######## shift_exec_stage ########
Fig. 1: shift_exec_stage, placed cells, one color a class
Drawn at 2 px/µm. Fill, decap, tap and diode cells in gray.
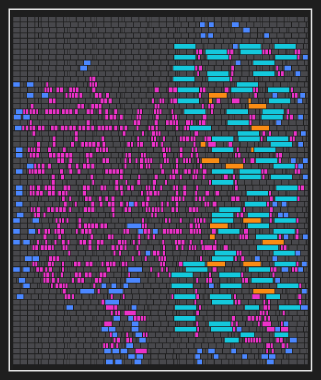

### config.mk
export PLATFORM = sky130hd
export DESIGN_NAME = shift_exec_stage
export DESIGN_NICKNAME = d
export VERILOG_FILES = /design/src/rtl/shift_pkg.sv /design/src/rtl/SHIFTER_32.sv /design/src/rtl/shift_exec_stage.sv
export SDC_FILE = /design/constraint.sdc
export NUM_CORES = 1
export LEC_CHECK = 0
export ABC_AREA = 1
export ABC_CLOCK_PERIOD_IN_PS = 3700
export CAP_MARGIN = 30
export CORE_ASPECT_RATIO = 1.2
export CORE_MARGIN = 1
export CORE_UTILIZATION = 23
export DETAILED_ROUTE_END_ITERATION = 8
export PLACE_DENSITY_LB_ADDON = 0.12
export SYNTH_ARGS = -nofsm -noshare
export SYNTH_HDL_FRONTEND = slang
export SYNTH_HIERARCHICAL = 1
export SYNTH_SLANG_ARGS = --single-unit
### constraint.sdc
create_clock -name clk -period 3.7 [get_ports clk]
set_input_delay 0.555 -clock clk [delete_from_list [all_inputs] [get_ports clk]]
set_output_delay 0.555 -clock clk [all_outputs]
set_load 0.05 [all_outputs]
### src/rtl/shift_pkg.sv
// Shared definitions for the shift execute stage.
//   - R-type funct encodings for the six supported shifts
//   - decoded op enumeration and its decode function
//   - queue entry record {result, rd, illegal}
package shift_pkg;

  localparam logic [5:0] F_SLL  = 6'b000000;
  localparam logic [5:0] F_SRL  = 6'b000010;
  localparam logic [5:0] F_SRA  = 6'b000011;
  localparam logic [5:0] F_SLLV = 6'b000100;
  localparam logic [5:0] F_SRLV = 6'b000110;
  localparam logic [5:0] F_SRAV = 6'b000111;

  typedef enum logic [2:0] {
    OP_SLL, OP_SRL, OP_SRA, OP_SLLV, OP_SRLV, OP_SRAV, OP_ILL
  } shift_op_e;

  typedef struct packed {
    logic [31:0] data;
    logic [4:0]  rd;
    logic        illegal;
  } q_entry_t;

  function automatic shift_op_e decode_funct(input logic [5:0] f);
    case (f)
      F_SLL:   return OP_SLL;
      F_SRL:   return OP_SRL;
      F_SRA:   return OP_SRA;
      F_SLLV:  return OP_SLLV;
      F_SRLV:  return OP_SRLV;
      F_SRAV:  return OP_SRAV;
      default: return OP_ILL;
    endcase
  endfunction

endpackage

### src/rtl/SHIFTER_32.sv
// 32-bit combinational barrel shifter.
//   X     : operand
//   Sa    : shift amount 0..31
//   Right : 1 = shift right, 0 = shift left
//   Arith : with Right, fill with X[31] instead of 0
//   Sh    : result
// Left shifts reuse the right-shift network by bit-reversing in and out.
module SHIFTER_32 (
  input  logic [31:0] X,
  input  logic [4:0]  Sa,
  input  logic        Right,
  input  logic        Arith,
  output logic [31:0] Sh
);

  function automatic logic [31:0] rev32(input logic [31:0] v);
    logic [31:0] r;
    for (int b = 0; b < 32; b++) r[b] = v[31-b];
    return r;
  endfunction

  logic        fill;
  logic [31:0] stg [6];

  assign fill   = Right & Arith & X[31];
  assign stg[0] = Right ? X : rev32(X);

  // log2 stages: stage i shifts by 2**i when Sa[i] is set
  for (genvar i = 0; i < 5; i++) begin : g_stage
    assign stg[i+1] = Sa[i] ? {{(1 << i){fill}}, stg[i][31:(1 << i)]} : stg[i];
  end

  assign Sh = Right ? stg[5] : rev32(stg[5]);

endmodule

### src/rtl/shift_exec_stage.sv
// Shift execute stage: decodes an R-type shift, computes the result
// combinationally and enqueues {result, rd, illegal} into a DEPTH-entry
// FIFO that feeds writeback.
//   clk, rst_n        : clock, synchronous active-low reset
//   flush             : synchronous queue clear (beats push/pop)
//   in_valid/in_ready : issue handshake; funct, shamt, rs, rt, rd operands
//   out_valid/out_ready : writeback handshake
//   out_data, out_rd, out_illegal : queue head, zero when empty
module shift_exec_stage
  import shift_pkg::*;
#(
  parameter int DEPTH = 2
) (
  input  logic        clk,
  input  logic        rst_n,
  input  logic        flush,
  input  logic        in_valid,
  output logic        in_ready,
  input  logic [5:0]  funct,
  input  logic [4:0]  shamt,
  input  logic [31:0] rs,
  input  logic [31:0] rt,
  input  logic [4:0]  rd,
  output logic        out_valid,
  input  logic        out_ready,
  output logic [31:0] out_data,
  output logic [4:0]  out_rd,
  output logic        out_illegal
);

  localparam int CW = $clog2(DEPTH + 1);
  localparam int PW = $clog2(DEPTH);

  shift_op_e   op;
  logic [4:0]  sa;
  logic        right, arith, illegal;
  logic [31:0] sh;
  logic        unused_rs;

  assign op      = decode_funct(funct);
  assign illegal = (op == OP_ILL);
  assign sa      = (op == OP_SLLV || op == OP_SRLV || op == OP_SRAV) ? rs[4:0] : shamt;
  assign right   = (op == OP_SRL || op == OP_SRA || op == OP_SRLV || op == OP_SRAV);
  assign arith   = (op == OP_SRA || op == OP_SRAV);
  assign unused_rs = ^rs[31:5];

  SHIFTER_32 u_shifter (
    .X     (rt),
    .Sa    (sa),
    .Right (right),
    .Arith (arith),
    .Sh    (sh)
  );

  q_entry_t        mem_q [DEPTH];
  q_entry_t        wr_entry;
  logic [CW-1:0]   count_q, count_d;
  logic [PW-1:0]   wr_ptr_q, wr_ptr_d, rd_ptr_q, rd_ptr_d;
  logic            push, pop, clr;

  assign wr_entry = '{data: illegal ? 32'd0 : sh, rd: rd, illegal: illegal};

  assign in_ready  = (count_q < CW'(DEPTH));
  assign out_valid = (count_q != '0);
  assign clr       = !rst_n || flush;
  assign push      = in_valid && in_ready && !clr;
  assign pop       = out_valid && out_ready && !clr;

  always_comb begin
    count_d  = count_q;
    wr_ptr_d = wr_ptr_q;
    rd_ptr_d = rd_ptr_q;
    if (clr) begin
      count_d  = '0;
      wr_ptr_d = '0;
      rd_ptr_d = '0;
    end else begin
      // pointers wrap modulo DEPTH, which need not be a power of two
      if (push) wr_ptr_d = (wr_ptr_q == PW'(DEPTH - 1)) ? '0 : wr_ptr_q + PW'(1);
      if (pop)  rd_ptr_d = (rd_ptr_q == PW'(DEPTH - 1)) ? '0 : rd_ptr_q + PW'(1);
      case ({push, pop})
        2'b10:   count_d = count_q + CW'(1);
        2'b01:   count_d = count_q - CW'(1);
        default: count_d = count_q;
      endcase
    end
  end

  always_ff @(posedge clk) begin
    if (!rst_n) begin
      count_q  <= '0;
      wr_ptr_q <= '0;
      rd_ptr_q <= '0;
    end else begin
      count_q  <= count_d;
      wr_ptr_q <= wr_ptr_d;
      rd_ptr_q <= rd_ptr_d;
    end
  end

  // storage needs no reset: the head is masked whenever count is zero
  always_ff @(posedge clk) begin
    if (push) mem_q[wr_ptr_q] <= wr_entry;
  end

  assign out_data    = out_valid ? mem_q[rd_ptr_q].data    : 32'd0;
  assign out_rd      = out_valid ? mem_q[rd_ptr_q].rd      : 5'd0;
  assign out_illegal = out_valid ? mem_q[rd_ptr_q].illegal : 1'b0;

endmodule

######## div_seq_ctrl ########
==> src/rtl/div_seq_ctrl.sv <==
// div_seq_ctrl: sequencer wrapping an iterative unsigned divider core as a
// MIPS DIV/DIVU unit. Strips operand signs before launching the core, applies
// the sign fix-up on the way back, short-circuits divide-by-zero, writes HI/LO,
// stalls the pipeline while busy, and supports flush and a core watchdog.
module div_seq_ctrl #(
  parameter int WIDTH   = 64,
  parameter int TIMEOUT = 80
) (
  input  logic             clk,
  input  logic             rst,
  input  logic             req_valid,
  input  logic             req_signed,
  input  logic [WIDTH-1:0] req_a,
  input  logic [WIDTH-1:0] req_b,
  output logic             req_ready,
  input  logic             flush,
  output logic             stall,
  output logic             core_start,
  output logic [WIDTH-1:0] core_dividend,
  output logic [WIDTH-1:0] core_divisor,
  input  logic             core_done,
  input  logic [WIDTH-1:0] core_quotient,
  input  logic [WIDTH-1:0] core_remainder,
  output logic [WIDTH-1:0] hi,
  output logic [WIDTH-1:0] lo,
  output logic             done,
  output logic             dbz,
  output logic             err
);

  typedef enum logic [2:0] {
    S_IDLE,
    S_LAUNCH,
    S_WAIT,
    S_FIXUP,
    S_DRAIN
  } state_t;

  // Watchdog fires on the last allowed WAIT/DRAIN cycle, so the state lasts
  // exactly TIMEOUT cycles and err appears TIMEOUT cycles after entry.
  localparam logic [7:0] CNT_LAST = 8'(TIMEOUT - 1);

  state_t           state, state_nxt;
  logic [7:0]       cnt;
  logic [WIDTH-1:0] q_r, r_r;
  logic             sign_q, sign_r, dbz_pend;
  logic             accept, timed_out;
  logic             cnt_clr, capture, writeback, raise_err;

  // flush in IDLE blocks acceptance for that cycle.
  assign accept     = (state == S_IDLE) && req_valid && !flush;
  assign timed_out  = (cnt == CNT_LAST);
  assign req_ready  = (state == S_IDLE);
  assign stall      = (state != S_IDLE);
  assign core_start = (state == S_LAUNCH);

  // State register.
  // NOTE: sequential state uses non-blocking (<=) so every flop samples the
  // pre-edge values; blocking here would create order-dependent races.
  always_ff @(posedge clk) begin
    if (rst) state <= S_IDLE;
    else     state <= state_nxt;
  end

  // Next-state and per-cycle control strobes.
  // NOTE: every output of this block gets a default first, so no path leaves
  // a signal unassigned and no latch is inferred.
  always_comb begin
    state_nxt = state;
    cnt_clr   = 1'b0;
    capture   = 1'b0;
    writeback = 1'b0;
    raise_err = 1'b0;
    unique case (state)
      S_IDLE: begin
        if (accept) state_nxt = (req_b == '0) ? S_FIXUP : S_LAUNCH;
      end
      S_LAUNCH: begin
        cnt_clr   = 1'b1;
        state_nxt = flush ? S_DRAIN : S_WAIT;
      end
      S_WAIT: begin
        if (flush) begin
          // A result arriving with the flush already ends the core run.
          cnt_clr   = 1'b1;
          state_nxt = core_done ? S_IDLE : S_DRAIN;
        end else if (core_done) begin
          capture   = 1'b1;
          state_nxt = S_FIXUP;
        end else if (timed_out) begin
          raise_err = 1'b1;
          state_nxt = S_IDLE;
        end
      end
      S_FIXUP: begin
        writeback = !flush;
        state_nxt = S_IDLE;
      end
      S_DRAIN: begin
        if (core_done || timed_out) state_nxt = S_IDLE;
      end
      default: state_nxt = S_IDLE;
    endcase
  end

  // Watchdog counter: cleared on launch/flush, counts WAIT and DRAIN cycles.
  always_ff @(posedge clk) begin
    if (rst)                                     cnt <= '0;
    else if (cnt_clr)                            cnt <= '0;
    else if (state == S_WAIT || state == S_DRAIN) cnt <= cnt + 8'd1;
  end

  // Operand latch, result capture, sign fix-up and HI/LO writeback.
  always_ff @(posedge clk) begin
    if (rst) begin
      core_dividend <= '0;
      core_divisor  <= '0;
      q_r           <= '0;
      r_r           <= '0;
      sign_q        <= 1'b0;
      sign_r        <= 1'b0;
      dbz_pend      <= 1'b0;
      hi            <= '0;
      lo            <= '0;
      done          <= 1'b0;
      dbz           <= 1'b0;
      err           <= 1'b0;
    end else begin
      done <= 1'b0;
      err  <= raise_err;
      if (accept) begin
        core_dividend <= (req_signed && req_a[WIDTH-1]) ? -req_a : req_a;
        core_divisor  <= (req_signed && req_b[WIDTH-1]) ? -req_b : req_b;
        // Preload the divide-by-zero result; a core capture overwrites it.
        // Signs are cleared for dbz so FIXUP passes these through untouched.
        q_r      <= '1;
        r_r      <= req_a;
        dbz_pend <= (req_b == '0);
        sign_q   <= req_signed && (req_b != '0) && (req_a[WIDTH-1] ^ req_b[WIDTH-1]);
        sign_r   <= req_signed && (req_b != '0) && req_a[WIDTH-1];
      end
      if (capture) begin
        q_r <= core_quotient;
        r_r <= core_remainder;
      end
      if (writeback) begin
        lo   <= sign_q ? -q_r : q_r;
        hi   <= sign_r ? -r_r : r_r;
        dbz  <= dbz_pend;
        done <= 1'b1;
      end
    end
  end

endmodule

==> config.mk <==
export PLATFORM = sky130hd
export DESIGN_NAME = div_seq_ctrl
export DESIGN_NICKNAME = d
export VERILOG_FILES = /design/src/rtl/div_seq_ctrl.sv
export SDC_FILE = /design/constraint.sdc
export NUM_CORES = 1
export LEC_CHECK = 0
export ABC_AREA = 1
export CAP_MARGIN = 20
export CORE_ASPECT_RATIO = 1.5
export CORE_MARGIN = 2
export CORE_UTILIZATION = 38
export DETAILED_ROUTE_END_ITERATION = 16
export GPL_TIMING_DRIVEN = 0
export PLACE_DENSITY = 0.7
export SYNTH_ARGS = -nofsm -noshare
export SYNTH_HDL_FRONTEND = slang
export SYNTH_SLANG_ARGS = --single-unit
==> constraint.sdc <==
create_clock -name clk -period 1.8 [get_ports clk]
set_input_delay 0.18 -clock clk [delete_from_list [all_inputs] [get_ports clk]]
set_output_delay 0.18 -clock clk [all_outputs]
set_load 0.005 [all_outputs]

==> gallery <==
I/O pins on the die edge.
picture 1
Drawn at 1.5 px/µm. Pins as bars across the die edge, other pins in gray.
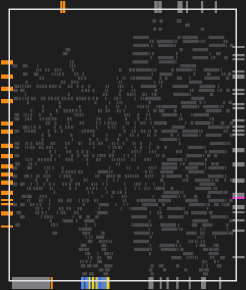
picture 2
Drawn at 1 px/µm. Pins as bars across the die edge, other pins in gray.
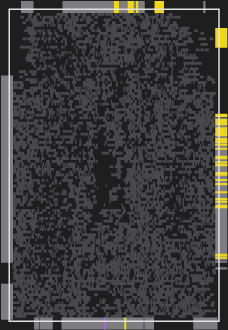
picture 1: shift_exec_stage
picture 2: div_seq_ctrl
Of these, largest die: picture 2
Of these, most pins: picture 2

Fig. 2: div_seq_ctrl, clock routing
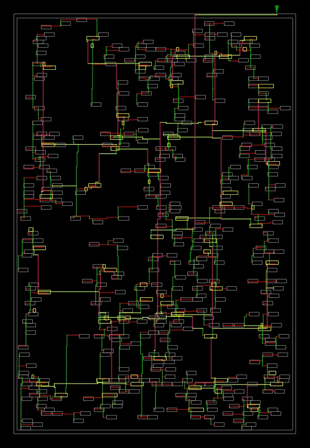
power dissipated in the clock network: 0.00946 W
registers: 401

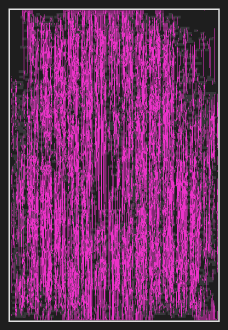
Fig. 3. Signal wires on met2 (div_seq_ctrl).
Drawn at 1 px/µm. Cells faint in the background.
3846 nets have wire on it. The wires run mostly vertical. The longest straight run is 165 µm. The layer holds 48% of the routed length. The layer carries 59.6 mm of wire.
met2 global-route usage: 0.652
total number of vias: 28800
total length of routed wires: 124000 µm

==> flow_summary.rst, div_seq_ctrl <==
Physical design figures
=======================

.. list-table::
   :header-rows: 1

   * - Metric
     - Value
   * - Most frequent logic cells in the routed design
     - sky130_fd_sc_hd__nand2_1, sky130_fd_sc_hd__nor2_1, sky130_fd_sc_hd__clkdlybuf4s50_1, sky130_fd_sc_hd__dfxtp_1, sky130_fd_sc_hd__inv_1
   * - Remaining routing DRC violations
     - 0
   * - Xor and xnor fraction of the mapped netlist area
     - 0.0291
   * - Startpoint of the worst register-to-register path
     - q_r[0]$_SDFFE_PP0P_
   * - Worst max-slew margin expressed relative to the limit
     - 0.219
   * - Violated checks
     - setup timing
   * - WP data arrival
     - 2.31 ns
   * - Clock Root Buffer
     - sky130_fd_sc_hd__clkbuf_16
   * - Number of global-route vias before repair
     - 27900
   * - Number of synthesis warnings
     - 0
   * - Standard cell area after detailed placement
     - 30000 µm²
   * - Max Buffers Root-to-Sink
     - 3
   * - Final total power
     - 0.0250 W
   * - Share of the synthesized area in the top cell type
     - 0.337
   * - Count of buffers not belonging to the clock network in the layout
     - 747
   * - Total of hold buffers inserted after clock tree synthesis
     - 0
   * - Number of placed I/O pins
     - 524
   * - LEAKAGE
     - 14.3 nW
   * - Outcome
     - finished, violations left
   * - Number of failing setup endpoints in the final timing report
     - 1
   * - Most common cell in the netlist
     - sky130_fd_sc_hd__nand2_1
   * - Critical path startpoint category
     - register
   * - Post CTS Setup Buffer Count
     - 26
   * - Kind of cell adding the most delay to the critical path
     - simple AND/OR/NAND/NOR gates
   * - Die height
     - 310 µm
   * - Power per cell area
     - 746 nW/µm²
   * - Mux frac, synth
     - 0
   * - Via density per instance
     - 5.38
   * - Tightest Hold Check Type
     - input pin to register
   * - Footprint of the multi-input gates
     - 14700 µm²
   * - Setup repair after global routing missed its margin
     - true
   * - Fin worst setup slack
     - -0.0107 ns
   * - Net count after synthesis
     - 4171
   * - Sequential fraction of design power
     - 0.388
   * - Delay of the slowest critical-path stage
     - 0.36 ns
   * - Power of the sequential group
     - 0.00973 W
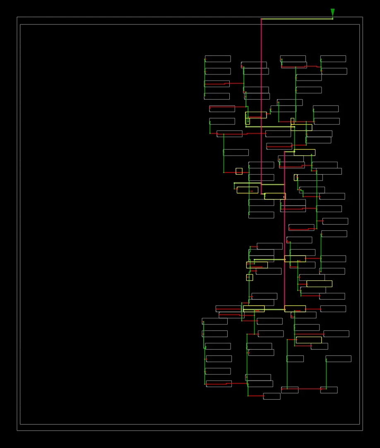
Fig. 4. Clock routing (shift_exec_stage).
power dissipated in the clock network: 0.000929 W
number of CTS-inserted buffers: 9
clock buffer instance count of the final layout: 11
registers: 81

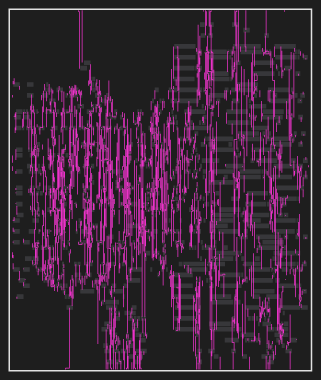
Fig. 5. Signal wires on met2 (shift_exec_stage).
Drawn at 2 px/µm. Cells faint in the background.
The wires run mostly vertical. The layer holds 49% of the routed length. 774 nets have wire on it. The layer carries 9430 µm of wire. The longest straight run is 57.3 µm.
total number of vias: 6055
total length of routed wires: 19400 µm
met2 global-route usage: 0.250

Notes on Fig. 1 above:
Magenta stands for all other logic, cells 754, share of their area 47%. Blue stands for other buffers and delay cells, cells 118, share of their area 15%. Cyan stands for flops, cells 81, share of their area 33%. Orange stands for clock drivers and dummy loads, cells 16, share of their area 4.3%.
std cell rows: 64
total core area: 25700 µm²
core utilization of the finished layout: 0.297
final standard cell area without fillers: 7630 µm²
share of the final layout cell area in sequential cells: 0.312

==> flow_summary.rst, shift_exec_stage <==
Physical design figures
=======================

.. list-table::
   :header-rows: 1

   * - Metric
     - Value
   * - Outcome
     - completed
   * - Number of antenna violations at the first check in global routing
     - 0
   * - Capture point of the critical path
     - mem_q[0][9]$_DFFE_PP_
   * - Proportion of layout cells with a drive suffix above 1
     - 0.116
   * - Critical path startpoint category
     - input pin
   * - Chip area from the yosys synthesis statistics
     - 6080 µm²
   * - Most frequent logic cells in the routed design
     - sky130_fd_sc_hd__nand2_1, sky130_fd_sc_hd__nand3_1, sky130_fd_sc_hd__edfxtp_1, sky130_fd_sc_hd__clkdlybuf4s50_1, sky130_fd_sc_hd__buf_4
   * - Chip footprint
     - 27100 µm²
   * - Footprint of the flip-flops and latches
     - 2380 µm²
   * - Maxcap violations
     - 0
   * - Leading registers by flop count
     - mem_q (76), count_q (2)
   * - Uppermost signal routing layer after detailed routing
     - met4
   * - Tool warnings
     - 53
   * - LEAKAGE
     - 3.31 nW
   * - Share of synthesized cell area in and-or and or-and compound cells
     - 0.0391
   * - Min-Delay Path Depth
     - 2
   * - Total number of clock tree sinks
     - 81
   * - Count of TritonRoute iterations in the first routing pass
     - 5
   * - Setup repair after global routing missed its margin
     - false
   * - Skew final
     - 0.00413 ns
   * - Max Buffers Root-to-Sink
     - 2
   * - Layout Cells excl Fill
     - 1299
   * - Sequential fraction of design power
     - 0.397
   * - Number of synthesis warnings
     - 6
   * - Number of diodes
     - 0
   * - Synth cell count leaders
     - sky130_fd_sc_hd__nand2_1, sky130_fd_sc_hd__nand3_1, sky130_fd_sc_hd__edfxtp_1
   * - Class of the most critical setup path
     - input pin to register
   * - Die height
     - 180 µm
   * - Clock Root Buffer
     - sky130_fd_sc_hd__clkbuf_16
   * - Peak fanout along the critical path
     - 32
   * - Max reg flops
     - 76
   * - Max-slew violation total from the final report
     - 0
   * - Net count after synthesis
     - 981
   * - Worst Path Buf+Inv
     - 5
   * - Signal buffers share of area
     - 0.145
   * - Area share of fa/ha/maj cells after synthesis
     - 0.00206
   * - Kind of cell adding the most delay to the critical path
     - simple AND/OR/NAND/NOR gates
   * - Cell occurring most often along the worst timing path
     - sky130_fd_sc_hd__nand2_1
   * - Largest Pwr Group
     - sequential cells
   * - Most common logic cell in the routed design
     - sky130_fd_sc_hd__nand2_1

######## tl_ul_scratch_responder ########
Fig. 6: tl_ul_scratch_responder, signal wires on met2
Drawn at 1 px/µm. Cells faint in the background.
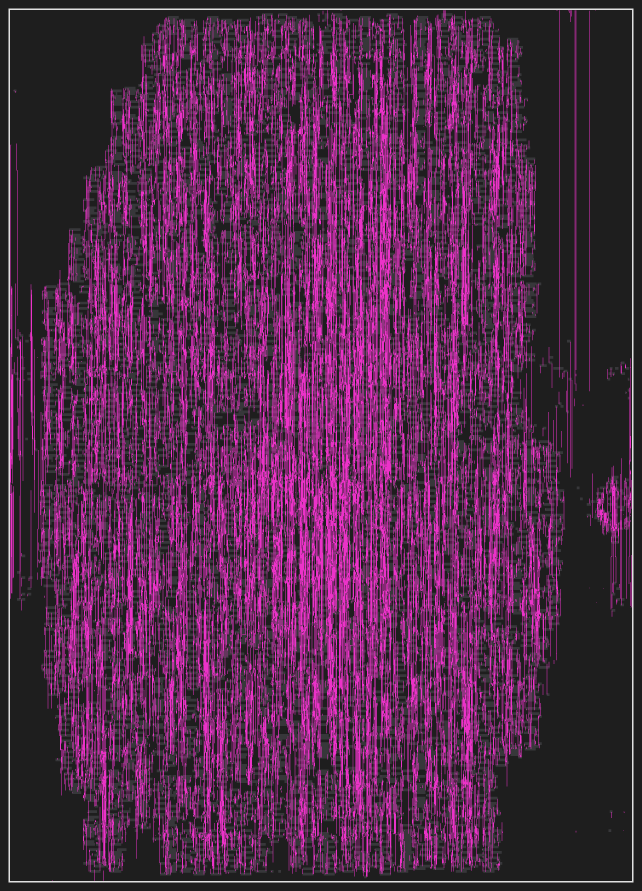

--- src/rtl/tl_ul_pkg.sv ---
// TL-UL shared definitions: opcode encodings, A/D beat header structs and the
// byte-lane helper used by responders and monitors on the 32-bit port.
package tl_ul_pkg;

    localparam logic [2:0] PUT_FULL        = 3'd0;
    localparam logic [2:0] PUT_PARTIAL     = 3'd1;
    localparam logic [2:0] GET             = 3'd4;

    localparam logic [2:0] ACCESS_ACK      = 3'd0;
    localparam logic [2:0] ACCESS_ACK_DATA = 3'd1;

    typedef struct packed {
        logic [2:0] opcode;
        logic [2:0] param;
        logic [1:0] size;
        logic [3:0] mask;
    } tl_a_hdr_t;

    typedef struct packed {
        logic [2:0] opcode;
        logic [1:0] param;
        logic [1:0] size;
        logic       denied;
        logic       corrupt;
    } tl_d_hdr_t;

    // Lanes a naturally aligned access of 2^size bytes at addr_lo touches.
    function automatic logic [3:0] mask_for(input logic [1:0] size, input logic [1:0] addr_lo);
        case (size)
            2'd0:    return 4'b0001 << addr_lo;
            2'd1:    return addr_lo[1] ? 4'b1100 : 4'b0011;
            2'd2:    return 4'b1111;
            default: return 4'b0000;
        endcase
    endfunction

endpackage

--- src/rtl/tl_ul_scratch_ram.sv ---
// Flop-based word RAM with per-byte write enables; synchronous write and
// asynchronous read so a response can be formed in the request cycle.
module tl_ul_scratch_ram #(
    parameter int WORD_AW = 7,
    parameter int DATA_W  = 32
) (
    input  logic                  clock,
    input  logic                  we,
    input  logic [DATA_W/8-1:0]   wmask,
    input  logic [WORD_AW-1:0]    addr,
    input  logic [DATA_W-1:0]     wdata,
    output logic [DATA_W-1:0]     rdata
);

    logic [DATA_W-1:0] mem [2**WORD_AW];

    always_ff @(posedge clock) begin
        if (we) begin
            for (int i = 0; i < DATA_W/8; i++) begin
                if (wmask[i]) mem[addr][8*i +: 8] <= wdata[8*i +: 8];
            end
        end
    end

    assign rdata = mem[addr];

endmodule

--- src/rtl/tl_ul_scratch_responder.sv ---
// TL-UL manager terminating one A/D pair onto a scratch RAM; Get/PutFull/
// PutPartial answered one cycle later from a single-entry D register.
module tl_ul_scratch_responder
    import tl_ul_pkg::*;
#(
    parameter int ADDR_W   = 9,
    parameter int DATA_W   = 32,
    parameter int SOURCE_W = 1
) (
    input  logic                clock,
    input  logic                reset,
    input  logic                a_valid,
    output logic                a_ready,
    input  logic [2:0]          a_opcode,
    input  logic [2:0]          a_param,
    input  logic [1:0]          a_size,
    input  logic [SOURCE_W-1:0] a_source,
    input  logic [ADDR_W-1:0]   a_address,
    input  logic [3:0]          a_mask,
    input  logic [DATA_W-1:0]   a_data,
    output logic                d_valid,
    input  logic                d_ready,
    output logic [2:0]          d_opcode,
    output logic [1:0]          d_param,
    output logic [1:0]          d_size,
    output logic [SOURCE_W-1:0] d_source,
    output logic                d_denied,
    output logic                d_corrupt,
    output logic [DATA_W-1:0]   d_data
);

    typedef enum logic {EMPTY, FULL} resp_state_e;

    tl_a_hdr_t           a_hdr_p0;
    tl_d_hdr_t           d_hdr_p0;
    tl_d_hdr_t           d_hdr_p1;
    resp_state_e         state_p1;
    logic [SOURCE_W-1:0] d_source_p1;
    logic [DATA_W-1:0]   d_data_p0;
    logic [DATA_W-1:0]   d_data_p1;
    logic [DATA_W-1:0]   rdata_p0;
    logic [3:0]          mask_exp_p0;
    logic                aligned_p0;
    logic                legal_p0;
    logic                is_get_p0;
    logic                is_put_p0;
    logic                fire_a;
    logic                fire_d;
    logic                unused_a_param;

    assign a_hdr_p0       = '{opcode: a_opcode, param: a_param, size: a_size, mask: a_mask};
    assign unused_a_param = ^a_hdr_p0.param;

    assign d_valid = (state_p1 == FULL);
    assign a_ready = ~d_valid | d_ready;
    assign fire_a  = a_valid & a_ready;
    assign fire_d  = d_valid & d_ready;

    always_comb begin
        mask_exp_p0 = mask_for(a_hdr_p0.size, a_address[1:0]);
        case (a_hdr_p0.size)
            2'd0:    aligned_p0 = 1'b1;
            2'd1:    aligned_p0 = ~a_address[0];
            2'd2:    aligned_p0 = (a_address[1:0] == 2'b00);
            default: aligned_p0 = 1'b0;
        endcase
        is_get_p0 = (a_hdr_p0.opcode == GET);
        is_put_p0 = (a_hdr_p0.opcode == PUT_FULL) || (a_hdr_p0.opcode == PUT_PARTIAL);
        case (a_hdr_p0.opcode)
            PUT_FULL:    legal_p0 = aligned_p0 && (a_hdr_p0.mask == mask_exp_p0);
            PUT_PARTIAL: legal_p0 = aligned_p0 && ((a_hdr_p0.mask & ~mask_exp_p0) == 4'b0000);
            GET:         legal_p0 = aligned_p0;
            default:     legal_p0 = 1'b0;
        endcase
        d_hdr_p0.opcode  = is_get_p0 ? ACCESS_ACK_DATA : ACCESS_ACK;
        d_hdr_p0.param   = 2'b00;
        d_hdr_p0.size    = a_hdr_p0.size;
        d_hdr_p0.denied  = ~legal_p0;
        d_hdr_p0.corrupt = is_get_p0 & ~legal_p0;
        d_data_p0        = (is_get_p0 && legal_p0) ? rdata_p0 : '0;
    end

    tl_ul_scratch_ram #(
        .WORD_AW (ADDR_W - 2),
        .DATA_W  (DATA_W)
    ) u_ram (
        .clock (clock),
        .we    (fire_a & legal_p0 & is_put_p0),
        .wmask (a_hdr_p0.mask),
        .addr  (a_address[ADDR_W-1:2]),
        .wdata (a_data),
        .rdata (rdata_p0)
    );

    // p0 -> p1: response register; a new beat may load while the old one drains.
    always_ff @(posedge clock) begin
        if (reset) begin
            state_p1    <= EMPTY;
            d_hdr_p1    <= '0;
            d_source_p1 <= '0;
            d_data_p1   <= '0;
        end else begin
            case (state_p1)
                EMPTY:   if (fire_a) state_p1 <= FULL;
                FULL:    if (fire_d && !fire_a) state_p1 <= EMPTY;
                default: state_p1 <= EMPTY;
            endcase
            if (fire_a) begin
                d_hdr_p1    <= d_hdr_p0;
                d_source_p1 <= a_source;
                d_data_p1   <= d_data_p0;
            end
        end
    end

    assign d_opcode  = d_hdr_p1.opcode;
    assign d_param   = d_hdr_p1.param;
    assign d_size    = d_hdr_p1.size;
    assign d_denied  = d_hdr_p1.denied;
    assign d_corrupt = d_hdr_p1.corrupt;
    assign d_source  = d_source_p1;
    assign d_data    = d_data_p1;

endmodule

--- config.mk ---
export PLATFORM = sky130hd
export DESIGN_NAME = tl_ul_scratch_responder
export DESIGN_NICKNAME = d
export VERILOG_FILES = /design/src/rtl/tl_ul_pkg.sv /design/src/rtl/tl_ul_scratch_ram.sv /design/src/rtl/tl_ul_scratch_responder.sv
export SDC_FILE = /design/constraint.sdc
export NUM_CORES = 2
export LEC_CHECK = 0
export CELL_PAD_IN_SITES_DETAIL_PLACEMENT = 1
export CELL_PAD_IN_SITES_GLOBAL_PLACEMENT = 2
export CORE_AREA = 2 2 620 869
export CTS_CLUSTER_DIAMETER = 100
export DETAILED_ROUTE_END_ITERATION = 7
export DIE_AREA = 0 0 622 871
export PLACE_DENSITY = 0.53
export SETUP_SLACK_MARGIN = 0.2
export SLEW_MARGIN = 0
export SYNTH_ARGS = -nofsm -noshare
export SYNTH_HDL_FRONTEND = slang
export SYNTH_SLANG_ARGS = --single-unit
--- constraint.sdc ---
create_clock -name clock -period 9.35 [get_ports clock]
set_clock_uncertainty 0.15 [all_clocks]
set_input_delay 0.935 -clock clock [delete_from_list [all_inputs] [get_ports clock]]
set_output_delay 0.935 -clock clock [all_outputs]
set_load 0.01 [all_outputs]
######## spi_reg_file ########
**config.mk**
```make
export PLATFORM = sky130hd
export DESIGN_NAME = spi_reg_file
export DESIGN_NICKNAME = d
export VERILOG_FILES = /design/src/rtl/spi_reg_file_pkg.sv /design/src/rtl/spi_reg_file_mem.sv /design/src/rtl/spi_reg_file.sv
export SDC_FILE = /design/constraint.sdc
export NUM_CORES = 1
export LEC_CHECK = 0
export CELL_PAD_IN_SITES_DETAIL_PLACEMENT = 1
export CELL_PAD_IN_SITES_GLOBAL_PLACEMENT = 1
export CORE_ASPECT_RATIO = 0.9
export CORE_MARGIN = 1.5
export CORE_UTILIZATION = 50
export CTS_BUF_LIST = sky130_fd_sc_hd__clkbuf_4 sky130_fd_sc_hd__clkbuf_8
export DETAILED_ROUTE_END_ITERATION = 10
export PLACE_DENSITY_LB_ADDON = 0.1
export SYNTH_ARGS = -nofsm -noshare
export SYNTH_HDL_FRONTEND = slang
export SYNTH_HIERARCHICAL = 1
export SYNTH_SLANG_ARGS = --single-unit
```
**constraint.sdc**
```tcl
create_clock -name clk -period 6.3 [get_ports clk]
set_input_delay 0.63 -clock clk [delete_from_list [all_inputs] [get_ports clk]]
set_output_delay 0.63 -clock clk [all_outputs]
set_load 0.1 [all_outputs]
```
**src/rtl/spi_reg_file_pkg.sv**
```systemverilog
// Shared bridge register package: register addresses, CTRL/STATUS bit
// positions and identification defaults. Firmware headers are generated
// from this file, so keep names and values stable.
package spi_reg_file_pkg;

  localparam logic [6:0] ADDR_ID         = 7'h00;
  localparam logic [6:0] ADDR_VERSION    = 7'h01;
  localparam logic [6:0] ADDR_CTRL       = 7'h02;
  localparam logic [6:0] ADDR_STATUS     = 7'h03;
  localparam logic [6:0] ADDR_SCRATCH    = 7'h04;
  localparam logic [6:0] ADDR_FIFO_WDATA = 7'h10;
  localparam logic [6:0] ADDR_FIFO_LEVEL = 7'h11;

  localparam int CTRL_EN_BIT      = 0;
  localparam int CTRL_FLUSH_BIT   = 1;
  localparam int CTRL_IRQ_EN_BIT  = 2;

  localparam int STATUS_EMPTY_BIT = 0;
  localparam int STATUS_FULL_BIT  = 1;
  localparam int STATUS_OVF_BIT   = 2;

  localparam logic [7:0] ID_DEFAULT      = 8'hB5;
  localparam logic [7:0] VERSION_DEFAULT = 8'h01;

  // CTRL as seen by a read: FLUSH is self-clearing and always reads 0.
  function automatic logic [7:0] pack_ctrl(input logic en, input logic irq_en);
    logic [7:0] v;
    v                  = 8'h00;
    v[CTRL_EN_BIT]     = en;
    v[CTRL_IRQ_EN_BIT] = irq_en;
    return v;
  endfunction

  function automatic logic [7:0] pack_status(input logic empty, input logic full,
                                             input logic ovf);
    logic [7:0] v;
    v                   = 8'h00;
    v[STATUS_EMPTY_BIT] = empty;
    v[STATUS_FULL_BIT]  = full;
    v[STATUS_OVF_BIT]   = ovf;
    return v;
  endfunction

endpackage

```
**src/rtl/spi_reg_file_mem.sv**
```systemverilog
// Command FIFO storage: DEPTH x 8 array, synchronous write, asynchronous
// read. No reset so it maps onto distributed RAM.
module cmd_fifo_mem #(
  parameter int DEPTH = 16,
  parameter int AW    = $clog2(DEPTH)
) (
  input  logic          clk,
  input  logic          i_we,
  input  logic [AW-1:0] i_waddr,
  input  logic [7:0]    i_wdata,
  input  logic [AW-1:0] i_raddr,
  output logic [7:0]    o_rdata
);

  logic [7:0] r_mem [DEPTH];

  // Synchronous write port.
  always_ff @(posedge clk) begin
    if (i_we) r_mem[i_waddr] <= i_wdata;
  end

  assign o_rdata = r_mem[i_raddr];

endmodule

```
**src/rtl/spi_reg_file.sv**
```systemverilog
// SPI-side register file with a transactional command FIFO. Bytes written
// to FIFO_WDATA are staged and only become visible to the HID engine when
// the SPI transaction ends cleanly; any dropped byte discards the whole
// transaction and raises the sticky OVF flag.
module spi_reg_file
  import spi_reg_file_pkg::*;
#(
  parameter int         FIFO_DEPTH = 16,
  parameter logic [7:0] ID_VALUE   = ID_DEFAULT,
  parameter logic [7:0] VERSION    = VERSION_DEFAULT
) (
  input  logic       clk,
  input  logic       rst_n,
  input  logic [6:0] reg_addr,
  input  logic [7:0] reg_wdata,
  input  logic       reg_wen,
  input  logic       reg_ren,
  input  logic       reg_done,
  output logic [7:0] reg_rdata,
  output logic [7:0] cmd_data,
  output logic       cmd_valid,
  input  logic       cmd_ready,
  output logic       irq
);

  localparam int AW = $clog2(FIFO_DEPTH);
  localparam int PW = AW + 1;
  localparam logic [PW-1:0] DEPTH_P = PW'(FIFO_DEPTH);

  logic          r_en;
  logic          r_irq_en;
  logic          r_ovf;
  logic          r_txn_ovf;
  logic [7:0]    r_scratch;
  logic [7:0]    r_rdata;
  logic          r_irq;
  logic [PW-1:0] r_rd_ptr;
  logic [PW-1:0] r_wr_ptr;
  logic [PW-1:0] r_wr_stage;

  // Upstream has already advanced the address when it strobes a write.
  logic [6:0] w_waddr;
  assign w_waddr = reg_addr - 7'd1;

  logic w_wr_ctrl, w_wr_status, w_wr_scratch, w_wr_fifo, w_flush;
  assign w_wr_ctrl    = reg_wen && (w_waddr == ADDR_CTRL);
  assign w_wr_status  = reg_wen && (w_waddr == ADDR_STATUS);
  assign w_wr_scratch = reg_wen && (w_waddr == ADDR_SCRATCH);
  assign w_wr_fifo    = reg_wen && (w_waddr == ADDR_FIFO_WDATA);
  assign w_flush      = w_wr_ctrl && reg_wdata[CTRL_FLUSH_BIT];

  // Pointer arithmetic wraps naturally at 2*FIFO_DEPTH via the PW width.
  logic [PW-1:0] w_level, w_stage_used, w_stage_nxt;
  logic          w_empty, w_full, w_space_ok, w_push, w_drop, w_pop;
  logic          w_txn_ovf_nxt, w_commit, w_discard;
  assign w_level      = r_wr_ptr - r_rd_ptr;
  assign w_stage_used = r_wr_stage - r_rd_ptr;
  assign w_empty      = (w_level == '0);
  assign w_full       = (w_level == DEPTH_P);
  assign w_space_ok   = (w_stage_used < DEPTH_P);
  assign w_push       = w_wr_fifo && w_space_ok;
  assign w_drop       = w_wr_fifo && !w_space_ok;
  assign cmd_valid    = r_en && !w_empty;
  assign w_pop        = cmd_valid && cmd_ready;

  // A write landing in the same cycle as reg_done belongs to the ending
  // transaction, so commit/discard act on the post-push stage state.
  assign w_stage_nxt   = w_push ? (r_wr_stage + PW'(1)) : r_wr_stage;
  assign w_txn_ovf_nxt = r_txn_ovf || w_drop;
  assign w_commit      = reg_done && !w_txn_ovf_nxt;
  assign w_discard     = reg_done && w_txn_ovf_nxt;

  cmd_fifo_mem #(
    .DEPTH (FIFO_DEPTH),
    .AW    (AW)
  ) u_mem (
    .clk     (clk),
    .i_we    (w_push),
    .i_waddr (r_wr_stage[AW-1:0]),
    .i_wdata (reg_wdata),
    .i_raddr (r_rd_ptr[AW-1:0]),
    .o_rdata (cmd_data)
  );

  // FIFO pointers and per-transaction overflow tracking; FLUSH wins over all.
  always_ff @(posedge clk or negedge rst_n) begin
    if (!rst_n) begin
      r_rd_ptr   <= '0;
      r_wr_ptr   <= '0;
      r_wr_stage <= '0;
      r_txn_ovf  <= 1'b0;
    end else if (w_flush) begin
      r_rd_ptr   <= '0;
      r_wr_ptr   <= '0;
      r_wr_stage <= '0;
      r_txn_ovf  <= 1'b0;
    end else begin
      if (w_pop) r_rd_ptr <= r_rd_ptr + PW'(1);
      if (w_discard) begin
        r_wr_stage <= r_wr_ptr;
        r_txn_ovf  <= 1'b0;
      end else begin
        r_wr_stage <= w_stage_nxt;
        r_txn_ovf  <= w_txn_ovf_nxt;
      end
      if (w_commit) r_wr_ptr <= w_stage_nxt;
    end
  end

  // CTRL, SCRATCH and the sticky OVF flag (setting beats a W1C clear).
  always_ff @(posedge clk or negedge rst_n) begin
    if (!rst_n) begin
      r_en      <= 1'b0;
      r_irq_en  <= 1'b0;
      r_scratch <= 8'h00;
      r_ovf     <= 1'b0;
    end else begin
      if (w_wr_ctrl) begin
        r_en     <= reg_wdata[CTRL_EN_BIT];
        r_irq_en <= reg_wdata[CTRL_IRQ_EN_BIT];
      end
      if (w_wr_scratch) r_scratch <= reg_wdata;
      if (w_discard && !w_flush) r_ovf <= 1'b1;
      else if (w_wr_status && reg_wdata[STATUS_OVF_BIT]) r_ovf <= 1'b0;
    end
  end

  // Interrupt is a registered copy of IRQ_EN & OVF.
  always_ff @(posedge clk or negedge rst_n) begin
    if (!rst_n) r_irq <= 1'b0;
    else        r_irq <= r_irq_en && r_ovf;
  end

  // Read mux; every source is a plain view of state, so prefetch is harmless.
  logic [7:0] w_rd_mux;
  always_comb begin
    w_rd_mux = 8'h00;
    case (reg_addr)
      ADDR_ID:         w_rd_mux = ID_VALUE;
      ADDR_VERSION:    w_rd_mux = VERSION;
      ADDR_CTRL:       w_rd_mux = pack_ctrl(r_en, r_irq_en);
      ADDR_STATUS:     w_rd_mux = pack_status(w_empty, w_full, r_ovf);
      ADDR_SCRATCH:    w_rd_mux = r_scratch;
      ADDR_FIFO_LEVEL: w_rd_mux = 8'(w_level);
      default:         w_rd_mux = 8'h00;
    endcase
  end

  // Read data is captured only on a fetch strobe and held otherwise.
  always_ff @(posedge clk or negedge rst_n) begin
    if (!rst_n)       r_rdata <= 8'h00;
    else if (reg_ren) r_rdata <= w_rd_mux;
  end

  assign reg_rdata = r_rdata;
  assign irq       = r_irq;

endmodule

```
######## mem_port_arbiter ########
`src/rtl/mips_mem_pkg.sv`:
```
// Shared types and constants for the unified memory port arbiter.
//   arbStateT : arbiter FSM states (IDLE, ACCESS, RESP)
//   GNT_*     : grant encoding (none / instruction fetch / data access)
//   CNT_W     : width of the latency and streak counters
//   satInc    : saturating increment used by the starvation streak counter
package mips_mem_pkg;

    localparam int unsigned CNT_W = 4;

    typedef enum logic [1:0] {
        IDLE   = 2'd0,
        ACCESS = 2'd1,
        RESP   = 2'd2
    } arbStateT;

    localparam logic [1:0] GNT_NONE = 2'b00;
    localparam logic [1:0] GNT_IF   = 2'b01;
    localparam logic [1:0] GNT_DM   = 2'b10;

    function automatic logic [CNT_W-1:0] satInc(input logic [CNT_W-1:0] value,
                                                input logic [CNT_W-1:0] limit);
        return (value >= limit) ? limit : value + 1'b1;
    endfunction

endpackage

```
`src/rtl/mem_arb_pick.sv`:
```
// Combinational winner selection between instruction fetch and data access.
//   ifReq  in  fetch request pending
//   dmReq  in  data request pending
//   streak in  consecutive data grants made while a fetch was waiting
//   grant  out GNT_NONE / GNT_IF / GNT_DM
// Data access normally wins; once the streak reaches STARVE_MAX a waiting fetch is forced through.
module mem_arb_pick
    import mips_mem_pkg::*;
#(
    parameter int unsigned STARVE_MAX = 4
) (
    input  logic             ifReq,
    input  logic             dmReq,
    input  logic [CNT_W-1:0] streak,
    output logic [1:0]       grant
);

    localparam logic [CNT_W-1:0] StarveLim = CNT_W'(STARVE_MAX);

    always_comb begin
        grant = GNT_NONE;
        if (ifReq && (!dmReq || streak >= StarveLim)) begin
            grant = GNT_IF;
        end else if (dmReq) begin
            grant = GNT_DM;
        end
    end

endmodule

```
`src/rtl/mem_port_arbiter.sv`:
```
// Shares one single-port unified memory between the IF stage (fetch) and MEM stage (load/store).
// One requester is granted at a time; the port is driven for LATENCY cycles, then a one-cycle
// ack is returned with the read data.
//   clk, rst                       clock, asynchronous active-high reset
//   if_req/if_addr                 fetch request and byte address
//   if_ack/if_rdata                fetch completion pulse and instruction (held after ack)
//   dm_req/dm_we/dm_addr/dm_wdata  data request, store flag, address, store data
//   dm_ack/dm_rdata                data completion pulse and load data (held after ack)
//   mem_en/mem_we/mem_addr/mem_wdata/mem_rdata   memory port
//   stall_if/stall_mem             request pending and not yet acked (to hazard logic)
module mem_port_arbiter
    import mips_mem_pkg::*;
#(
    parameter int unsigned LATENCY    = 2,
    parameter int unsigned STARVE_MAX = 4
) (
    input  logic        clk,
    input  logic        rst,
    input  logic        if_req,
    input  logic [31:0] if_addr,
    output logic        if_ack,
    output logic [31:0] if_rdata,
    input  logic        dm_req,
    input  logic        dm_we,
    input  logic [31:0] dm_addr,
    input  logic [31:0] dm_wdata,
    output logic        dm_ack,
    output logic [31:0] dm_rdata,
    output logic        mem_en,
    output logic        mem_we,
    output logic [31:0] mem_addr,
    output logic [31:0] mem_wdata,
    input  logic [31:0] mem_rdata,
    output logic        stall_if,
    output logic        stall_mem
);

    localparam logic [CNT_W-1:0] LastCnt   = CNT_W'(LATENCY - 1);
    localparam logic [CNT_W-1:0] StarveLim = CNT_W'(STARVE_MAX);

    arbStateT         stateQ, stateD;
    logic [1:0]       grantQ, grantD;
    logic [1:0]       pickGrant;
    logic [CNT_W-1:0] streakQ, streakD;
    logic [CNT_W-1:0] latCntQ, latCntD;
    logic [31:0]      addrQ, addrD;
    logic             weQ, weD;
    logic [31:0]      wdataQ, wdataD;
    logic [31:0]      ifRdataQ, ifRdataD;
    logic [31:0]      dmRdataQ, dmRdataD;

    mem_arb_pick #(
        .STARVE_MAX(STARVE_MAX)
    ) uPick (
        .ifReq (if_req),
        .dmReq (dm_req),
        .streak(streakQ),
        .grant (pickGrant)
    );

    always_comb begin
        stateD   = stateQ;
        grantD   = grantQ;
        streakD  = streakQ;
        latCntD  = latCntQ;
        addrD    = addrQ;
        weD      = weQ;
        wdataD   = wdataQ;
        ifRdataD = ifRdataQ;
        dmRdataD = dmRdataQ;

        case (stateQ)
            IDLE: begin
                if (pickGrant != GNT_NONE) begin
                    stateD  = ACCESS;
                    grantD  = pickGrant;
                    latCntD = '0;
                    if (pickGrant == GNT_DM) begin
                        addrD   = dm_addr;
                        weD     = dm_we;
                        wdataD  = dm_wdata;
                        // Only data grants that overtook a waiting fetch count toward starvation.
                        streakD = if_req ? satInc(streakQ, StarveLim) : '0;
                    end else begin
                        addrD   = if_addr;
                        weD     = 1'b0;
                        wdataD  = '0;
                        streakD = '0;
                    end
                end
            end
            ACCESS: begin
                if (latCntQ == LastCnt) begin
                    stateD = RESP;
                    // Read data is valid on the final access cycle only.
                    if (grantQ == GNT_IF) begin
                        ifRdataD = mem_rdata;
                    end else if (!weQ) begin
                        dmRdataD = mem_rdata;
                    end
                end else begin
                    latCntD = latCntQ + 1'b1;
                end
            end
            RESP: begin
                stateD = IDLE;
                grantD = GNT_NONE;
            end
            default: begin
                stateD = IDLE;
                grantD = GNT_NONE;
            end
        endcase
    end

    always_ff @(posedge clk or posedge rst) begin
        if (rst) begin
            stateQ   <= IDLE;
            grantQ   <= GNT_NONE;
            streakQ  <= '0;
            latCntQ  <= '0;
            addrQ    <= '0;
            weQ      <= 1'b0;
            wdataQ   <= '0;
            ifRdataQ <= '0;
            dmRdataQ <= '0;
        end else begin
            stateQ   <= stateD;
            grantQ   <= grantD;
            streakQ  <= streakD;
            latCntQ  <= latCntD;
            addrQ    <= addrD;
            weQ      <= weD;
            wdataQ   <= wdataD;
            ifRdataQ <= ifRdataD;
            dmRdataQ <= dmRdataD;
        end
    end

    // Port enables decode straight from the state register so reset drops them immediately.
    assign mem_en    = (stateQ == ACCESS);
    assign mem_we    = mem_en & weQ;
    assign mem_addr  = addrQ;
    assign mem_wdata = wdataQ;

    assign if_ack    = (stateQ == RESP) && (grantQ == GNT_IF);
    assign dm_ack    = (stateQ == RESP) && (grantQ == GNT_DM);
    assign if_rdata  = ifRdataQ;
    assign dm_rdata  = dmRdataQ;

    assign stall_if  = if_req & ~if_ack;
    assign stall_mem = dm_req & ~dm_ack;

endmodule

```
`config.mk`:
```
export PLATFORM = sky130hd
export DESIGN_NAME = mem_port_arbiter
export DESIGN_NICKNAME = d
export VERILOG_FILES = /design/src/rtl/mips_mem_pkg.sv /design/src/rtl/mem_arb_pick.sv /design/src/rtl/mem_port_arbiter.sv
export SDC_FILE = /design/constraint.sdc
export NUM_CORES = 1
export LEC_CHECK = 0
export CAP_MARGIN = 20
export CORE_UTILIZATION = 44
export CTS_CLUSTER_DIAMETER = 80
export DETAILED_ROUTE_END_ITERATION = 6
export GPL_TIMING_DRIVEN = 1
export HOLD_SLACK_MARGIN = 0.06
export PLACE_DENSITY = 0.85
export RECOVER_POWER = 100
export SETUP_SLACK_MARGIN = 0.05
export SLEW_MARGIN = 15
export SYNTH_ARGS = -nofsm -noshare
export SYNTH_HDL_FRONTEND = slang
export SYNTH_HIERARCHICAL = 1
export SYNTH_SLANG_ARGS = --single-unit
```
`constraint.sdc`:
```
create_clock -name clk -period 13.52 [get_ports clk]
set_input_delay 2.028 -clock clk [delete_from_list [all_inputs] [get_ports clk]]
set_output_delay 2.028 -clock clk [all_outputs]
set_load 0.02 [all_outputs]
```
######## seq_alu ########
===== src/rtl/seq_alu.sv =====
// Handshaked sequential ALU: single-cycle arithmetic/logic ops, WIDTH-step shift-add MUL and restoring DIV.
// Define SEQ_ALU_ROTATE_EN to enable opcode C (ROL) and D (ROR); otherwise they are invalid opcodes.
module seq_alu #(
  parameter int WIDTH = 8
) (
  input  logic             clk,
  input  logic             rst_n,
  input  logic             in_valid,
  output logic             in_ready,
  input  logic [WIDTH-1:0] a,
  input  logic [WIDTH-1:0] b,
  input  logic [3:0]       sel,
  output logic             out_valid,
  input  logic             out_ready,
  output logic [WIDTH-1:0] result,
  output logic [3:0]       flag
);

  typedef enum logic [1:0] {IDLE, CALC, DONE} state_t;

  localparam int CW = $clog2(WIDTH + 1);
  localparam logic [CW-1:0]    LAST  = CW'(WIDTH - 1);
  localparam logic [WIDTH-1:0] W_VAL = WIDTH'(WIDTH);

  localparam logic [3:0] OP_ADD  = 4'h0;
  localparam logic [3:0] OP_SUB  = 4'h1;
  localparam logic [3:0] OP_MUL  = 4'h2;
  localparam logic [3:0] OP_DIV  = 4'h3;
  localparam logic [3:0] OP_SHL  = 4'h4;
  localparam logic [3:0] OP_SHR  = 4'h5;
  localparam logic [3:0] OP_AND  = 4'h6;
  localparam logic [3:0] OP_OR   = 4'h7;
  localparam logic [3:0] OP_XOR  = 4'h8;
  localparam logic [3:0] OP_XNOR = 4'h9;
  localparam logic [3:0] OP_NAND = 4'hA;
  localparam logic [3:0] OP_NOR  = 4'hB;
`ifdef SEQ_ALU_ROTATE_EN
  localparam logic [3:0] OP_ROL  = 4'hC;
  localparam logic [3:0] OP_ROR  = 4'hD;
`endif

  state_t state, next_state;

  logic             op_mul;
  logic             lt_q;
  logic [WIDTH-1:0] b_q;
  logic [WIDTH-1:0] hi, lo;
  logic [CW-1:0]    cnt;

  logic             accept, is_iter;
  logic [WIDTH:0]   sum;
  logic [WIDTH-1:0] sc_result;
  logic [3:0]       sc_flag;
  logic             sc_valid;
`ifdef SEQ_ALU_ROTATE_EN
  logic [WIDTH-1:0] rot_amt;
`endif

  logic [WIDTH:0]   madd;
  logic [WIDTH:0]   shifted;
  logic [WIDTH-1:0] diff;
  logic             ge;
  logic [WIDTH-1:0] step_hi, step_lo;

  assign in_ready  = (state == IDLE) && rst_n;
  assign out_valid = (state == DONE);
  assign accept    = in_valid && in_ready;
  assign is_iter   = (sel == OP_MUL) || (sel == OP_DIV);

  always_comb begin
    sc_result = '0;
    sc_flag   = '0;
    sc_valid  = 1'b1;
    sum       = {1'b0, a} + {1'b0, b};
`ifdef SEQ_ALU_ROTATE_EN
    rot_amt   = b % W_VAL;
`endif
    case (sel)
      OP_ADD: begin
        sc_result  = sum[WIDTH-1:0];
        sc_flag[1] = sum[WIDTH];
      end
      OP_SUB: begin
        sc_result  = a - b;
        sc_flag[3] = (a < b);
      end
      OP_SHL:  sc_result = (b >= W_VAL) ? '0 : (a << b);
      OP_SHR:  sc_result = (b >= W_VAL) ? '0 : (a >> b);
      OP_AND:  sc_result = a & b;
      OP_OR:   sc_result = a | b;
      OP_XOR:  sc_result = a ^ b;
      OP_XNOR: sc_result = ~(a ^ b);
      OP_NAND: sc_result = ~(a & b);
      OP_NOR:  sc_result = ~(a | b);
`ifdef SEQ_ALU_ROTATE_EN
      OP_ROL:  sc_result = (a << rot_amt) | (a >> (W_VAL - rot_amt));
      OP_ROR:  sc_result = (a >> rot_amt) | (a << (W_VAL - rot_amt));
`endif
      default: sc_valid = 1'b0;
    endcase
    if (sc_valid) sc_flag[0] = (sc_result == '0);
  end

  // One iteration: MUL shifts {hi,lo} right after a conditional add; DIV shifts left and trial-subtracts.
  always_comb begin
    madd    = {1'b0, hi} + ({1'b0, b_q} & {(WIDTH+1){lo[0]}});
    shifted = {hi, lo[WIDTH-1]};
    ge      = (shifted >= {1'b0, b_q});
    diff    = shifted[WIDTH-1:0] - b_q;
    if (op_mul) begin
      step_hi = madd[WIDTH:1];
      step_lo = {madd[0], lo[WIDTH-1:1]};
    end else begin
      step_hi = ge ? diff : shifted[WIDTH-1:0];
      step_lo = {lo[WIDTH-2:0], ge};
    end
  end

  always_ff @(posedge clk or negedge rst_n) begin
    if (!rst_n) state <= IDLE;
    else        state <= next_state;
  end

  always_comb begin
    next_state = state;
    case (state)
      IDLE: if (accept) next_state = is_iter ? CALC : DONE;
      CALC: if (cnt == LAST) next_state = DONE;
      DONE: if (out_ready) next_state = IDLE;
      default: next_state = IDLE;
    endcase
  end

  always_ff @(posedge clk or negedge rst_n) begin
    if (!rst_n) begin
      op_mul <= 1'b0;
      lt_q   <= 1'b0;
      b_q    <= '0;
      hi     <= '0;
      lo     <= '0;
      cnt    <= '0;
      result <= '0;
      flag   <= '0;
    end else begin
      case (state)
        IDLE: if (accept) begin
          op_mul <= (sel == OP_MUL);
          lt_q   <= (a < b);
          b_q    <= b;
          hi     <= '0;
          lo     <= a;
          cnt    <= '0;
          if (!is_iter) begin
            result <= sc_result;
            flag   <= sc_flag;
          end
        end
        CALC: begin
          hi  <= step_hi;
          lo  <= step_lo;
          cnt <= cnt + 1'b1;
          // Final step: flags come from the post-step values, never the previous operation's.
          if (cnt == LAST) begin
            if (op_mul) begin
              result <= step_lo;
              flag   <= {1'b0, (step_hi != '0), 1'b0, (step_lo == '0)};
            end else if (b_q == '0) begin
              result <= '1;
              flag   <= 4'b0100;
            end else begin
              result <= step_lo;
              flag   <= {lt_q, 2'b00, (step_lo == '0)};
            end
          end
        end
        default: ;
      endcase
    end
  end

endmodule

===== config.mk =====
export PLATFORM = sky130hd
export DESIGN_NAME = seq_alu
export DESIGN_NICKNAME = d
export VERILOG_FILES = /design/src/rtl/seq_alu.sv
export SDC_FILE = /design/constraint.sdc
export NUM_CORES = 1
export LEC_CHECK = 0
export CORE_ASPECT_RATIO = 2
export CORE_MARGIN = 3
export CORE_UTILIZATION = 30
export DETAILED_ROUTE_END_ITERATION = 12
export GPL_TIMING_DRIVEN = 0
export PLACE_DENSITY = 0.49
export RECOVER_POWER = 100
export SLEW_MARGIN = 10
export SYNTH_ARGS = -nofsm -noshare
export SYNTH_HDL_FRONTEND = slang
export SYNTH_SLANG_ARGS = --single-unit

===== constraint.sdc =====
create_clock -name clk -period 8.1 [get_ports clk]
set_clock_uncertainty 0.05 [all_clocks]
set_input_delay 1.62 -clock clk [delete_from_list [all_inputs] [get_ports clk]]
set_output_delay 1.62 -clock clk [all_outputs]
set_load 0.05 [all_outputs]

Fig. 7: spi_reg_file, I/O pins on the die edge
Drawn at 2 px/µm. Pins as bars across the die edge, other pins in gray.
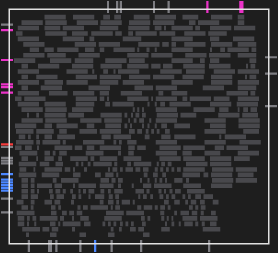
Red stands for irq, pins 1, direction output, edge west. Magenta stands for reg_wdata, pins 8, direction input, edge 5 west, 3 north. Blue stands for reg_addr, pins 7, direction input, edge 6 west, 1 south.
All pins by edge: 19 west, 9 south, 8 north, 3 east.
die width: 129 µm
die height: 116 µm
Port-buffer cells: 38

==> flow_summary.rst, spi_reg_file <==
Physical design figures
=======================

.. list-table::
   :header-rows: 1

   * - Metric
     - Value
   * - Outcome
     - completed
   * - Power per cell area
     - 360 nW/µm²
   * - Synth flops
     - 164
   * - Total negative setup slack
     - 0 ns
   * - Post-DR wirelength/cell
     - 23.2 µm
   * - Total half-perimeter wirelength after legalization and detailed placement
     - 10400 µm
   * - Clock input transition at the sequential cells of the worst setup and hold paths
     - 0.08 ns
   * - Count of buffers not belonging to the clock network in the layout
     - 43
   * - Most heavily used metal layer in global routing
     - met2
   * - Number of antenna violations at the first check in global routing
     - 0
   * - Capturing element type of the critical path
     - primary output
   * - Wire length of the first global-routing pass
     - 25100 µm
   * - Most flop-heavy register
     - u_mem/r_mem
   * - Uppermost signal routing layer after detailed routing
     - met4
   * - Footprint of the multi-input gates
     - 2230 µm²
   * - Most frequent logic cells in the routed design
     - sky130_fd_sc_hd__edfxtp_1, sky130_fd_sc_hd__clkdlybuf4s50_1, sky130_fd_sc_hd__dfrtp_1, sky130_fd_sc_hd__nor2_1
   * - Total number of clock tree sinks
     - 164
   * - Class of the most critical setup path
     - register to primary output
   * - Hold violation count in the final report
     - 0
   * - Weighted congestion reported at the end of routability-driven placement
     - 0.808
   * - Tool warnings
     - 26
   * - Final critical delay including setup and external delays
     - 5.01 ns
   * - Clock Root Buffer
     - sky130_fd_sc_hd__clkbuf_8
   * - Logic share of the area
     - 0.274
   * - Critical path startpoint category
     - register
   * - Total core area
     - 14000 µm²
   * - Inverter tally of the final layout excluding the clock network
     - 15
   * - Standard cell area after detailed placement
     - 7690 µm²
   * - Remaining routing DRC violations
     - 0
   * - Chain of cells forming the critical path
     - buf_4 -> inv_1 -> ha_1 -> nor2b_1 -> o21a_1 -> or3_1 -> a221oi_1 -> nor2_1 -> clkdlybuf4s50_1
   * - Max-slew violation total from the final report
     - 0
   * - Xor and xnor fraction of the mapped netlist area
     - 0.00857
   * - Area Overhead vs Synth
     - 14.1%
   * - Clock network area share
     - 0.0577
   * - Fin worst setup slack
     - 1.29 ns
   * - Routed metal-1 wire length
     - 7470 µm
   * - Resized Gates After CTS
     - 0
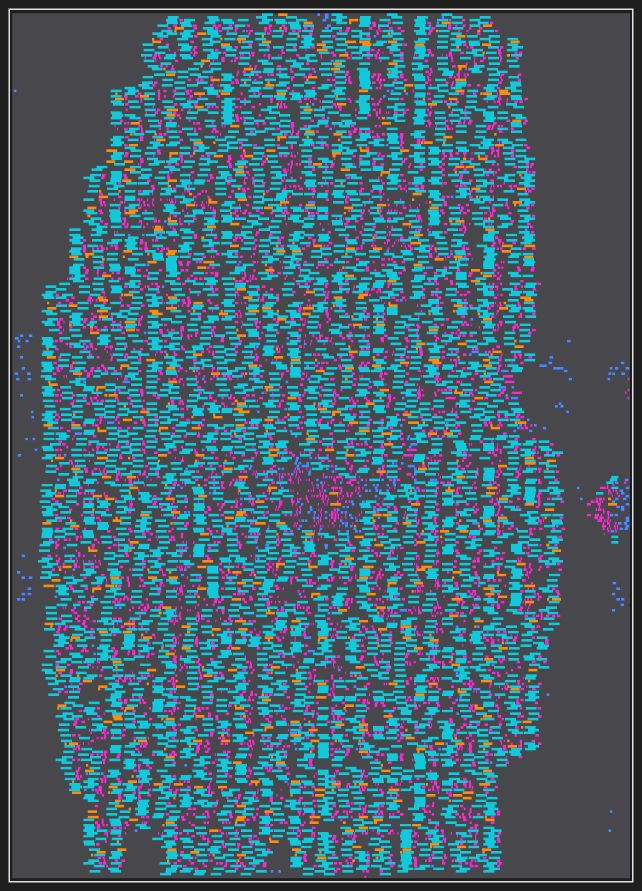
Fig. 8. Placed cells, one color a class (tl_ul_scratch_responder).
Drawn at 1 px/µm. Fill, decap, tap and diode cells in gray.
Cyan stands for flops, cells 4135, share of their area 71%. Blue stands for other buffers and delay cells, cells 343, share of their area 1.7%. Orange stands for clock drivers and dummy loads, cells 771, share of their area 7.8%. Magenta stands for all other logic, cells 4330, share of their area 19%.
final standard cell area without fillers: 183000 µm²
std cell rows: 318
core utilization of the finished layout: 0.342
share of the final layout cell area in sequential cells: 0.677
total core area: 534000 µm²

## Picture notes: Fig. 6
The layer holds 48% of the routed length. The layer carries 274 mm of wire.
total length of routed wires: 564000 µm
total number of vias: 84800

==> flow_summary.rst, tl_ul_scratch_responder <==
Physical design figures
=======================

.. list-table::
   :header-rows: 1

   * - Metric
     - Value
   * - Cell occurring most often along the worst timing path
     - sky130_fd_sc_hd__buf_4
   * - Outcome
     - completed
   * - GRT met3 Usage
     - 0.0310
   * - Post-Synthesis Mean Instance Area
     - 17.7 µm²
   * - Mux frac, synth
     - 0.128
   * - Remaining routing DRC violations
     - 0
   * - Port-buffer cells
     - 94
   * - Peak fanout along the critical path
     - 38
   * - Inverter tally of the final layout excluding the clock network
     - 2
   * - Kind of cell adding the most delay to the critical path
     - buffers and inverters
   * - Overall fraction of global-route tracks in use
     - 0.203
   * - Tool warnings
     - 58
   * - Number of filler cells placed in the layout
     - 53200
   * - Largest Pwr Group
     - sequential cells
   * - Clock buffer instance count of the final layout
     - 502
   * - Met2 global-route usage
     - 0.339
   * - Sw Share
     - 0.218
   * - Maxcap violations
     - 0
   * - Post-place setup slack
     - 3.33 ns
   * - Share of the synthesized area in the top cell type
     - 0.771
   * - Synth flops
     - 4135
   * - Area Overhead vs Synth
     - 14.6%
   * - Clock power frac
     - 0.434
   * - Area share of fa/ha/maj cells after synthesis
     - 0.000314
   * - Critical path startpoint category
     - input pin
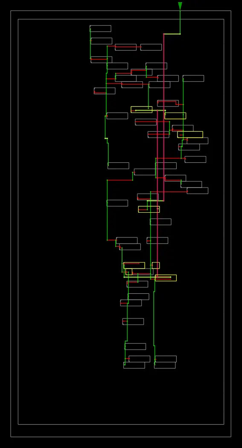
Fig. 9. Clock routing (seq_alu).
number of CTS-inserted buffers: 5
clock latency reported for the late side of the worst-skew pair: 0.30 ns
total number of clock tree sinks: 44

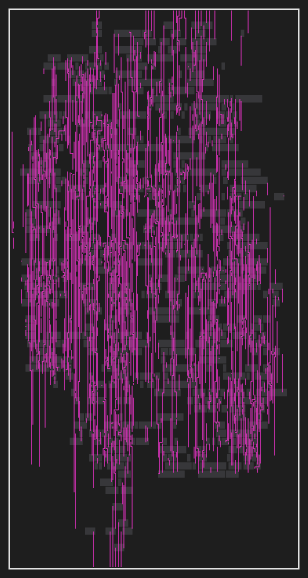
Fig. 10. Signal wires on met2 (seq_alu).
Drawn at 3 px/µm. Cells faint in the background.
The wires run mostly vertical. 591 nets have wire on it. The layer carries 10500 µm of wire. The longest straight run is 66.6 µm. The layer holds 57% of the routed length.
total number of vias: 4909
met2 global-route usage: 0.415
total length of routed wires: 18300 µm

==> flow_summary.rst, seq_alu <==
Physical design figures
=======================

.. list-table::
   :header-rows: 1

   * - Metric
     - Value
   * - Outcome
     - finished, violations left
   * - Violated checks
     - capacitance limit, slew limit
   * - Logic share of the area
     - 0.614
   * - Clock input transition at the sequential cells of the worst setup and hold paths
     - 0.07 ns
   * - CTS H-tree lvls
     - 2
   * - Net count after synthesis
     - 675
   * - Routed metal-1 wire length
     - 5980 µm
   * - Maxcap violations
     - 1
   * - Worst hold slack
     - 0.428 ns
   * - Via density per instance
     - 5.78
   * - Number of placed I/O pins
     - 38
   * - Chip footprint
     - 17900 µm²
   * - GRT met3 Usage
     - 0.0129
   * - FMAX
     - 166 MHz
   * - Share of synthesized cell area in and-or and or-and compound cells
     - 0.265
   * - WP data required
     - 8.29 ns
   * - Top class by area
     - multi-input combinational cells
   * - Largest cells by area
     - sky130_fd_sc_hd__dfrtp_1, sky130_fd_sc_hd__ha_1, sky130_fd_sc_hd__nand2_1, sky130_fd_sc_hd__o21ai_0, sky130_fd_sc_hd__mux2i_1
   * - LEAKAGE
     - 2.46 nW
   * - Inverter tally of the final layout excluding the clock network
     - 36
   * - Max-slew violation total from the final report
     - 32
   * - Port-buffer cells
     - 36
   * - Sw Share
     - 0.484
   * - Clock buffer instance count of the final layout
     - 5
   * - Hold violation count in the final report
     - 0
   * - Final standard cell area without fillers
     - 5630 µm²
   * - Tool warnings
     - 44
   * - Worst hold endpoint
     - result[1]$_DFFE_PN0P_
   * - Registers
     - 44
   * - Worst path depth
     - 13
   * - Share of the synthesized area in the top cell type
     - 0.227
   * - Clock power frac
     - 0.157
   * - DP Cell Count
     - 841
   * - Total of hold buffers inserted after clock tree synthesis
     - 0
   * - Area share of fa/ha/maj cells after synthesis
     - 0.130
   * - Floorplan-stage core utilization
     - 0.306
   * - Total negative setup slack
     - 0 ns
   * - Power per cell area
     - 276 nW/µm²
   * - Weighted congestion reported at the end of routability-driven placement
     - 0.964
   * - Resized Gates After CTS
     - 0
   * - Cell occurring most often along the worst timing path
     - sky130_fd_sc_hd__clkbuf_1
   * - Worst Path Buf+Inv
     - 4
   * - Sequential fraction of design power
     - 0.248
   * - Met3 routed wirelength
     - 569 µm
   * - Number of synthesis warnings
     - 0
   * - Remaining routing DRC violations
     - 0
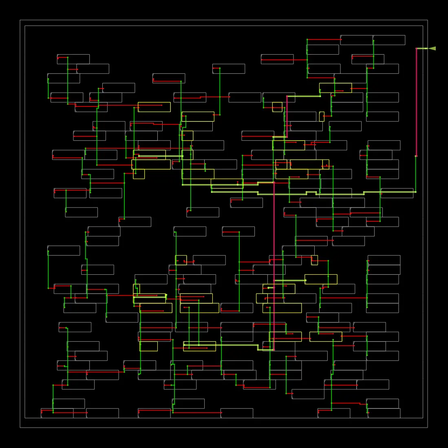
Fig. 11. Clock routing (mem_port_arbiter).
skew final: 0.00748 ns
number of CTS-inserted buffers: 17
clock buffer instance count of the final layout: 19
clock latency reported for the late side of the worst-skew pair: 0.41 ns
registers: 141

==> flow_summary.rst, mem_port_arbiter <==
Physical design figures
=======================

.. list-table::
   :header-rows: 1

   * - Metric
     - Value
   * - Outcome
     - finished, violations left
   * - Violated checks
     - capacitance limit, slew limit
   * - LEAKAGE
     - 3.99 nW
   * - Global Route met1 Usage
     - 0.256
   * - Number of cell instances on the worst register-to-register path
     - 7
   * - Power share of the combinational group
     - 0.454
   * - Total of hold buffers inserted after clock tree synthesis
     - 0
   * - Maxcap violations
     - 4
   * - Sw Share
     - 0.369
   * - Tightest Hold Check Type
     - register to register
   * - Fraction of synthesis flops using an asynchronous set or reset pin
     - 1.00
   * - Number of placed I/O pins
     - 267
   * - Peak fanout along the critical path
     - 64
   * - Setup repair after global routing missed its margin
     - false
   * - Post-DR wirelength/cell
     - 17.1 µm
   * - DP Cell Count
     - 834
   * - # Cells Yosys
     - 419
   * - Uppermost signal routing layer after detailed routing
     - met4
   * - Critical path's slowest cell
     - sky130_fd_sc_hd__clkbuf_1
   * - Final worst path period share
     - 0.534
   * - Number of diodes
     - 2
   * - Footprint of the flip-flops and latches
     - 3530 µm²
   * - Max-slew violation total from the final report
     - 185
   * - Total core area
     - 12600 µm²
   * - Largest Pwr Group
     - combinational logic
   * - Multi-input logic cell count
     - 245
   * - Hold wc startpoint
     - dm_rdata[24]$_DFFE_PP0P_

######## mem_access_stage ########
Fig. 12: mem_access_stage, clock routing
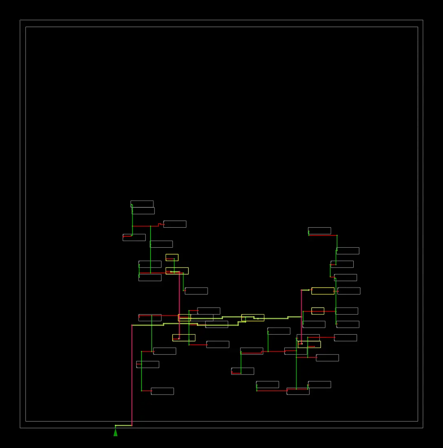

[config.mk]
export PLATFORM = sky130hd
export DESIGN_NAME = mem_access_stage
export DESIGN_NICKNAME = d
export VERILOG_FILES = /design/src/rtl/mem_access_stage.sv
export SDC_FILE = /design/constraint.sdc
export NUM_CORES = 1
export LEC_CHECK = 0
export ABC_CLOCK_PERIOD_IN_PS = 5430
export CORE_AREA = 2 2 162 164
export DETAILED_ROUTE_END_ITERATION = 12
export DIE_AREA = 0 0 164 166
export MAX_ROUTING_LAYER = met4
export PLACE_DENSITY = 0.49
export SETUP_SLACK_MARGIN = 0.05
export SKIP_LAST_GASP = 1
export SLEW_MARGIN = 30
export SYNTH_ARGS = -nofsm -noshare
export SYNTH_HDL_FRONTEND = slang
export SYNTH_SLANG_ARGS = --single-unit
[constraint.sdc]
create_clock -name clk -period 5.43 [get_ports clk]
set_input_delay 0.543 -clock clk [delete_from_list [all_inputs] [get_ports clk]]
set_output_delay 0.543 -clock clk [all_outputs]
set_load 0.02 [all_outputs]
[src/rtl/mem_access_stage.sv]
// MEM pipeline stage: issues load/store requests on a ready-handshake data
// port, steers byte lanes, replicates store data, and sign/zero-extends
// loads. It requests a stall while an access is outstanding and holds the
// completed load value while the pipeline is frozen.
module mem_access_stage #(
  parameter int ADDR_WIDTH     = 32,
  parameter int REG_ADDR_WIDTH = 5
) (
  input  logic                      clk,
  input  logic                      rst,
  input  logic                      stall_current_stage,
  input  logic                      mem_read_flag_in,
  input  logic                      mem_write_flag_in,
  input  logic                      mem_sign_flag_in,
  input  logic [3:0]                mem_sel_in,
  input  logic [31:0]               mem_write_data_in,
  input  logic [31:0]               result_in,
  input  logic                      reg_write_en_in,
  input  logic [REG_ADDR_WIDTH-1:0] reg_write_addr_in,
  input  logic [ADDR_WIDTH-1:0]     current_pc_addr_in,
  input  logic [31:0]               hi_write_data_in,
  input  logic [31:0]               lo_write_data_in,
  input  logic                      hilo_write_en_in,
  output logic                      ram_en,
  output logic [3:0]                ram_write_en,
  output logic [ADDR_WIDTH-1:0]     ram_addr,
  output logic [31:0]               ram_write_data,
  input  logic [31:0]               ram_read_data,
  input  logic                      ram_ready,
  output logic                      stall_request,
  output logic                      misalign_flag,
  output logic [31:0]               result_out,
  output logic                      reg_write_en_out,
  output logic [REG_ADDR_WIDTH-1:0] reg_write_addr_out,
  output logic [ADDR_WIDTH-1:0]     current_pc_addr_out,
  output logic [31:0]               hi_write_data_out,
  output logic [31:0]               lo_write_data_out,
  output logic                      hilo_write_en_out
);

  localparam logic [1:0] IDLE = 2'd0;
  localparam logic [1:0] WAIT = 2'd1;
  localparam logic [1:0] HOLD = 2'd2;

  logic [1:0]  state_q, state_d;
  logic [31:0] load_q, load_d;

  logic        mem_op, legal, aligned, access, misalign;
  logic        en_c, stall_c, complete;
  logic [1:0]  off;
  logic [3:0]  lane_mask;
  logic [31:0] wdata_c, src, shifted, load_val;

  // Access decode, bus request and handshake
  always_comb begin
    off      = result_in[1:0];
    mem_op   = mem_read_flag_in | mem_write_flag_in;
    legal    = (mem_sel_in == 4'b0001) || (mem_sel_in == 4'b0011) ||
               (mem_sel_in == 4'b1111);
    aligned  = (mem_sel_in == 4'b0001) ||
               ((mem_sel_in == 4'b0011) && !off[0]) ||
               ((mem_sel_in == 4'b1111) && (off == 2'b00));
    access   = (mem_read_flag_in ^ mem_write_flag_in) & legal & aligned;
    misalign = mem_op & ~access;

    // WAIT keeps the request up unconditionally; HOLD never re-issues it.
    en_c     = ((state_q == IDLE) & access) | (state_q == WAIT);
    stall_c  = en_c & ~ram_ready;
    complete = en_c & ram_ready;

    lane_mask = mem_sel_in << off;
    case (mem_sel_in)
      4'b0001: wdata_c = {4{mem_write_data_in[7:0]}};
      4'b0011: wdata_c = {2{mem_write_data_in[15:0]}};
      default: wdata_c = mem_write_data_in;
    endcase
  end

  // Load lane extraction and extension
  always_comb begin
    src     = (state_q == HOLD) ? load_q : ram_read_data;
    shifted = src >> {off, 3'b000};
    case (mem_sel_in)
      4'b0001: load_val = {{24{mem_sign_flag_in & shifted[7]}}, shifted[7:0]};
      4'b0011: load_val = {{16{mem_sign_flag_in & shifted[15]}}, shifted[15:0]};
      default: load_val = src;
    endcase
  end

  // Next-state and load-capture logic
  always_comb begin
    state_d = state_q;
    load_d  = load_q;
    if (complete) load_d = ram_read_data;
    case (state_q)
      IDLE: if (access) begin
              if (!ram_ready)               state_d = WAIT;
              else if (stall_current_stage) state_d = HOLD;
            end
      WAIT: if (ram_ready) state_d = stall_current_stage ? HOLD : IDLE;
      HOLD: if (!stall_current_stage) state_d = IDLE;
      default: state_d = IDLE;
    endcase
  end

  // State and captured-load registers
  always_ff @(posedge clk or posedge rst) begin
    if (rst) begin
      state_q <= IDLE;
      load_q  <= '0;
    end else begin
      state_q <= state_d;
      load_q  <= load_d;
    end
  end

  // Output drive; everything is forced low while reset is asserted so an
  // in-flight request is dropped without waiting for a clock edge.
  always_comb begin
    ram_en              = 1'b0;
    ram_write_en        = '0;
    ram_addr            = '0;
    ram_write_data      = '0;
    stall_request       = 1'b0;
    misalign_flag       = 1'b0;
    result_out          = '0;
    reg_write_en_out    = 1'b0;
    reg_write_addr_out  = '0;
    current_pc_addr_out = '0;
    hi_write_data_out   = '0;
    lo_write_data_out   = '0;
    hilo_write_en_out   = 1'b0;
    if (!rst) begin
      ram_en              = en_c;
      ram_write_en        = (en_c & mem_write_flag_in) ? lane_mask : 4'b0000;
      ram_addr            = {result_in[ADDR_WIDTH-1:2], 2'b00};
      ram_write_data      = wdata_c;
      stall_request       = stall_c;
      misalign_flag       = misalign;
      result_out          = mem_read_flag_in ? load_val : result_in;
      reg_write_en_out    = reg_write_en_in & ~misalign & ~stall_c;
      reg_write_addr_out  = reg_write_addr_in;
      current_pc_addr_out = current_pc_addr_in;
      hi_write_data_out   = hi_write_data_in;
      lo_write_data_out   = lo_write_data_in;
      hilo_write_en_out   = hilo_write_en_in;
    end
  end

endmodule

######## bf_out_route_sched ########
--- src/rtl/bf_out_route_sched.sv ---
// Pass sequencer for the dual-butterfly core: issues groups, counts stages, drains the output network.
// Optional BF_OUT_SCHED_STALL_EN adds a hold input that freezes issue while in RUN.
module bf_out_route_sched #(
  parameter int GRP_W        = 7,
  parameter int NUM_STAGES   = 9,
  parameter int STAGE_W      = 4,
  parameter int INTLV_STAGES = 2,
  parameter int NTT_LAT      = 7,
  parameter int INTT_LAT     = 13
) (
  input  logic               clk,
  input  logic               rst,
  input  logic               start,
  input  logic               mode,
  output logic               sel,
  output logic [1:0]         sel_a_0,
  output logic [1:0]         sel_a_1,
  output logic [1:0]         sel_a_2,
  output logic [1:0]         sel_a_3,
  output logic               issue_valid,
  output logic [GRP_W-1:0]   grp_idx,
  output logic [STAGE_W-1:0] stage_idx,
  output logic               busy,
  output logic               done
`ifdef BF_OUT_SCHED_STALL_EN
  ,
  input  logic               hold
`endif
);

  localparam int MAX_LAT = (NTT_LAT > INTT_LAT) ? NTT_LAT : INTT_LAT;
  localparam int LAT_W   = (MAX_LAT > 2) ? $clog2(MAX_LAT) : 1;

  localparam logic [STAGE_W-1:0] ILV_LO     = STAGE_W'(INTLV_STAGES);
  localparam logic [STAGE_W-1:0] ILV_HI     = STAGE_W'(NUM_STAGES - INTLV_STAGES);
  localparam logic [STAGE_W-1:0] LAST_STAGE = STAGE_W'(NUM_STAGES - 1);
  localparam logic [LAT_W-1:0]   NTT_LOAD   = LAT_W'(NTT_LAT - 1);
  localparam logic [LAT_W-1:0]   INTT_LOAD  = LAT_W'(INTT_LAT - 1);

  localparam logic [3:0][1:0] PAT_STR = 8'b01_00_11_10;
  localparam logic [3:0][1:0] PAT_ILV = 8'b01_11_00_10;

  typedef enum logic [1:0] {IDLE, RUN, GAP, DRAIN} state_t;

  state_t             state;
  logic [LAT_W-1:0]   lat_cnt;
  logic [3:0][1:0]    route_q;
  logic               issue_q;
  logic               adv;
  logic [STAGE_W-1:0] stage_nxt;

  // NTT interleaves the last stages, INTT the first ones
  function automatic logic [3:0][1:0] route(input logic [STAGE_W-1:0] s, input logic m);
    logic ilv;
    ilv = m ? (s < ILV_LO) : (s >= ILV_HI);
    return ilv ? PAT_ILV : PAT_STR;
  endfunction

`ifdef BF_OUT_SCHED_STALL_EN
  assign adv         = ~hold;
  assign issue_valid = issue_q & ~hold;
`else
  assign adv         = 1'b1;
  assign issue_valid = issue_q;
`endif

  assign stage_nxt = stage_idx + 1'b1;
  assign {sel_a_0, sel_a_1, sel_a_2, sel_a_3} = route_q;

  // Registers hold the values for the coming cycle, so the first issue is
  // visible right after the edge that samples start.
  always_ff @(posedge clk or posedge rst) begin
    if (rst) begin
      state     <= IDLE;
      lat_cnt   <= '0;
      route_q   <= PAT_STR;
      issue_q   <= 1'b0;
      sel       <= 1'b0;
      grp_idx   <= '0;
      stage_idx <= '0;
      busy      <= 1'b0;
      done      <= 1'b0;
    end else begin
      done <= 1'b0;
      case (state)
        IDLE: begin
          if (start && !done) begin
            sel       <= mode;
            grp_idx   <= '0;
            stage_idx <= '0;
            route_q   <= route('0, mode);
            issue_q   <= 1'b1;
            busy      <= 1'b1;
            state     <= RUN;
          end
        end
        RUN: begin
          if (adv) begin
            if (grp_idx == '1) begin
              grp_idx <= '0;
              lat_cnt <= sel ? INTT_LOAD : NTT_LOAD;
              issue_q <= 1'b0;
              state   <= (stage_idx == LAST_STAGE) ? DRAIN : GAP;
            end else begin
              grp_idx <= grp_idx + 1'b1;
            end
          end
        end
        GAP: begin
          if (lat_cnt == '0) begin
            stage_idx <= stage_nxt;
            route_q   <= route(stage_nxt, sel);
            issue_q   <= 1'b1;
            state     <= RUN;
          end else begin
            lat_cnt <= lat_cnt - 1'b1;
          end
        end
        DRAIN: begin
          if (lat_cnt == '0) begin
            done  <= 1'b1;
            busy  <= 1'b0;
            state <= IDLE;
          end else begin
            lat_cnt <= lat_cnt - 1'b1;
          end
        end
        default: state <= IDLE;
      endcase
    end
  end

endmodule

--- config.mk ---
export PLATFORM = sky130hd
export DESIGN_NAME = bf_out_route_sched
export DESIGN_NICKNAME = d
export VERILOG_FILES = /design/src/rtl/bf_out_route_sched.sv
export SDC_FILE = /design/constraint.sdc
export NUM_CORES = 1
export LEC_CHECK = 0
export ABC_AREA = 1
export CAP_MARGIN = 20
export CORE_AREA = 2 2 61 63
export DETAILED_ROUTE_END_ITERATION = 6
export DIE_AREA = 0 0 63 65
export PLACE_DENSITY = 0.76
export SYNTH_ARGS = -nofsm -noshare
export SYNTH_HDL_FRONTEND = slang
export SYNTH_SLANG_ARGS = --single-unit
--- constraint.sdc ---
create_clock -name clk -period 1.3 [get_ports clk]
set_input_delay 0.39 -clock clk [delete_from_list [all_inputs] [get_ports clk]]
set_output_delay 0.39 -clock clk [all_outputs]
set_load 0.01 [all_outputs]
Fig. 13: mem_access_stage, placed cells, one color a class
Drawn at 2 px/µm. Fill, decap, tap and diode cells in gray.
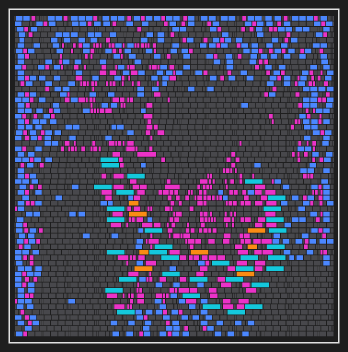
Blue stands for other buffers and delay cells, cells 424, share of their area 50%. Magenta stands for all other logic, cells 486, share of their area 38%. Cyan stands for flops, cells 34, share of their area 10%. Orange stands for clock drivers and dummy loads, cells 8, share of their area 2.0%.
share of the final layout cell area in sequential cells: 0.0955
total core area: 25600 µm²
std cell rows: 59
core utilization of the finished layout: 0.348

## Picture notes: Fig. 12
power dissipated in the clock network: 0.000318 W
clock buffer instance count of the final layout: 8
total number of clock tree sinks: 34
number of CTS-inserted buffers: 5
registers: 34

==> flow_summary.rst, mem_access_stage <==
Physical design figures
=======================

.. list-table::
   :header-rows: 1

   * - Metric
     - Value
   * - DRT iter0 DRCs
     - 351
   * - Hold violation count in the final report
     - 0
   * - Mux frac, synth
     - 0.202
   * - Hold wc startpoint
     - load_q[6]$_DFFE_PP0P_
   * - Share of synthesized cell area in and-or and or-and compound cells
     - 0.168
   * - Overall fraction of global-route tracks in use
     - 0.180
   * - Critical path startpoint category
     - input pin
   * - Chip area from the yosys synthesis statistics
     - 4320 µm²
   * - Chain of cells forming the critical path
     - clkdlybuf4s50_1 -> or4b_1 -> a221oi_4 -> o21bai_2 -> or3_1 -> nor3_1 -> clkdlybuf4s50_1
   * - Dominant combinational cell family by area after synthesis
     - simple AND/OR/NAND/NOR gates
   * - Fraction of synthesis flops using an asynchronous set or reset pin
     - 1.00
   * - Comb pwr
     - 0.000819 W
   * - Worst max-slew margin expressed relative to the limit
     - 0.416
   * - FMAX
     - 233 MHz
   * - Maximum number of pins on one net before global-route repair
     - 85
   * - Unique masters post-synth
     - 45
   * - Power of the sequential group
     - 0.000396 W
   * - R2R setup slack
     - 3.55 ns
   * - Final critical delay including setup and external delays
     - 4.30 ns
   * - Uppermost signal routing layer after detailed routing
     - met4
   * - Multi-input logic cell count
     - 478
   * - Most common logic cell in the routed design
     - sky130_fd_sc_hd__clkdlybuf4s50_1
   * - Number of cell instances on the worst register-to-register path
     - 4
   * - Post-Synthesis Mean Instance Area
     - 7.54 µm²
   * - Count of buffers not belonging to the clock network in the layout
     - 424
   * - Final worst path period share
     - 0.792
   * - Seq/Total Area, Yosys
     - 0.197
   * - Clock latency reported for the late side of the worst-skew pair
     - 0.28 ns
   * - Most flop-heavy register
     - load_q
   * - Total number of vias
     - 5617
   * - Sw Share
     - 0.334
   * - Number of placed I/O pins
     - 416
   * - Proportion of layout cells with a drive suffix above 1
     - 0.0819
   * - WP data arrival
     - 3.76 ns
   * - Outcome
     - completed
   * - Resized Gates After CTS
     - 0
   * - Wire length of the first global-routing pass
     - 36100 µm
   * - Grt total ovfl
     - 0
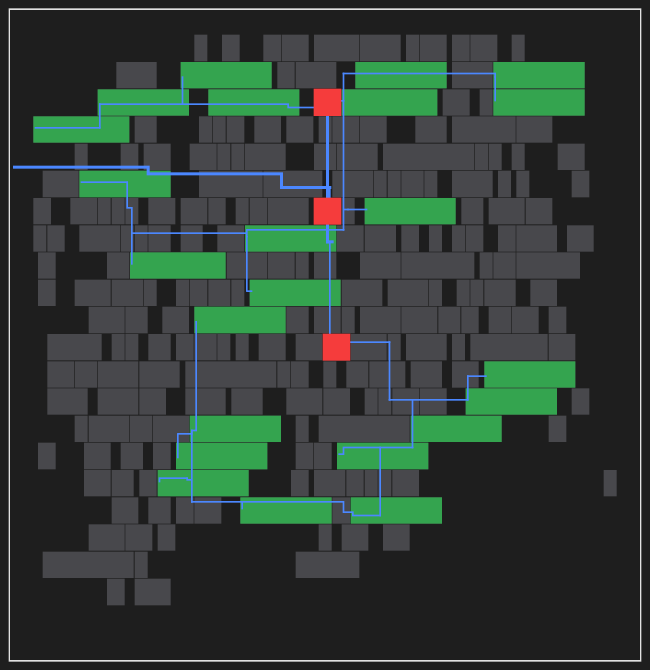
Fig. 14. Clock wires, drivers and flops (bf_out_route_sched).
Drawn at 10 px/µm.
Blue stands for clock wires, length 265 µm. Green stands for flip-flops, count 23. Red stands for cells driving clock nets, count 3.
There are 4 routed clock nets.
clock latency reported for the late side of the worst-skew pair: 0.31 ns
power dissipated in the clock network: 0.000337 W
Clock power frac: 0.111
skew final: 0.00374 ns

==> flow_summary.rst, bf_out_route_sched <==
Physical design figures
=======================

.. list-table::
   :header-rows: 1

   * - Metric
     - Value
   * - Outcome
     - finished, violations left
   * - Violated checks
     - setup timing
   * - Most common cell in the netlist
     - sky130_fd_sc_hd__nand2_1
   * - Final worst path period share
     - 1.08
   * - Xor and xnor fraction of the mapped netlist area
     - 0.0200
   * - Met3 routed wirelength
     - 96 µm
   * - Mux frac, synth
     - 0
   * - Number of standard cells after synthesis
     - 162
   * - Chain of cells forming the critical path
     - buf_2
   * - DRT iter0 DRCs
     - 37
   * - GRT met3 Usage
     - 0.0278
   * - FMAX
     - 715 MHz
   * - Leading registers by flop count
     - grp_idx (7), lat_cnt (4), stage_idx (4)
   * - Resized Gates After CTS
     - 114
   * - Total of hold buffers inserted after clock tree synthesis
     - 0
   * - Logic share of the area
     - 0.403
   * - Power share of the combinational group
     - 0.560
   * - CTS H-tree lvls
     - 1
   * - Number of tap cells inserted
     - 48
   * - Hold violation count in the final report
     - 0
   * - Total half-perimeter wirelength after legalization and detailed placement
     - 2240 µm
   * - Tightest Hold Check Type
     - input pin to async pin
   * - Core utilization of the finished layout
     - 0.620
   * - Total met2 wirelength after detailed routing
     - 2200 µm
   * - Floorplan-stage core utilization
     - 0.376
   * - Clock Root Buffer
     - sky130_fd_sc_hd__clkbuf_4
   * - Total number of vias
     - 1337
   * - Share of synthesized cell area in and, or, nand and nor gates
     - 0.294
   * - Number of diodes
     - 0
   * - Power of the sequential group
     - 0.000994 W
   * - Count of TritonRoute iterations in the first routing pass
     - 4
   * - Final critical delay including setup and external delays
     - 1.40 ns
   * - Number of failing setup endpoints in the final timing report
     - 12
   * - Total negative setup slack
     - -0.656 ns
   * - Most heavily used metal layer in global routing
     - met2
   * - Weighted congestion reported at the end of routability-driven placement
     - 0.805
   * - Fin worst setup slack
     - -0.0989 ns
   * - Overall fraction of global-route tracks in use
     - 0.170
   * - Max reg flops
     - 7
   * - CTS tree
     - yes
   * - Final antenna-violating net count
     - 0
   * - LEAKAGE
     - 1.10 nW
   * - Share of the final layout cell area in sequential cells
     - 0.267

######## seq_shift_add_mult_flat ########
Fig. 15: seq_shift_add_mult_flat, clock routing
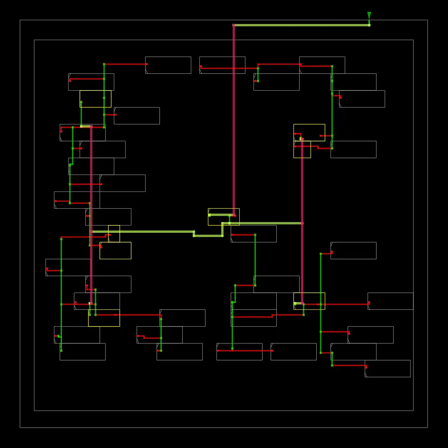

==> config.mk <==
export PLATFORM = sky130hd
export DESIGN_NAME = seq_shift_add_mult_flat
export DESIGN_NICKNAME = d
export VERILOG_FILES = /design/src/rtl/seq_shift_add_mult_if.sv /design/src/rtl/seq_shift_add_mult.sv /design/src/flat_wrapper.sv
export SDC_FILE = /design/constraint.sdc
export NUM_CORES = 1
export LEC_CHECK = 0
export ABC_AREA = 0
export CAP_MARGIN = 5
export CORE_MARGIN = 2
export CORE_UTILIZATION = 52
export CTS_CLUSTER_DIAMETER = 80
export DETAILED_ROUTE_END_ITERATION = 8
export PLACE_DENSITY = 0.81
export SLEW_MARGIN = 20
export SYNTH_ARGS = -nofsm -noshare
export SYNTH_HDL_FRONTEND = slang
export SYNTH_SLANG_ARGS = --single-unit
==> constraint.sdc <==
create_clock -name clk -period 4 [get_ports clk]
set_input_delay 1 -clock clk [delete_from_list [all_inputs] [get_ports clk]]
set_output_delay 1 -clock clk [all_outputs]
set_load 0.01 [all_outputs]
==> src/rtl/seq_shift_add_mult_if.sv <==
// Handshake and operand/result bundle for the sequential shift-add multiplier.
// The master side issues start and operands; the slave side returns product, rdy and done.
interface seq_shift_add_mult_if #(
   parameter int WIDTH = 8
);
   logic               start;
   logic               signed_mode;
   logic [WIDTH-1:0]   multiplicand;
   logic [WIDTH-1:0]   multiplier;
   logic [2*WIDTH-1:0] product;
   logic               rdy;
   logic               done;

   modport master (
      output start, signed_mode, multiplicand, multiplier,
      input  product, rdy, done
   );

   modport slave (
      input  start, signed_mode, multiplicand, multiplier,
      output product, rdy, done
   );
endinterface

==> src/rtl/seq_shift_add_mult.sv <==
// Sequential shift-add multiplier: a one-hot IDLE/ADD/SHIFT controller steers an A/B/Q/C/P datapath.
// The unit supports signed and unsigned operands and takes 2*WIDTH+1 cycles from accept to the done strobe.
module seq_shift_add_mult #(
   parameter  int WIDTH = 8,
   localparam int CNT_W = $clog2(WIDTH + 1)
) (
   input logic clk,
   input logic rst_b,
   seq_shift_add_mult_if.slave bus
);

   typedef enum logic [2:0] {
      IDLE  = 3'b001,
      ADD   = 3'b010,
      SHIFT = 3'b100
   } state_t;

   state_t             state;
   state_t             state_nxt;

   logic [WIDTH-1:0]   a;
   logic [WIDTH-1:0]   b;
   logic [WIDTH-1:0]   q;
   logic               c;
   logic [CNT_W-1:0]   p;
   logic               mode;
   logic               last;
   logic [WIDTH:0]     a_ext;
   logic [WIDTH:0]     b_ext;
   logic [WIDTH:0]     sum;

   // In signed mode the final partial product is weighted by the multiplier's sign bit,
   // so the last ADD subtracts B instead of adding it.
   always_comb begin
      a_ext = {mode & a[WIDTH-1], a};
      b_ext = {mode & b[WIDTH-1], b};
      if (mode && (p == CNT_W'(1)))
         sum = a_ext - b_ext;
      else
         sum = a_ext + b_ext;
   end

   always_ff @(posedge clk) begin
      if (!rst_b)
         state <= IDLE;
      else
         state <= state_nxt;
   end

   always_comb begin
      state_nxt = state;
      case (state)
         IDLE:    if (bus.start) state_nxt = ADD;
         ADD:     state_nxt = SHIFT;
         SHIFT:   state_nxt = (p == '0) ? IDLE : ADD;
         default: state_nxt = IDLE;
      endcase
   end

   always_ff @(posedge clk) begin
      if (!rst_b) begin
         a    <= '0;
         b    <= '0;
         q    <= '0;
         c    <= 1'b0;
         p    <= CNT_W'(WIDTH);
         mode <= 1'b0;
         last <= 1'b0;
      end else begin
         last <= 1'b0;
         case (state)
            IDLE: begin
               if (bus.start) begin
                  a    <= '0;
                  c    <= 1'b0;
                  b    <= bus.multiplicand;
                  q    <= bus.multiplier;
                  p    <= CNT_W'(WIDTH);
                  mode <= bus.signed_mode;
               end
            end
            ADD: begin
               if (q[0])
                  {c, a} <= sum;
               else
                  c <= mode & a[WIDTH-1];
               p <= p - CNT_W'(1);
            end
            SHIFT: begin
               {c, a, q} <= {1'b0, c, a, q[WIDTH-1:1]};
               // Marks the IDLE cycle that follows the final shift.
               last      <= (p == '0);
            end
            default: ;
         endcase
      end
   end

   always_comb begin
      bus.rdy     = (state == IDLE);
      bus.done    = (state == IDLE) & last;
      bus.product = {a, q};
   end

endmodule

==> src/flat_wrapper.sv <==
// flat-port wrapper written by rule: the top's interface ports become plain ports
module seq_shift_add_mult_flat 
#(
   parameter  int WIDTH = 8,
   localparam int CNT_W = $clog2(WIDTH + 1)
)
  (clk, rst_b, bus_start, bus_signed_mode, bus_multiplicand, bus_multiplier, bus_product, bus_rdy, bus_done);
  seq_shift_add_mult_if #(.WIDTH(WIDTH)) bus_i ();
  input logic clk;
  input logic rst_b;
  input wire logic [$bits(bus_i.start)-1:0] bus_start;
  input wire logic [$bits(bus_i.signed_mode)-1:0] bus_signed_mode;
  input wire logic [$bits(bus_i.multiplicand)-1:0] bus_multiplicand;
  input wire logic [$bits(bus_i.multiplier)-1:0] bus_multiplier;
  output wire logic [$bits(bus_i.product)-1:0] bus_product;
  output wire logic [$bits(bus_i.rdy)-1:0] bus_rdy;
  output wire logic [$bits(bus_i.done)-1:0] bus_done;
  assign bus_i.start = bus_start;
  assign bus_i.signed_mode = bus_signed_mode;
  assign bus_i.multiplicand = bus_multiplicand;
  assign bus_i.multiplier = bus_multiplier;
  assign bus_product = bus_i.product;
  assign bus_rdy = bus_i.rdy;
  assign bus_done = bus_i.done;
  seq_shift_add_mult #(.WIDTH(WIDTH)) u_core (.clk(clk), .rst_b(rst_b), .bus(bus_i));
endmodule
######## hamming_encoder_flat ########
`src/rtl/hamming_encoder_if.sv`:
```
// Byte-in / codeword-out handshake bundle for the Hamming(12,8) encoder, with the injection hook and status.
interface hamming_encoder_if #(
    parameter int DEPTH = 2,
    parameter int CNT_W = 16
);
    logic [7:0]              in_data;
    logic                    in_valid;
    logic                    in_ready;
    logic [11:0]             out_data;
    logic                    out_valid;
    logic                    out_ready;
    logic [11:0]             inj_mask;
    logic                    inj_arm;
    logic                    inj_pending;
    logic [$clog2(DEPTH):0]  level;
    logic [CNT_W-1:0]        cw_count;

    modport master (
        output in_data, in_valid, out_ready, inj_mask, inj_arm,
        input  in_ready, out_data, out_valid, inj_pending, level, cw_count
    );

    modport slave (
        input  in_data, in_valid, out_ready, inj_mask, inj_arm,
        output in_ready, out_data, out_valid, inj_pending, level, cw_count
    );
endinterface

```
`src/rtl/hamming_encoder.sv`:
```
// Hamming(12,8) encoder into a DEPTH-entry FIFO; codeword visible 1 cycle after accept.
// in_ready depends only on registered occupancy, so a full FIFO refuses pushes even during a pop.
module hamming_encoder #(
    parameter int DEPTH = 2,
    parameter int CNT_W = 16
) (
    input  logic              clk,
    input  logic              rst,
    hamming_encoder_if.slave  bus
);
    localparam int AW = $clog2(DEPTH);
    localparam int LW = AW + 1;

    logic [11:0]      mem [DEPTH];
    logic [AW-1:0]    wr_ptr;
    logic [AW-1:0]    rd_ptr;
    logic [LW-1:0]    level_q;
    logic [CNT_W-1:0] cnt_q;
    logic             pending_q;
    logic [11:0]      mask_q;

    logic             push;
    logic             pop;
    logic [7:0]       d;
    logic [11:0]      cw;
    logic [11:0]      eff_mask;

    assign bus.in_ready    = (level_q != LW'(DEPTH));
    assign bus.out_valid   = (level_q != '0);
    assign bus.out_data    = bus.out_valid ? mem[rd_ptr] : 12'h000;
    assign bus.level       = level_q;
    assign bus.cw_count    = cnt_q;
    assign bus.inj_pending = pending_q;

    assign push = bus.in_valid && bus.in_ready;
    assign pop  = bus.out_valid && bus.out_ready;
    assign d    = bus.in_data;

    // Parity bits sit at hc[0], hc[1], hc[3], hc[7] so the decoder syndrome is the error position.
    assign cw = {d[7:4],
                 d[7] ^ d[6] ^ d[5] ^ d[4],
                 d[3:1],
                 d[7] ^ d[3] ^ d[2] ^ d[1],
                 d[0],
                 d[6] ^ d[5] ^ d[3] ^ d[2] ^ d[0],
                 d[6] ^ d[4] ^ d[3] ^ d[1] ^ d[0]};

    always_comb begin
        eff_mask = 12'h000;
        if (pending_q)
            eff_mask = mask_q;
        else if (bus.inj_arm)
            eff_mask = bus.inj_mask;
    end

    always_ff @(posedge clk) begin
        if (push)
            mem[wr_ptr] <= cw ^ eff_mask;
    end

    always_ff @(posedge clk) begin
        if (rst) begin
            wr_ptr    <= '0;
            rd_ptr    <= '0;
            level_q   <= '0;
            cnt_q     <= '0;
            pending_q <= 1'b0;
            mask_q    <= 12'h000;
        end else begin
            if (push)
                wr_ptr <= wr_ptr + AW'(1);
            if (pop) begin
                rd_ptr <= rd_ptr + AW'(1);
                cnt_q  <= cnt_q + CNT_W'(1);
            end
            case ({push, pop})
                2'b10:   level_q <= level_q + LW'(1);
                2'b01:   level_q <= level_q - LW'(1);
                default: level_q <= level_q;
            endcase
            // An accept always consumes the hook; an arm that coincides with it is applied directly.
            if (push) begin
                pending_q <= 1'b0;
                mask_q    <= 12'h000;
            end else if (bus.inj_arm) begin
                pending_q <= 1'b1;
                mask_q    <= bus.inj_mask;
            end
        end
    end
endmodule

```
`src/flat_wrapper.sv`:
```
// flat-port wrapper written by rule: the top's interface ports become plain ports
module hamming_encoder_flat 
#(
    parameter int DEPTH = 2,
    parameter int CNT_W = 16
)
  (clk, rst, bus_in_data, bus_in_valid, bus_out_ready, bus_inj_mask, bus_inj_arm, bus_in_ready, bus_out_data, bus_out_valid, bus_inj_pending, bus_level, bus_cw_count);
  hamming_encoder_if #(.DEPTH(DEPTH), .CNT_W(CNT_W)) bus_i ();
  input  logic clk;
  input  logic rst;
  input wire logic [$bits(bus_i.in_data)-1:0] bus_in_data;
  input wire logic [$bits(bus_i.in_valid)-1:0] bus_in_valid;
  input wire logic [$bits(bus_i.out_ready)-1:0] bus_out_ready;
  input wire logic [$bits(bus_i.inj_mask)-1:0] bus_inj_mask;
  input wire logic [$bits(bus_i.inj_arm)-1:0] bus_inj_arm;
  output wire logic [$bits(bus_i.in_ready)-1:0] bus_in_ready;
  output wire logic [$bits(bus_i.out_data)-1:0] bus_out_data;
  output wire logic [$bits(bus_i.out_valid)-1:0] bus_out_valid;
  output wire logic [$bits(bus_i.inj_pending)-1:0] bus_inj_pending;
  output wire logic [$bits(bus_i.level)-1:0] bus_level;
  output wire logic [$bits(bus_i.cw_count)-1:0] bus_cw_count;
  assign bus_i.in_data = bus_in_data;
  assign bus_i.in_valid = bus_in_valid;
  assign bus_i.out_ready = bus_out_ready;
  assign bus_i.inj_mask = bus_inj_mask;
  assign bus_i.inj_arm = bus_inj_arm;
  assign bus_in_ready = bus_i.in_ready;
  assign bus_out_data = bus_i.out_data;
  assign bus_out_valid = bus_i.out_valid;
  assign bus_inj_pending = bus_i.inj_pending;
  assign bus_level = bus_i.level;
  assign bus_cw_count = bus_i.cw_count;
  hamming_encoder #(.DEPTH(DEPTH), .CNT_W(CNT_W)) u_core (.clk(clk), .rst(rst), .bus(bus_i));
endmodule
```
`config.mk`:
```
export PLATFORM = sky130hd
export DESIGN_NAME = hamming_encoder_flat
export DESIGN_NICKNAME = d
export VERILOG_FILES = /design/src/rtl/hamming_encoder_if.sv /design/src/rtl/hamming_encoder.sv /design/src/flat_wrapper.sv
export SDC_FILE = /design/constraint.sdc
export NUM_CORES = 1
export LEC_CHECK = 0
export CAP_MARGIN = 20
export CORE_AREA = 2 2 73 82
export DETAILED_ROUTE_END_ITERATION = 12
export DIE_AREA = 0 0 75 84
export HOLD_SLACK_MARGIN = 0.06
export PLACE_DENSITY = 0.77
export SETUP_SLACK_MARGIN = 0.1
export SLEW_MARGIN = 40
export SYNTH_ARGS = -nofsm -noshare
export SYNTH_HDL_FRONTEND = slang
export SYNTH_SLANG_ARGS = --single-unit
```
`constraint.sdc`:
```
create_clock -name clk -period 3.5 [get_ports clk]
set_input_delay 0.7 -clock clk [delete_from_list [all_inputs] [get_ports clk]]
set_output_delay 0.7 -clock clk [all_outputs]
set_load 0.01 [all_outputs]
```
Fig. 16: hamming_encoder_flat, placed cells, one color a class
Drawn at 4 px/µm. Fill, decap, tap and diode cells in gray.
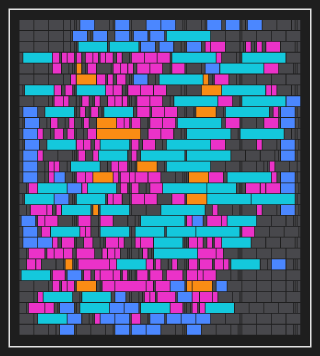
Orange stands for clock drivers and dummy loads, cells 16, share of their area 5.5%. Blue stands for other buffers and delay cells, cells 61, share of their area 18%. Cyan stands for flops, cells 58, share of their area 41%. Magenta stands for all other logic, cells 194, share of their area 36%.
std cell rows: 29
final standard cell area without fillers: 3500 µm²
share of the final layout cell area in sequential cells: 0.400
total core area: 5550 µm²
core utilization of the finished layout: 0.631

==> flow_summary.rst, hamming_encoder_flat <==
Physical design figures
=======================

.. list-table::
   :header-rows: 1

   * - Metric
     - Value
   * - GRT met3 Usage
     - 0.0423
   * - Sequential fraction of design power
     - 0.419
   * - Worst Path Buf+Inv
     - 1
   * - Slew of the pin with the lowest slew margin
     - 0.666 ns
   * - Worst path depth
     - 3
   * - Die height
     - 84 µm
   * - Area share of fa/ha/maj cells after synthesis
     - 0.00941
   * - Share of synthesized cell area in and-or and or-and compound cells
     - 0.0682
   * - CTS H-tree lvls
     - 3
   * - Remaining routing DRC violations
     - 0
   * - Count of TritonRoute iterations in the first routing pass
     - 4
   * - Weighted congestion reported at the end of routability-driven placement
     - 0.783
   * - Fin worst setup slack
     - 0.874 ns
   * - Registers
     - 58
   * - Yosys top cell by area
     - sky130_fd_sc_hd__edfxtp_1
   * - Total number of clock tree sinks
     - 58
   * - Unique masters post-synth
     - 30
   * - Via density per instance
     - 4.81
   * - Final antenna-violating net count
     - 0
   * - Synth cell count leaders
     - sky130_fd_sc_hd__nor2_1, sky130_fd_sc_hd__dfxtp_1, sky130_fd_sc_hd__nand2_1
   * - Outcome
     - completed
   * - Clock buffer instance count of the final layout
     - 12
   * - Largest Pwr Group
     - sequential cells
   * - Clock input transition at the sequential cells of the worst setup and hold paths
     - 0.06 ns
   * - Capturing element type of the critical path
     - primary output
   * - Min-Delay Path Depth
     - 2
   * - Total half-perimeter wirelength after legalization and detailed placement
     - 3820 µm
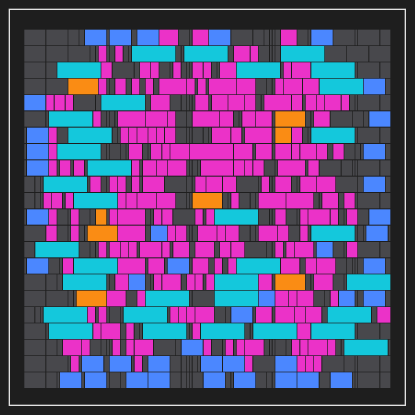
Fig. 17. Placed cells, one color a class (seq_shift_add_mult_flat).
Drawn at 6 px/µm. Fill, decap, tap and diode cells in gray.
Orange stands for clock drivers and dummy loads, cells 8, share of their area 3.9%. Blue stands for other buffers and delay cells, cells 42, share of their area 17%. Magenta stands for all other logic, cells 208, share of their area 51%. Cyan stands for flops, cells 34, share of their area 28%.
final standard cell area without fillers: 2490 µm²
std cell rows: 22
total core area: 3660 µm²

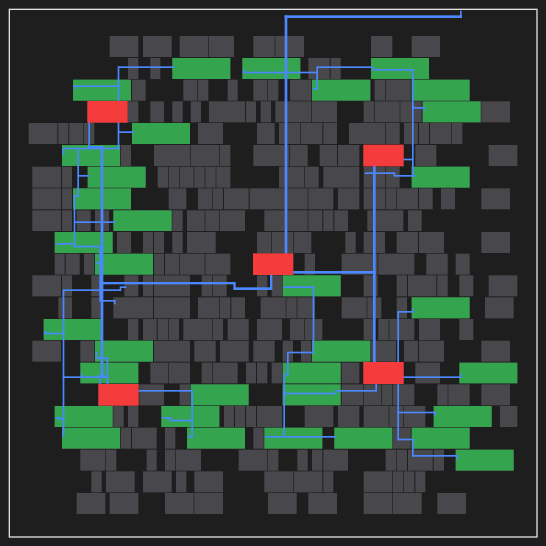
Fig. 18. Clock wires, drivers and flops (seq_shift_add_mult_flat).
Drawn at 8 px/µm.
Green stands for flip-flops, count 34. Red stands for cells driving clock nets, count 5. Blue stands for clock wires, length 433 µm.
There are 6 routed clock nets.
Clock power frac: 0.282
power dissipated in the clock network: 0.000266 W
skew final: 0.00882 ns
clock latency reported for the late side of the worst-skew pair: 0.30 ns

## Picture notes: Fig. 15
registers: 34
clock buffer instance count of the final layout: 6

==> flow_summary.rst, seq_shift_add_mult_flat <==
Physical design figures
=======================

.. list-table::
   :header-rows: 1

   * - Metric
     - Value
   * - Outcome
     - completed
   * - Grt total ovfl
     - 0
   * - Met3 routed wirelength
     - 191 µm
   * - Total number of vias
     - 1886
   * - Tightest Hold Check Type
     - register to register
   * - Number of failing setup endpoints in the final timing report
     - 0
   * - Peak fanout along the critical path
     - 9
   * - Total negative setup slack
     - 0 ns
   * - Post-Synthesis Mean Instance Area
     - 7.78 µm²
   * - Capture point of the critical path
     - u_core.c$_SDFFE_PN0P_
   * - Synthesized area
     - 1980 µm²
   * - WP data required
     - 4.18 ns
   * - Signal buffers share of area
     - 0.164
   * - Flip-flops with a built-in enable
     - 0
   * - Synth flops
     - 34
   * - Number of synthesis warnings
     - 0
   * - Largest Pwr Group
     - sequential cells
   * - Power share of the combinational group
     - 0.310
   * - Maximum number of pins on one net before global-route repair
     - 28
   * - Port-buffer cells
     - 37
   * - Area Overhead vs Synth
     - 25.4%
   * - CTS tree
     - yes
   * - Power per cell area
     - 378 nW/µm²
   * - Wire length of the first global-routing pass
     - 7450 µm
   * - Logic share of the area
     - 0.485
   * - Post-DR wirelength/cell
     - 13.4 µm
   * - Delay of the slowest critical-path stage
     - 0.45 ns
   * - Max-slew violation total from the final report
     - 0
   * - Number of placed I/O pins
     - 38
   * - Kind of cell adding the most delay to the critical path
     - simple AND/OR/NAND/NOR gates
   * - Startpoint of the worst register-to-register path
     - u_core.p[0]$_SDFFE_PN0P_
   * - Power of the sequential group
     - 0.000384 W
   * - Xor and xnor fraction of the mapped netlist area
     - 0.0441
   * - Resized Gates After CTS
     - 0
   * - Share of synthesized cell area in and, or, nand and nor gates
     - 0.251
   * - Start point of the critical path
     - u_core.p[0]$_SDFFE_PN0P_
   * - Leading registers by flop count
     - u_core.a (8), u_core.b (8), u_core.q (8)
   * - Number of antenna violations at the first check in global routing
     - 0
   * - Standard cell area after detailed placement
     - 2390 µm²
   * - Mux frac, synth
     - 0.0101
   * - Class of the most critical setup path
     - register to register
   * - Sequential fraction of design power
     - 0.408
   * - Final worst path period share
     - 0.743
   * - Met2 global-route usage
     - 0.362
   * - Comb pwr
     - 0.000291 W
   * - Clock input transition at the sequential cells of the worst setup and hold paths
     - 0.07 ns
   * - Share of the final layout cell area in sequential cells
     - 0.274
   * - Number of tap cells inserted
     - 48
   * - Overall fraction of global-route tracks in use
     - 0.227
   * - Dominant register cell
     - sky130_fd_sc_hd__dfxtp_1
   * - FMAX
     - 336 MHz
   * - Total half-perimeter wirelength after legalization and detailed placement
     - 3310 µm
   * - Most heavily used metal layer in global routing
     - met2
   * - Total number of clock tree sinks
     - 34
   * - Number of cell instances on the worst register-to-register path
     - 11
   * - GRT met3 Usage
     - 0.0511
   * - Total length of routed wires
     - 4550 µm
   * - Clock network area share
     - 0.0382
   * - DP Cell Count
     - 332

==> notes/layouts.md <==
Pictures saved along the way, in no particular order.

I/O pins on the die edge.
shot_01.png
Drawn at 3 px/µm. Pins as bars across the die edge, other pins in gray.
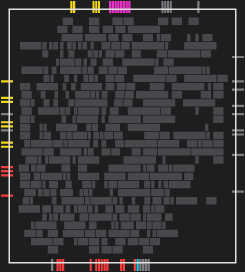
shot_02.png
Drawn at 4 px/µm. Pins as bars across the die edge, other pins in gray.
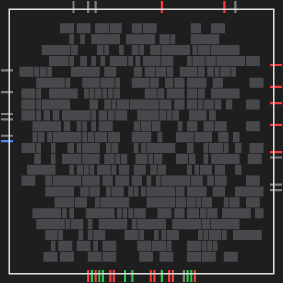
shot_02.png is seq_shift_add_mult_flat.
shot_01.png is hamming_encoder_flat.
- largest die: shot_01.png

Key to shot_02.png:
Green stands for bus_multiplier, pins 8, direction input, edge south. Red stands for bus_product, pins 16, direction output, edge 9 south, 5 east, 2 north. Blue stands for bus_signed_mode, pins 1, direction input, edge west.
All pins by edge: 18 south, 8 east, 6 west, 6 north.


######## detect_event_logger_flat ########
Fig. 19: detect_event_logger_flat, clock routing
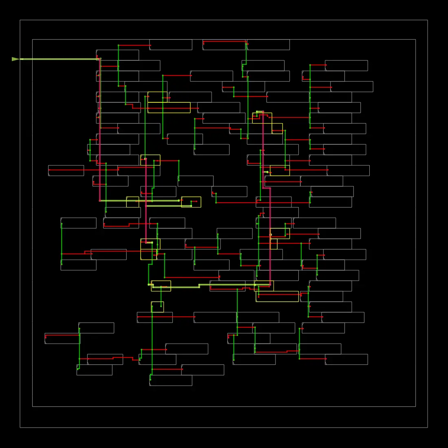
Fig. 20: detect_event_logger_flat, I/O pins on the die edge
Drawn at 2 px/µm. Pins as bars across the die edge, other pins in gray.
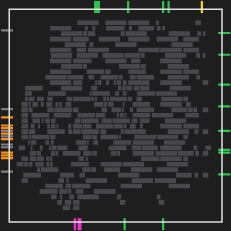
Fig. 21: detect_event_logger_flat, placed cells, one color a class
Drawn at 4 px/µm. Fill, decap, tap and diode cells in gray.
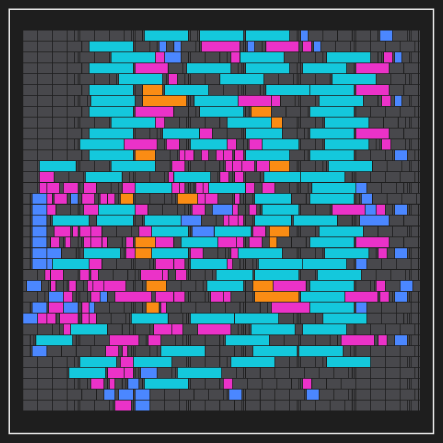
File: config.mk
export PLATFORM = sky130hd
export DESIGN_NAME = detect_event_logger_flat
export DESIGN_NICKNAME = d
export VERILOG_FILES = /design/src/rtl/detect_event_logger_if.sv /design/src/rtl/detect_event_logger.sv /design/src/flat_wrapper.sv
export SDC_FILE = /design/constraint.sdc
export NUM_CORES = 1
export LEC_CHECK = 0
export CAP_MARGIN = 25
export CORE_MARGIN = 3
export CORE_UTILIZATION = 41
export DETAILED_ROUTE_END_ITERATION = 7
export GPL_TIMING_DRIVEN = 0
export PLACE_DENSITY = 0.63
export SLEW_MARGIN = 20
export SYNTH_ARGS = -nofsm -noshare
export SYNTH_HDL_FRONTEND = slang
export SYNTH_SLANG_ARGS = --single-unit
File: constraint.sdc
create_clock -name clk -period 2.4 [get_ports clk]
set_clock_uncertainty 0.15 [all_clocks]
set_input_delay 0.24 -clock clk [delete_from_list [all_inputs] [get_ports clk]]
set_output_delay 0.24 -clock clk [all_outputs]
set_load 0.02 [all_outputs]
File: src/rtl/detect_event_logger_if.sv
// Bus between the event logger and its consumer: detection strobe, clear,
// FIFO read handshake and status outputs.
interface detect_event_logger_if #(
    parameter int TS_W  = 16,
    parameter int DEPTH = 4,
    parameter int CNT_W = 8
);
    localparam int LW = $clog2(DEPTH) + 1;

    logic            det_in;
    logic            rd_en;
    logic            clr;
    logic            rd_valid;
    logic [TS_W-1:0] rd_data;
    logic [LW-1:0]   fifo_level;
    logic            full;
    logic [CNT_W-1:0] ev_count;
    logic            overflow;

    modport master (
        output det_in, rd_en, clr,
        input  rd_valid, rd_data, fifo_level, full, ev_count, overflow
    );

    modport slave (
        input  det_in, rd_en, clr,
        output rd_valid, rd_data, fifo_level, full, ev_count, overflow
    );
endinterface

File: src/rtl/detect_event_logger.sv
// Timestamps each detection strobe into a show-ahead FIFO and keeps a
// saturating detection count plus a sticky drop flag.
module detect_event_logger #(
    parameter int TS_W  = 16,
    parameter int DEPTH = 4,
    parameter int CNT_W = 8
) (
    input logic                  clk,
    input logic                  reset,
    detect_event_logger_if.slave bus
);
    localparam int PW = $clog2(DEPTH);
    localparam int LW = PW + 1;

    logic [TS_W-1:0]  ts;
    logic [TS_W-1:0]  mem [DEPTH];
    logic [PW-1:0]    wr_ptr;
    logic [PW-1:0]    rd_ptr;
    logic [LW-1:0]    level;
    logic [CNT_W-1:0] cnt;
    logic             ovf;

    logic is_empty;
    logic is_full;
    logic pop;
    logic push;
    logic drop;

    always_comb begin
        is_empty = (level == '0);
        is_full  = (level == LW'(DEPTH));
        // A pop frees the slot for a same-cycle push even when full.
        pop      = bus.rd_en && !is_empty;
        push     = bus.det_in && (!is_full || pop);
        drop     = bus.det_in && is_full && !pop;
    end

    always_ff @(posedge clk or posedge reset) begin
        if (reset) begin
            ts <= '0;
        end else begin
            ts <= ts + TS_W'(1);
        end
    end

    // Storage is not reset; rd_data is gated by occupancy instead.
    always_ff @(posedge clk) begin
        if (push) begin
            mem[wr_ptr] <= ts;
        end
    end

    always_ff @(posedge clk or posedge reset) begin
        if (reset) begin
            wr_ptr <= '0;
            rd_ptr <= '0;
            level  <= '0;
        end else begin
            if (push) begin
                wr_ptr <= wr_ptr + PW'(1);
            end
            if (pop) begin
                rd_ptr <= rd_ptr + PW'(1);
            end
            if (push && !pop) begin
                level <= level + LW'(1);
            end else if (pop && !push) begin
                level <= level - LW'(1);
            end
        end
    end

    always_ff @(posedge clk or posedge reset) begin
        if (reset) begin
            cnt <= '0;
            ovf <= 1'b0;
        end else begin
            if (bus.clr) begin
                cnt <= bus.det_in ? CNT_W'(1) : '0;
            end else if (bus.det_in && (cnt != '1)) begin
                cnt <= cnt + CNT_W'(1);
            end
            if (drop) begin
                ovf <= 1'b1;
            end else if (bus.clr) begin
                ovf <= 1'b0;
            end
        end
    end

    assign bus.rd_valid   = !is_empty;
    assign bus.rd_data    = is_empty ? '0 : mem[rd_ptr];
    assign bus.fifo_level = level;
    assign bus.full       = is_full;
    assign bus.ev_count   = cnt;
    assign bus.overflow   = ovf;
endmodule
File: src/flat_wrapper.sv
// flat-port wrapper written by rule: the top's interface ports become plain ports
module detect_event_logger_flat 
#(
    parameter int TS_W  = 16,
    parameter int DEPTH = 4,
    parameter int CNT_W = 8
)
  (clk, reset, bus_det_in, bus_rd_en, bus_clr, bus_rd_valid, bus_rd_data, bus_fifo_level, bus_full, bus_ev_count, bus_overflow);
  detect_event_logger_if #(.TS_W(TS_W), .DEPTH(DEPTH), .CNT_W(CNT_W)) bus_i ();
  input logic clk;
  input logic reset;
  input wire logic [$bits(bus_i.det_in)-1:0] bus_det_in;
  input wire logic [$bits(bus_i.rd_en)-1:0] bus_rd_en;
  input wire logic [$bits(bus_i.clr)-1:0] bus_clr;
  output wire logic [$bits(bus_i.rd_valid)-1:0] bus_rd_valid;
  output wire logic [$bits(bus_i.rd_data)-1:0] bus_rd_data;
  output wire logic [$bits(bus_i.fifo_level)-1:0] bus_fifo_level;
  output wire logic [$bits(bus_i.full)-1:0] bus_full;
  output wire logic [$bits(bus_i.ev_count)-1:0] bus_ev_count;
  output wire logic [$bits(bus_i.overflow)-1:0] bus_overflow;
  assign bus_i.det_in = bus_det_in;
  assign bus_i.rd_en = bus_rd_en;
  assign bus_i.clr = bus_clr;
  assign bus_rd_valid = bus_i.rd_valid;
  assign bus_rd_data = bus_i.rd_data;
  assign bus_fifo_level = bus_i.fifo_level;
  assign bus_full = bus_i.full;
  assign bus_ev_count = bus_i.ev_count;
  assign bus_overflow = bus_i.overflow;
  detect_event_logger #(.TS_W(TS_W), .DEPTH(DEPTH), .CNT_W(CNT_W)) u_core (.clk(clk), .reset(reset), .bus(bus_i));
endmodule
==> flow_summary.rst <==
Physical design figures
=======================

.. list-table::
   :header-rows: 1

   * - Metric
     - Value
   * - Layout Cells excl Fill
     - 433
   * - Sequential fraction of design power
     - 0.416
   * - CTS tree
     - yes
   * - Class of the most critical setup path
     - register to primary output
   * - Proportion of layout cells with a drive suffix above 1
     - 0.214
   * - Most common cell in the netlist
     - sky130_fd_sc_hd__edfxtp_1
   * - Sw Share
     - 0.309
   * - Outcome
     - completed
   * - Chain of cells forming the critical path
     - buf_8 -> buf_12 -> mux4_2 -> and2_1 -> clkdlybuf4s15_2
   * - Most common logic cell in the routed design
     - sky130_fd_sc_hd__edfxtp_1
   * - Area Overhead vs Synth
     - 18.5%
   * - Peak fanout along the critical path
     - 9
   * - WP data required
     - 2.01 ns
   * - Number of standard cells after synthesis
     - 248
   * - Clock power frac
     - 0.233
   * - Number of filler cells placed in the layout
     - 828
   * - Largest vdd supply drop
     - 431 µV
   * - Remaining routing DRC violations
     - 0
   * - Total core area
     - 9460 µm²
   * - Dominant combinational cell family by area after synthesis
     - multiplexers
   * - Total of hold buffers inserted after clock tree synthesis
     - 0
   * - Routed metal-1 wire length
     - 3300 µm
   * - Synth flops
     - 96
   * - R2R setup slack
     - 0.12 ns
   * - Max-slew violation total from the final report
     - 0
   * - Signal buffers share of area
     - 0.0910
   * - Post-DR wirelength/cell
     - 16.4 µm
   * - Net switching power of the design
     - 0.00156 W
   * - Tool warnings
     - 29
   * - Maxcap violations
     - 0
   * - Chip area from the yosys synthesis statistics
     - 4070 µm²
   * - Fin worst setup slack
     - 0.0740 ns
   * - Maximum number of pins on one net before global-route repair
     - 33
   * - Worst Path Buf+Inv
     - 3
   * - Power of the sequential group
     - 0.00210 W
   * - Uppermost signal routing layer after detailed routing
     - met4
   * - Synthesized area
     - 4070 µm²
   * - Total length of routed wires
     - 7090 µm
   * - Critical path's slowest cell
     - sky130_fd_sc_hd__mux4_2
   * - Share of synthesized cell area in and-or and or-and compound cells
     - 0.0264
   * - Footprint of the flip-flops and latches
     - 2720 µm²
   * - CTS H-tree lvls
     - 3
   * - # Cells Yosys
     - 248
   * - Number of tap cells inserted
     - 129
   * - Mux frac, synth
     - 0.103
   * - DP Cell Count
     - 411
   * - Floorplan-stage core utilization
     - 0.431
   * - Tightest Hold Check Type
     - input pin to async pin
   * - Worst max-slew margin expressed relative to the limit
     - 0.541
   * - Total negative setup slack
     - 0 ns
   * - Logic share of the area
     - 0.257
   * - Overall fraction of global-route tracks in use
     - 0.136
   * - Largest Pwr Group
     - sequential cells
   * - Weighted congestion reported at the end of routability-driven placement
     - 0.736
   * - Number of cell instances on the worst register-to-register path
     - 7
   * - Via density per instance
     - 5.06
   * - Most heavily used metal layer in global routing
     - met2
   * - Met3 routed wirelength
     - 236 µm
   * - Share of the final layout cell area in sequential cells
     - 0.564
   * - Setup repair after global routing missed its margin
     - false
   * - Net count after synthesis
     - 261
   * - Dominant register cell
     - sky130_fd_sc_hd__edfxtp_1
   * - Comb pwr
     - 0.00177 W
   * - Most flop-heavy register
     - u_core.mem
   * - Chip footprint
     - 11200 µm²
About Fig. 19:
clock latency reported for the late side of the worst-skew pair: 0.35 ns
clock buffer instance count of the final layout: 9
power dissipated in the clock network: 0.00118 W
registers: 96
number of CTS-inserted buffers: 9

About Fig. 20:
Magenta stands for bus_fifo_level, pins 3, direction output, edge south. Yellow stands for bus_rd_valid, pins 1, direction output, edge north. Orange stands for bus_ev_count, pins 8, direction output, edge west. Green stands for bus_rd_data, pins 16, direction output, edge 8 east, 6 north, 2 south.
All pins by edge: 15 west, 8 east, 7 north, 5 south.
die height: 106 µm
die width: 106 µm
Port-buffer cells: 34

About Fig. 21:
Blue stands for other buffers and delay cells, cells 50, share of their area 9.4%. Cyan stands for flops, cells 96, share of their area 58%. Magenta stands for all other logic, cells 142, share of their area 27%. Orange stands for clock drivers and dummy loads, cells 16, share of their area 4.8%.
final standard cell area without fillers: 4830 µm²
std cell rows: 35
core utilization of the finished layout: 0.510



==> gallery <==
Signal wires on met2.
(a)
Drawn at 6 px/µm. Cells faint in the background.
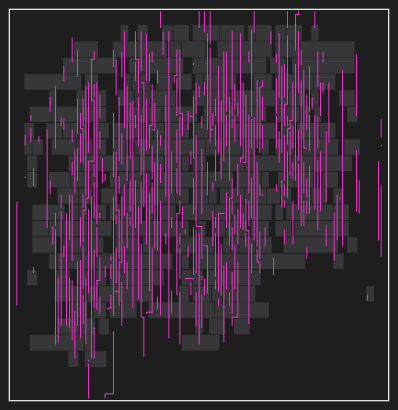
(b)
Drawn at 3 px/µm. Cells faint in the background.
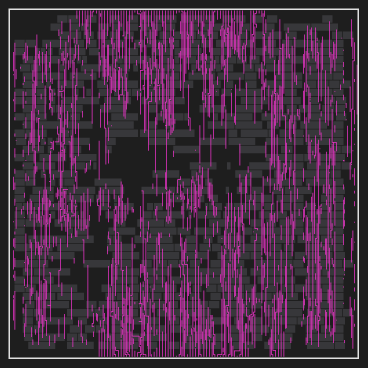
(c)
Drawn at 4 px/µm. Cells faint in the background.
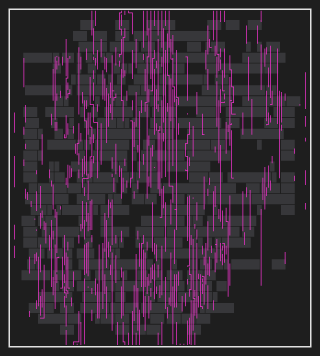
(d)
Drawn at 6 px/µm. Cells faint in the background.
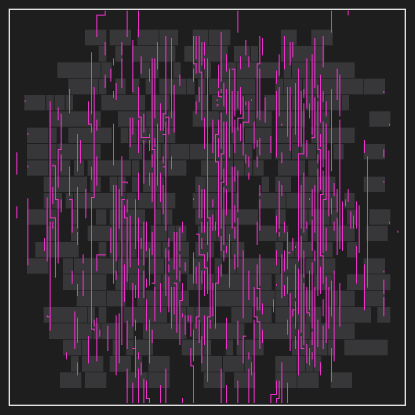
(e)
Drawn at 4 px/µm. Cells faint in the background.
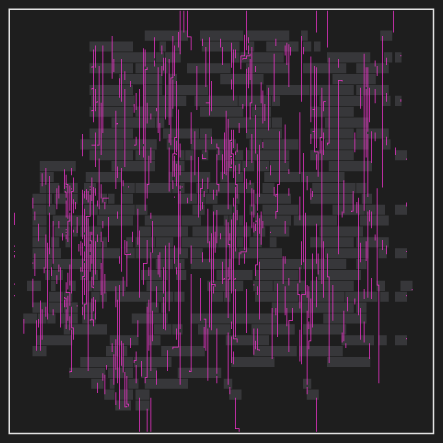
(f)
Drawn at 3 px/µm. Cells faint in the background.
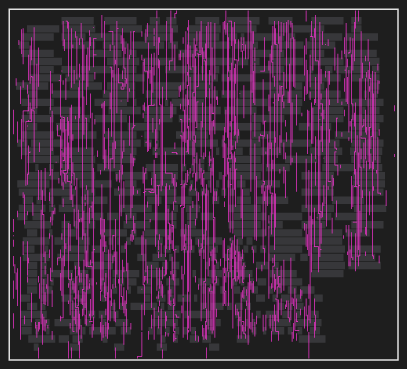
| from | picture |
|---|---|
| bf_out_route_sched | (a) |
| hamming_encoder_flat | (c) |
| detect_event_logger_flat | (e) |
| seq_shift_add_mult_flat | (d) |
| spi_reg_file | (f) |
| mem_port_arbiter | (b) |

Key to (c):
The longest straight run is 32.6 µm. The layer carries 2540 µm of wire.


==> screenshots <==
Clock wires, drivers and flops.
image #1
Drawn at 4 px/µm.
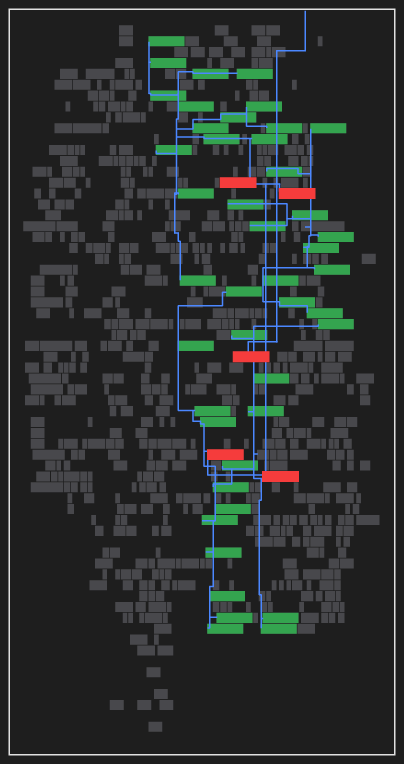
image #2
Drawn at 4 px/µm.
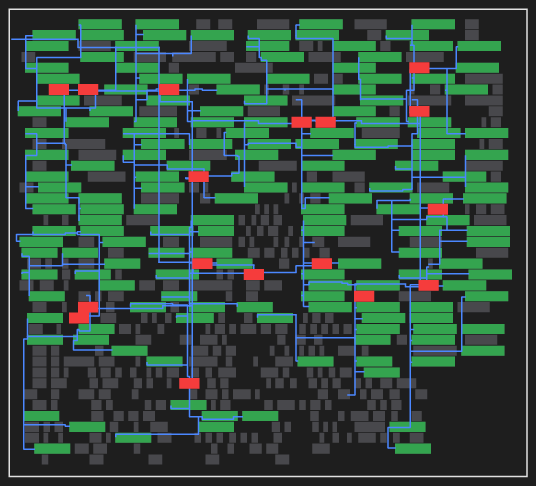
image #3
Drawn at 2 px/µm.
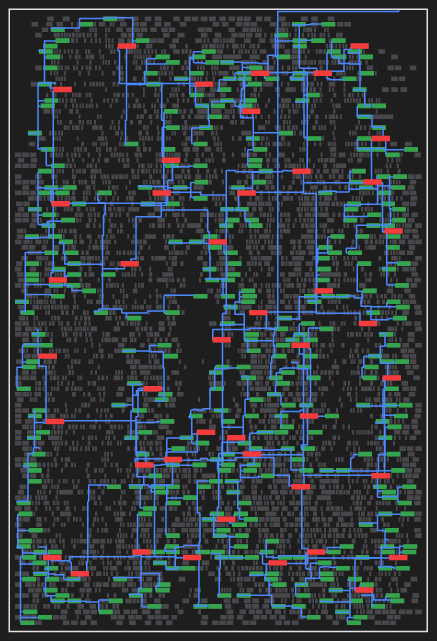
image #4
Drawn at 1 px/µm.
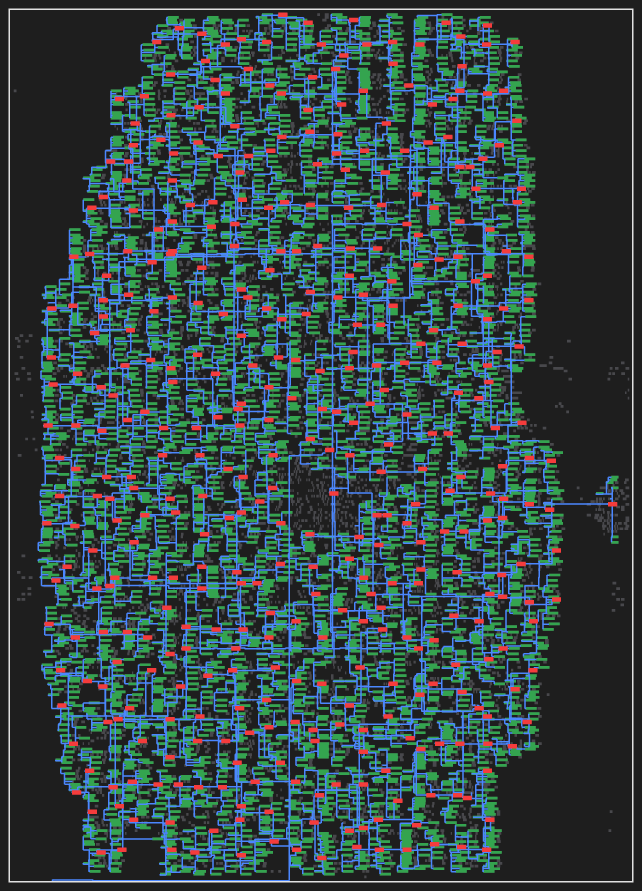
image #5
Drawn at 3 px/µm.
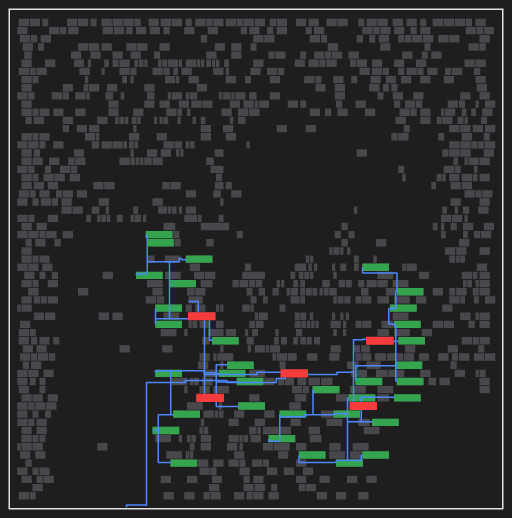
image #6
Drawn at 3 px/µm.
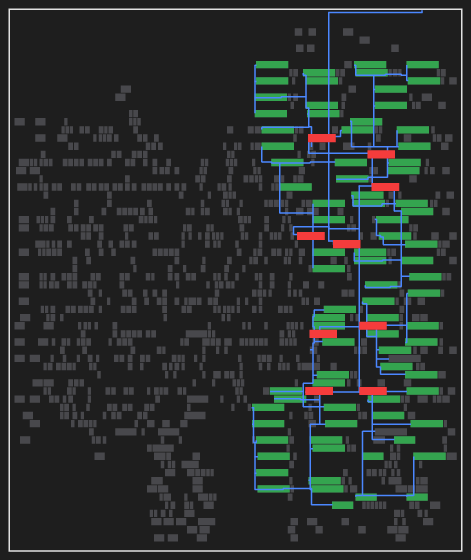
spi_reg_file: image #2
tl_ul_scratch_responder: image #4
shift_exec_stage: image #6
seq_alu: image #1
div_seq_ctrl: image #3
mem_access_stage: image #5

Key to image #5:
Green stands for flip-flops, count 34. Red stands for cells driving clock nets, count 5. Blue stands for clock wires, length 600 µm.
There are 6 routed clock nets.

No activity file was given, so power comes from the tool's default toggle rates.
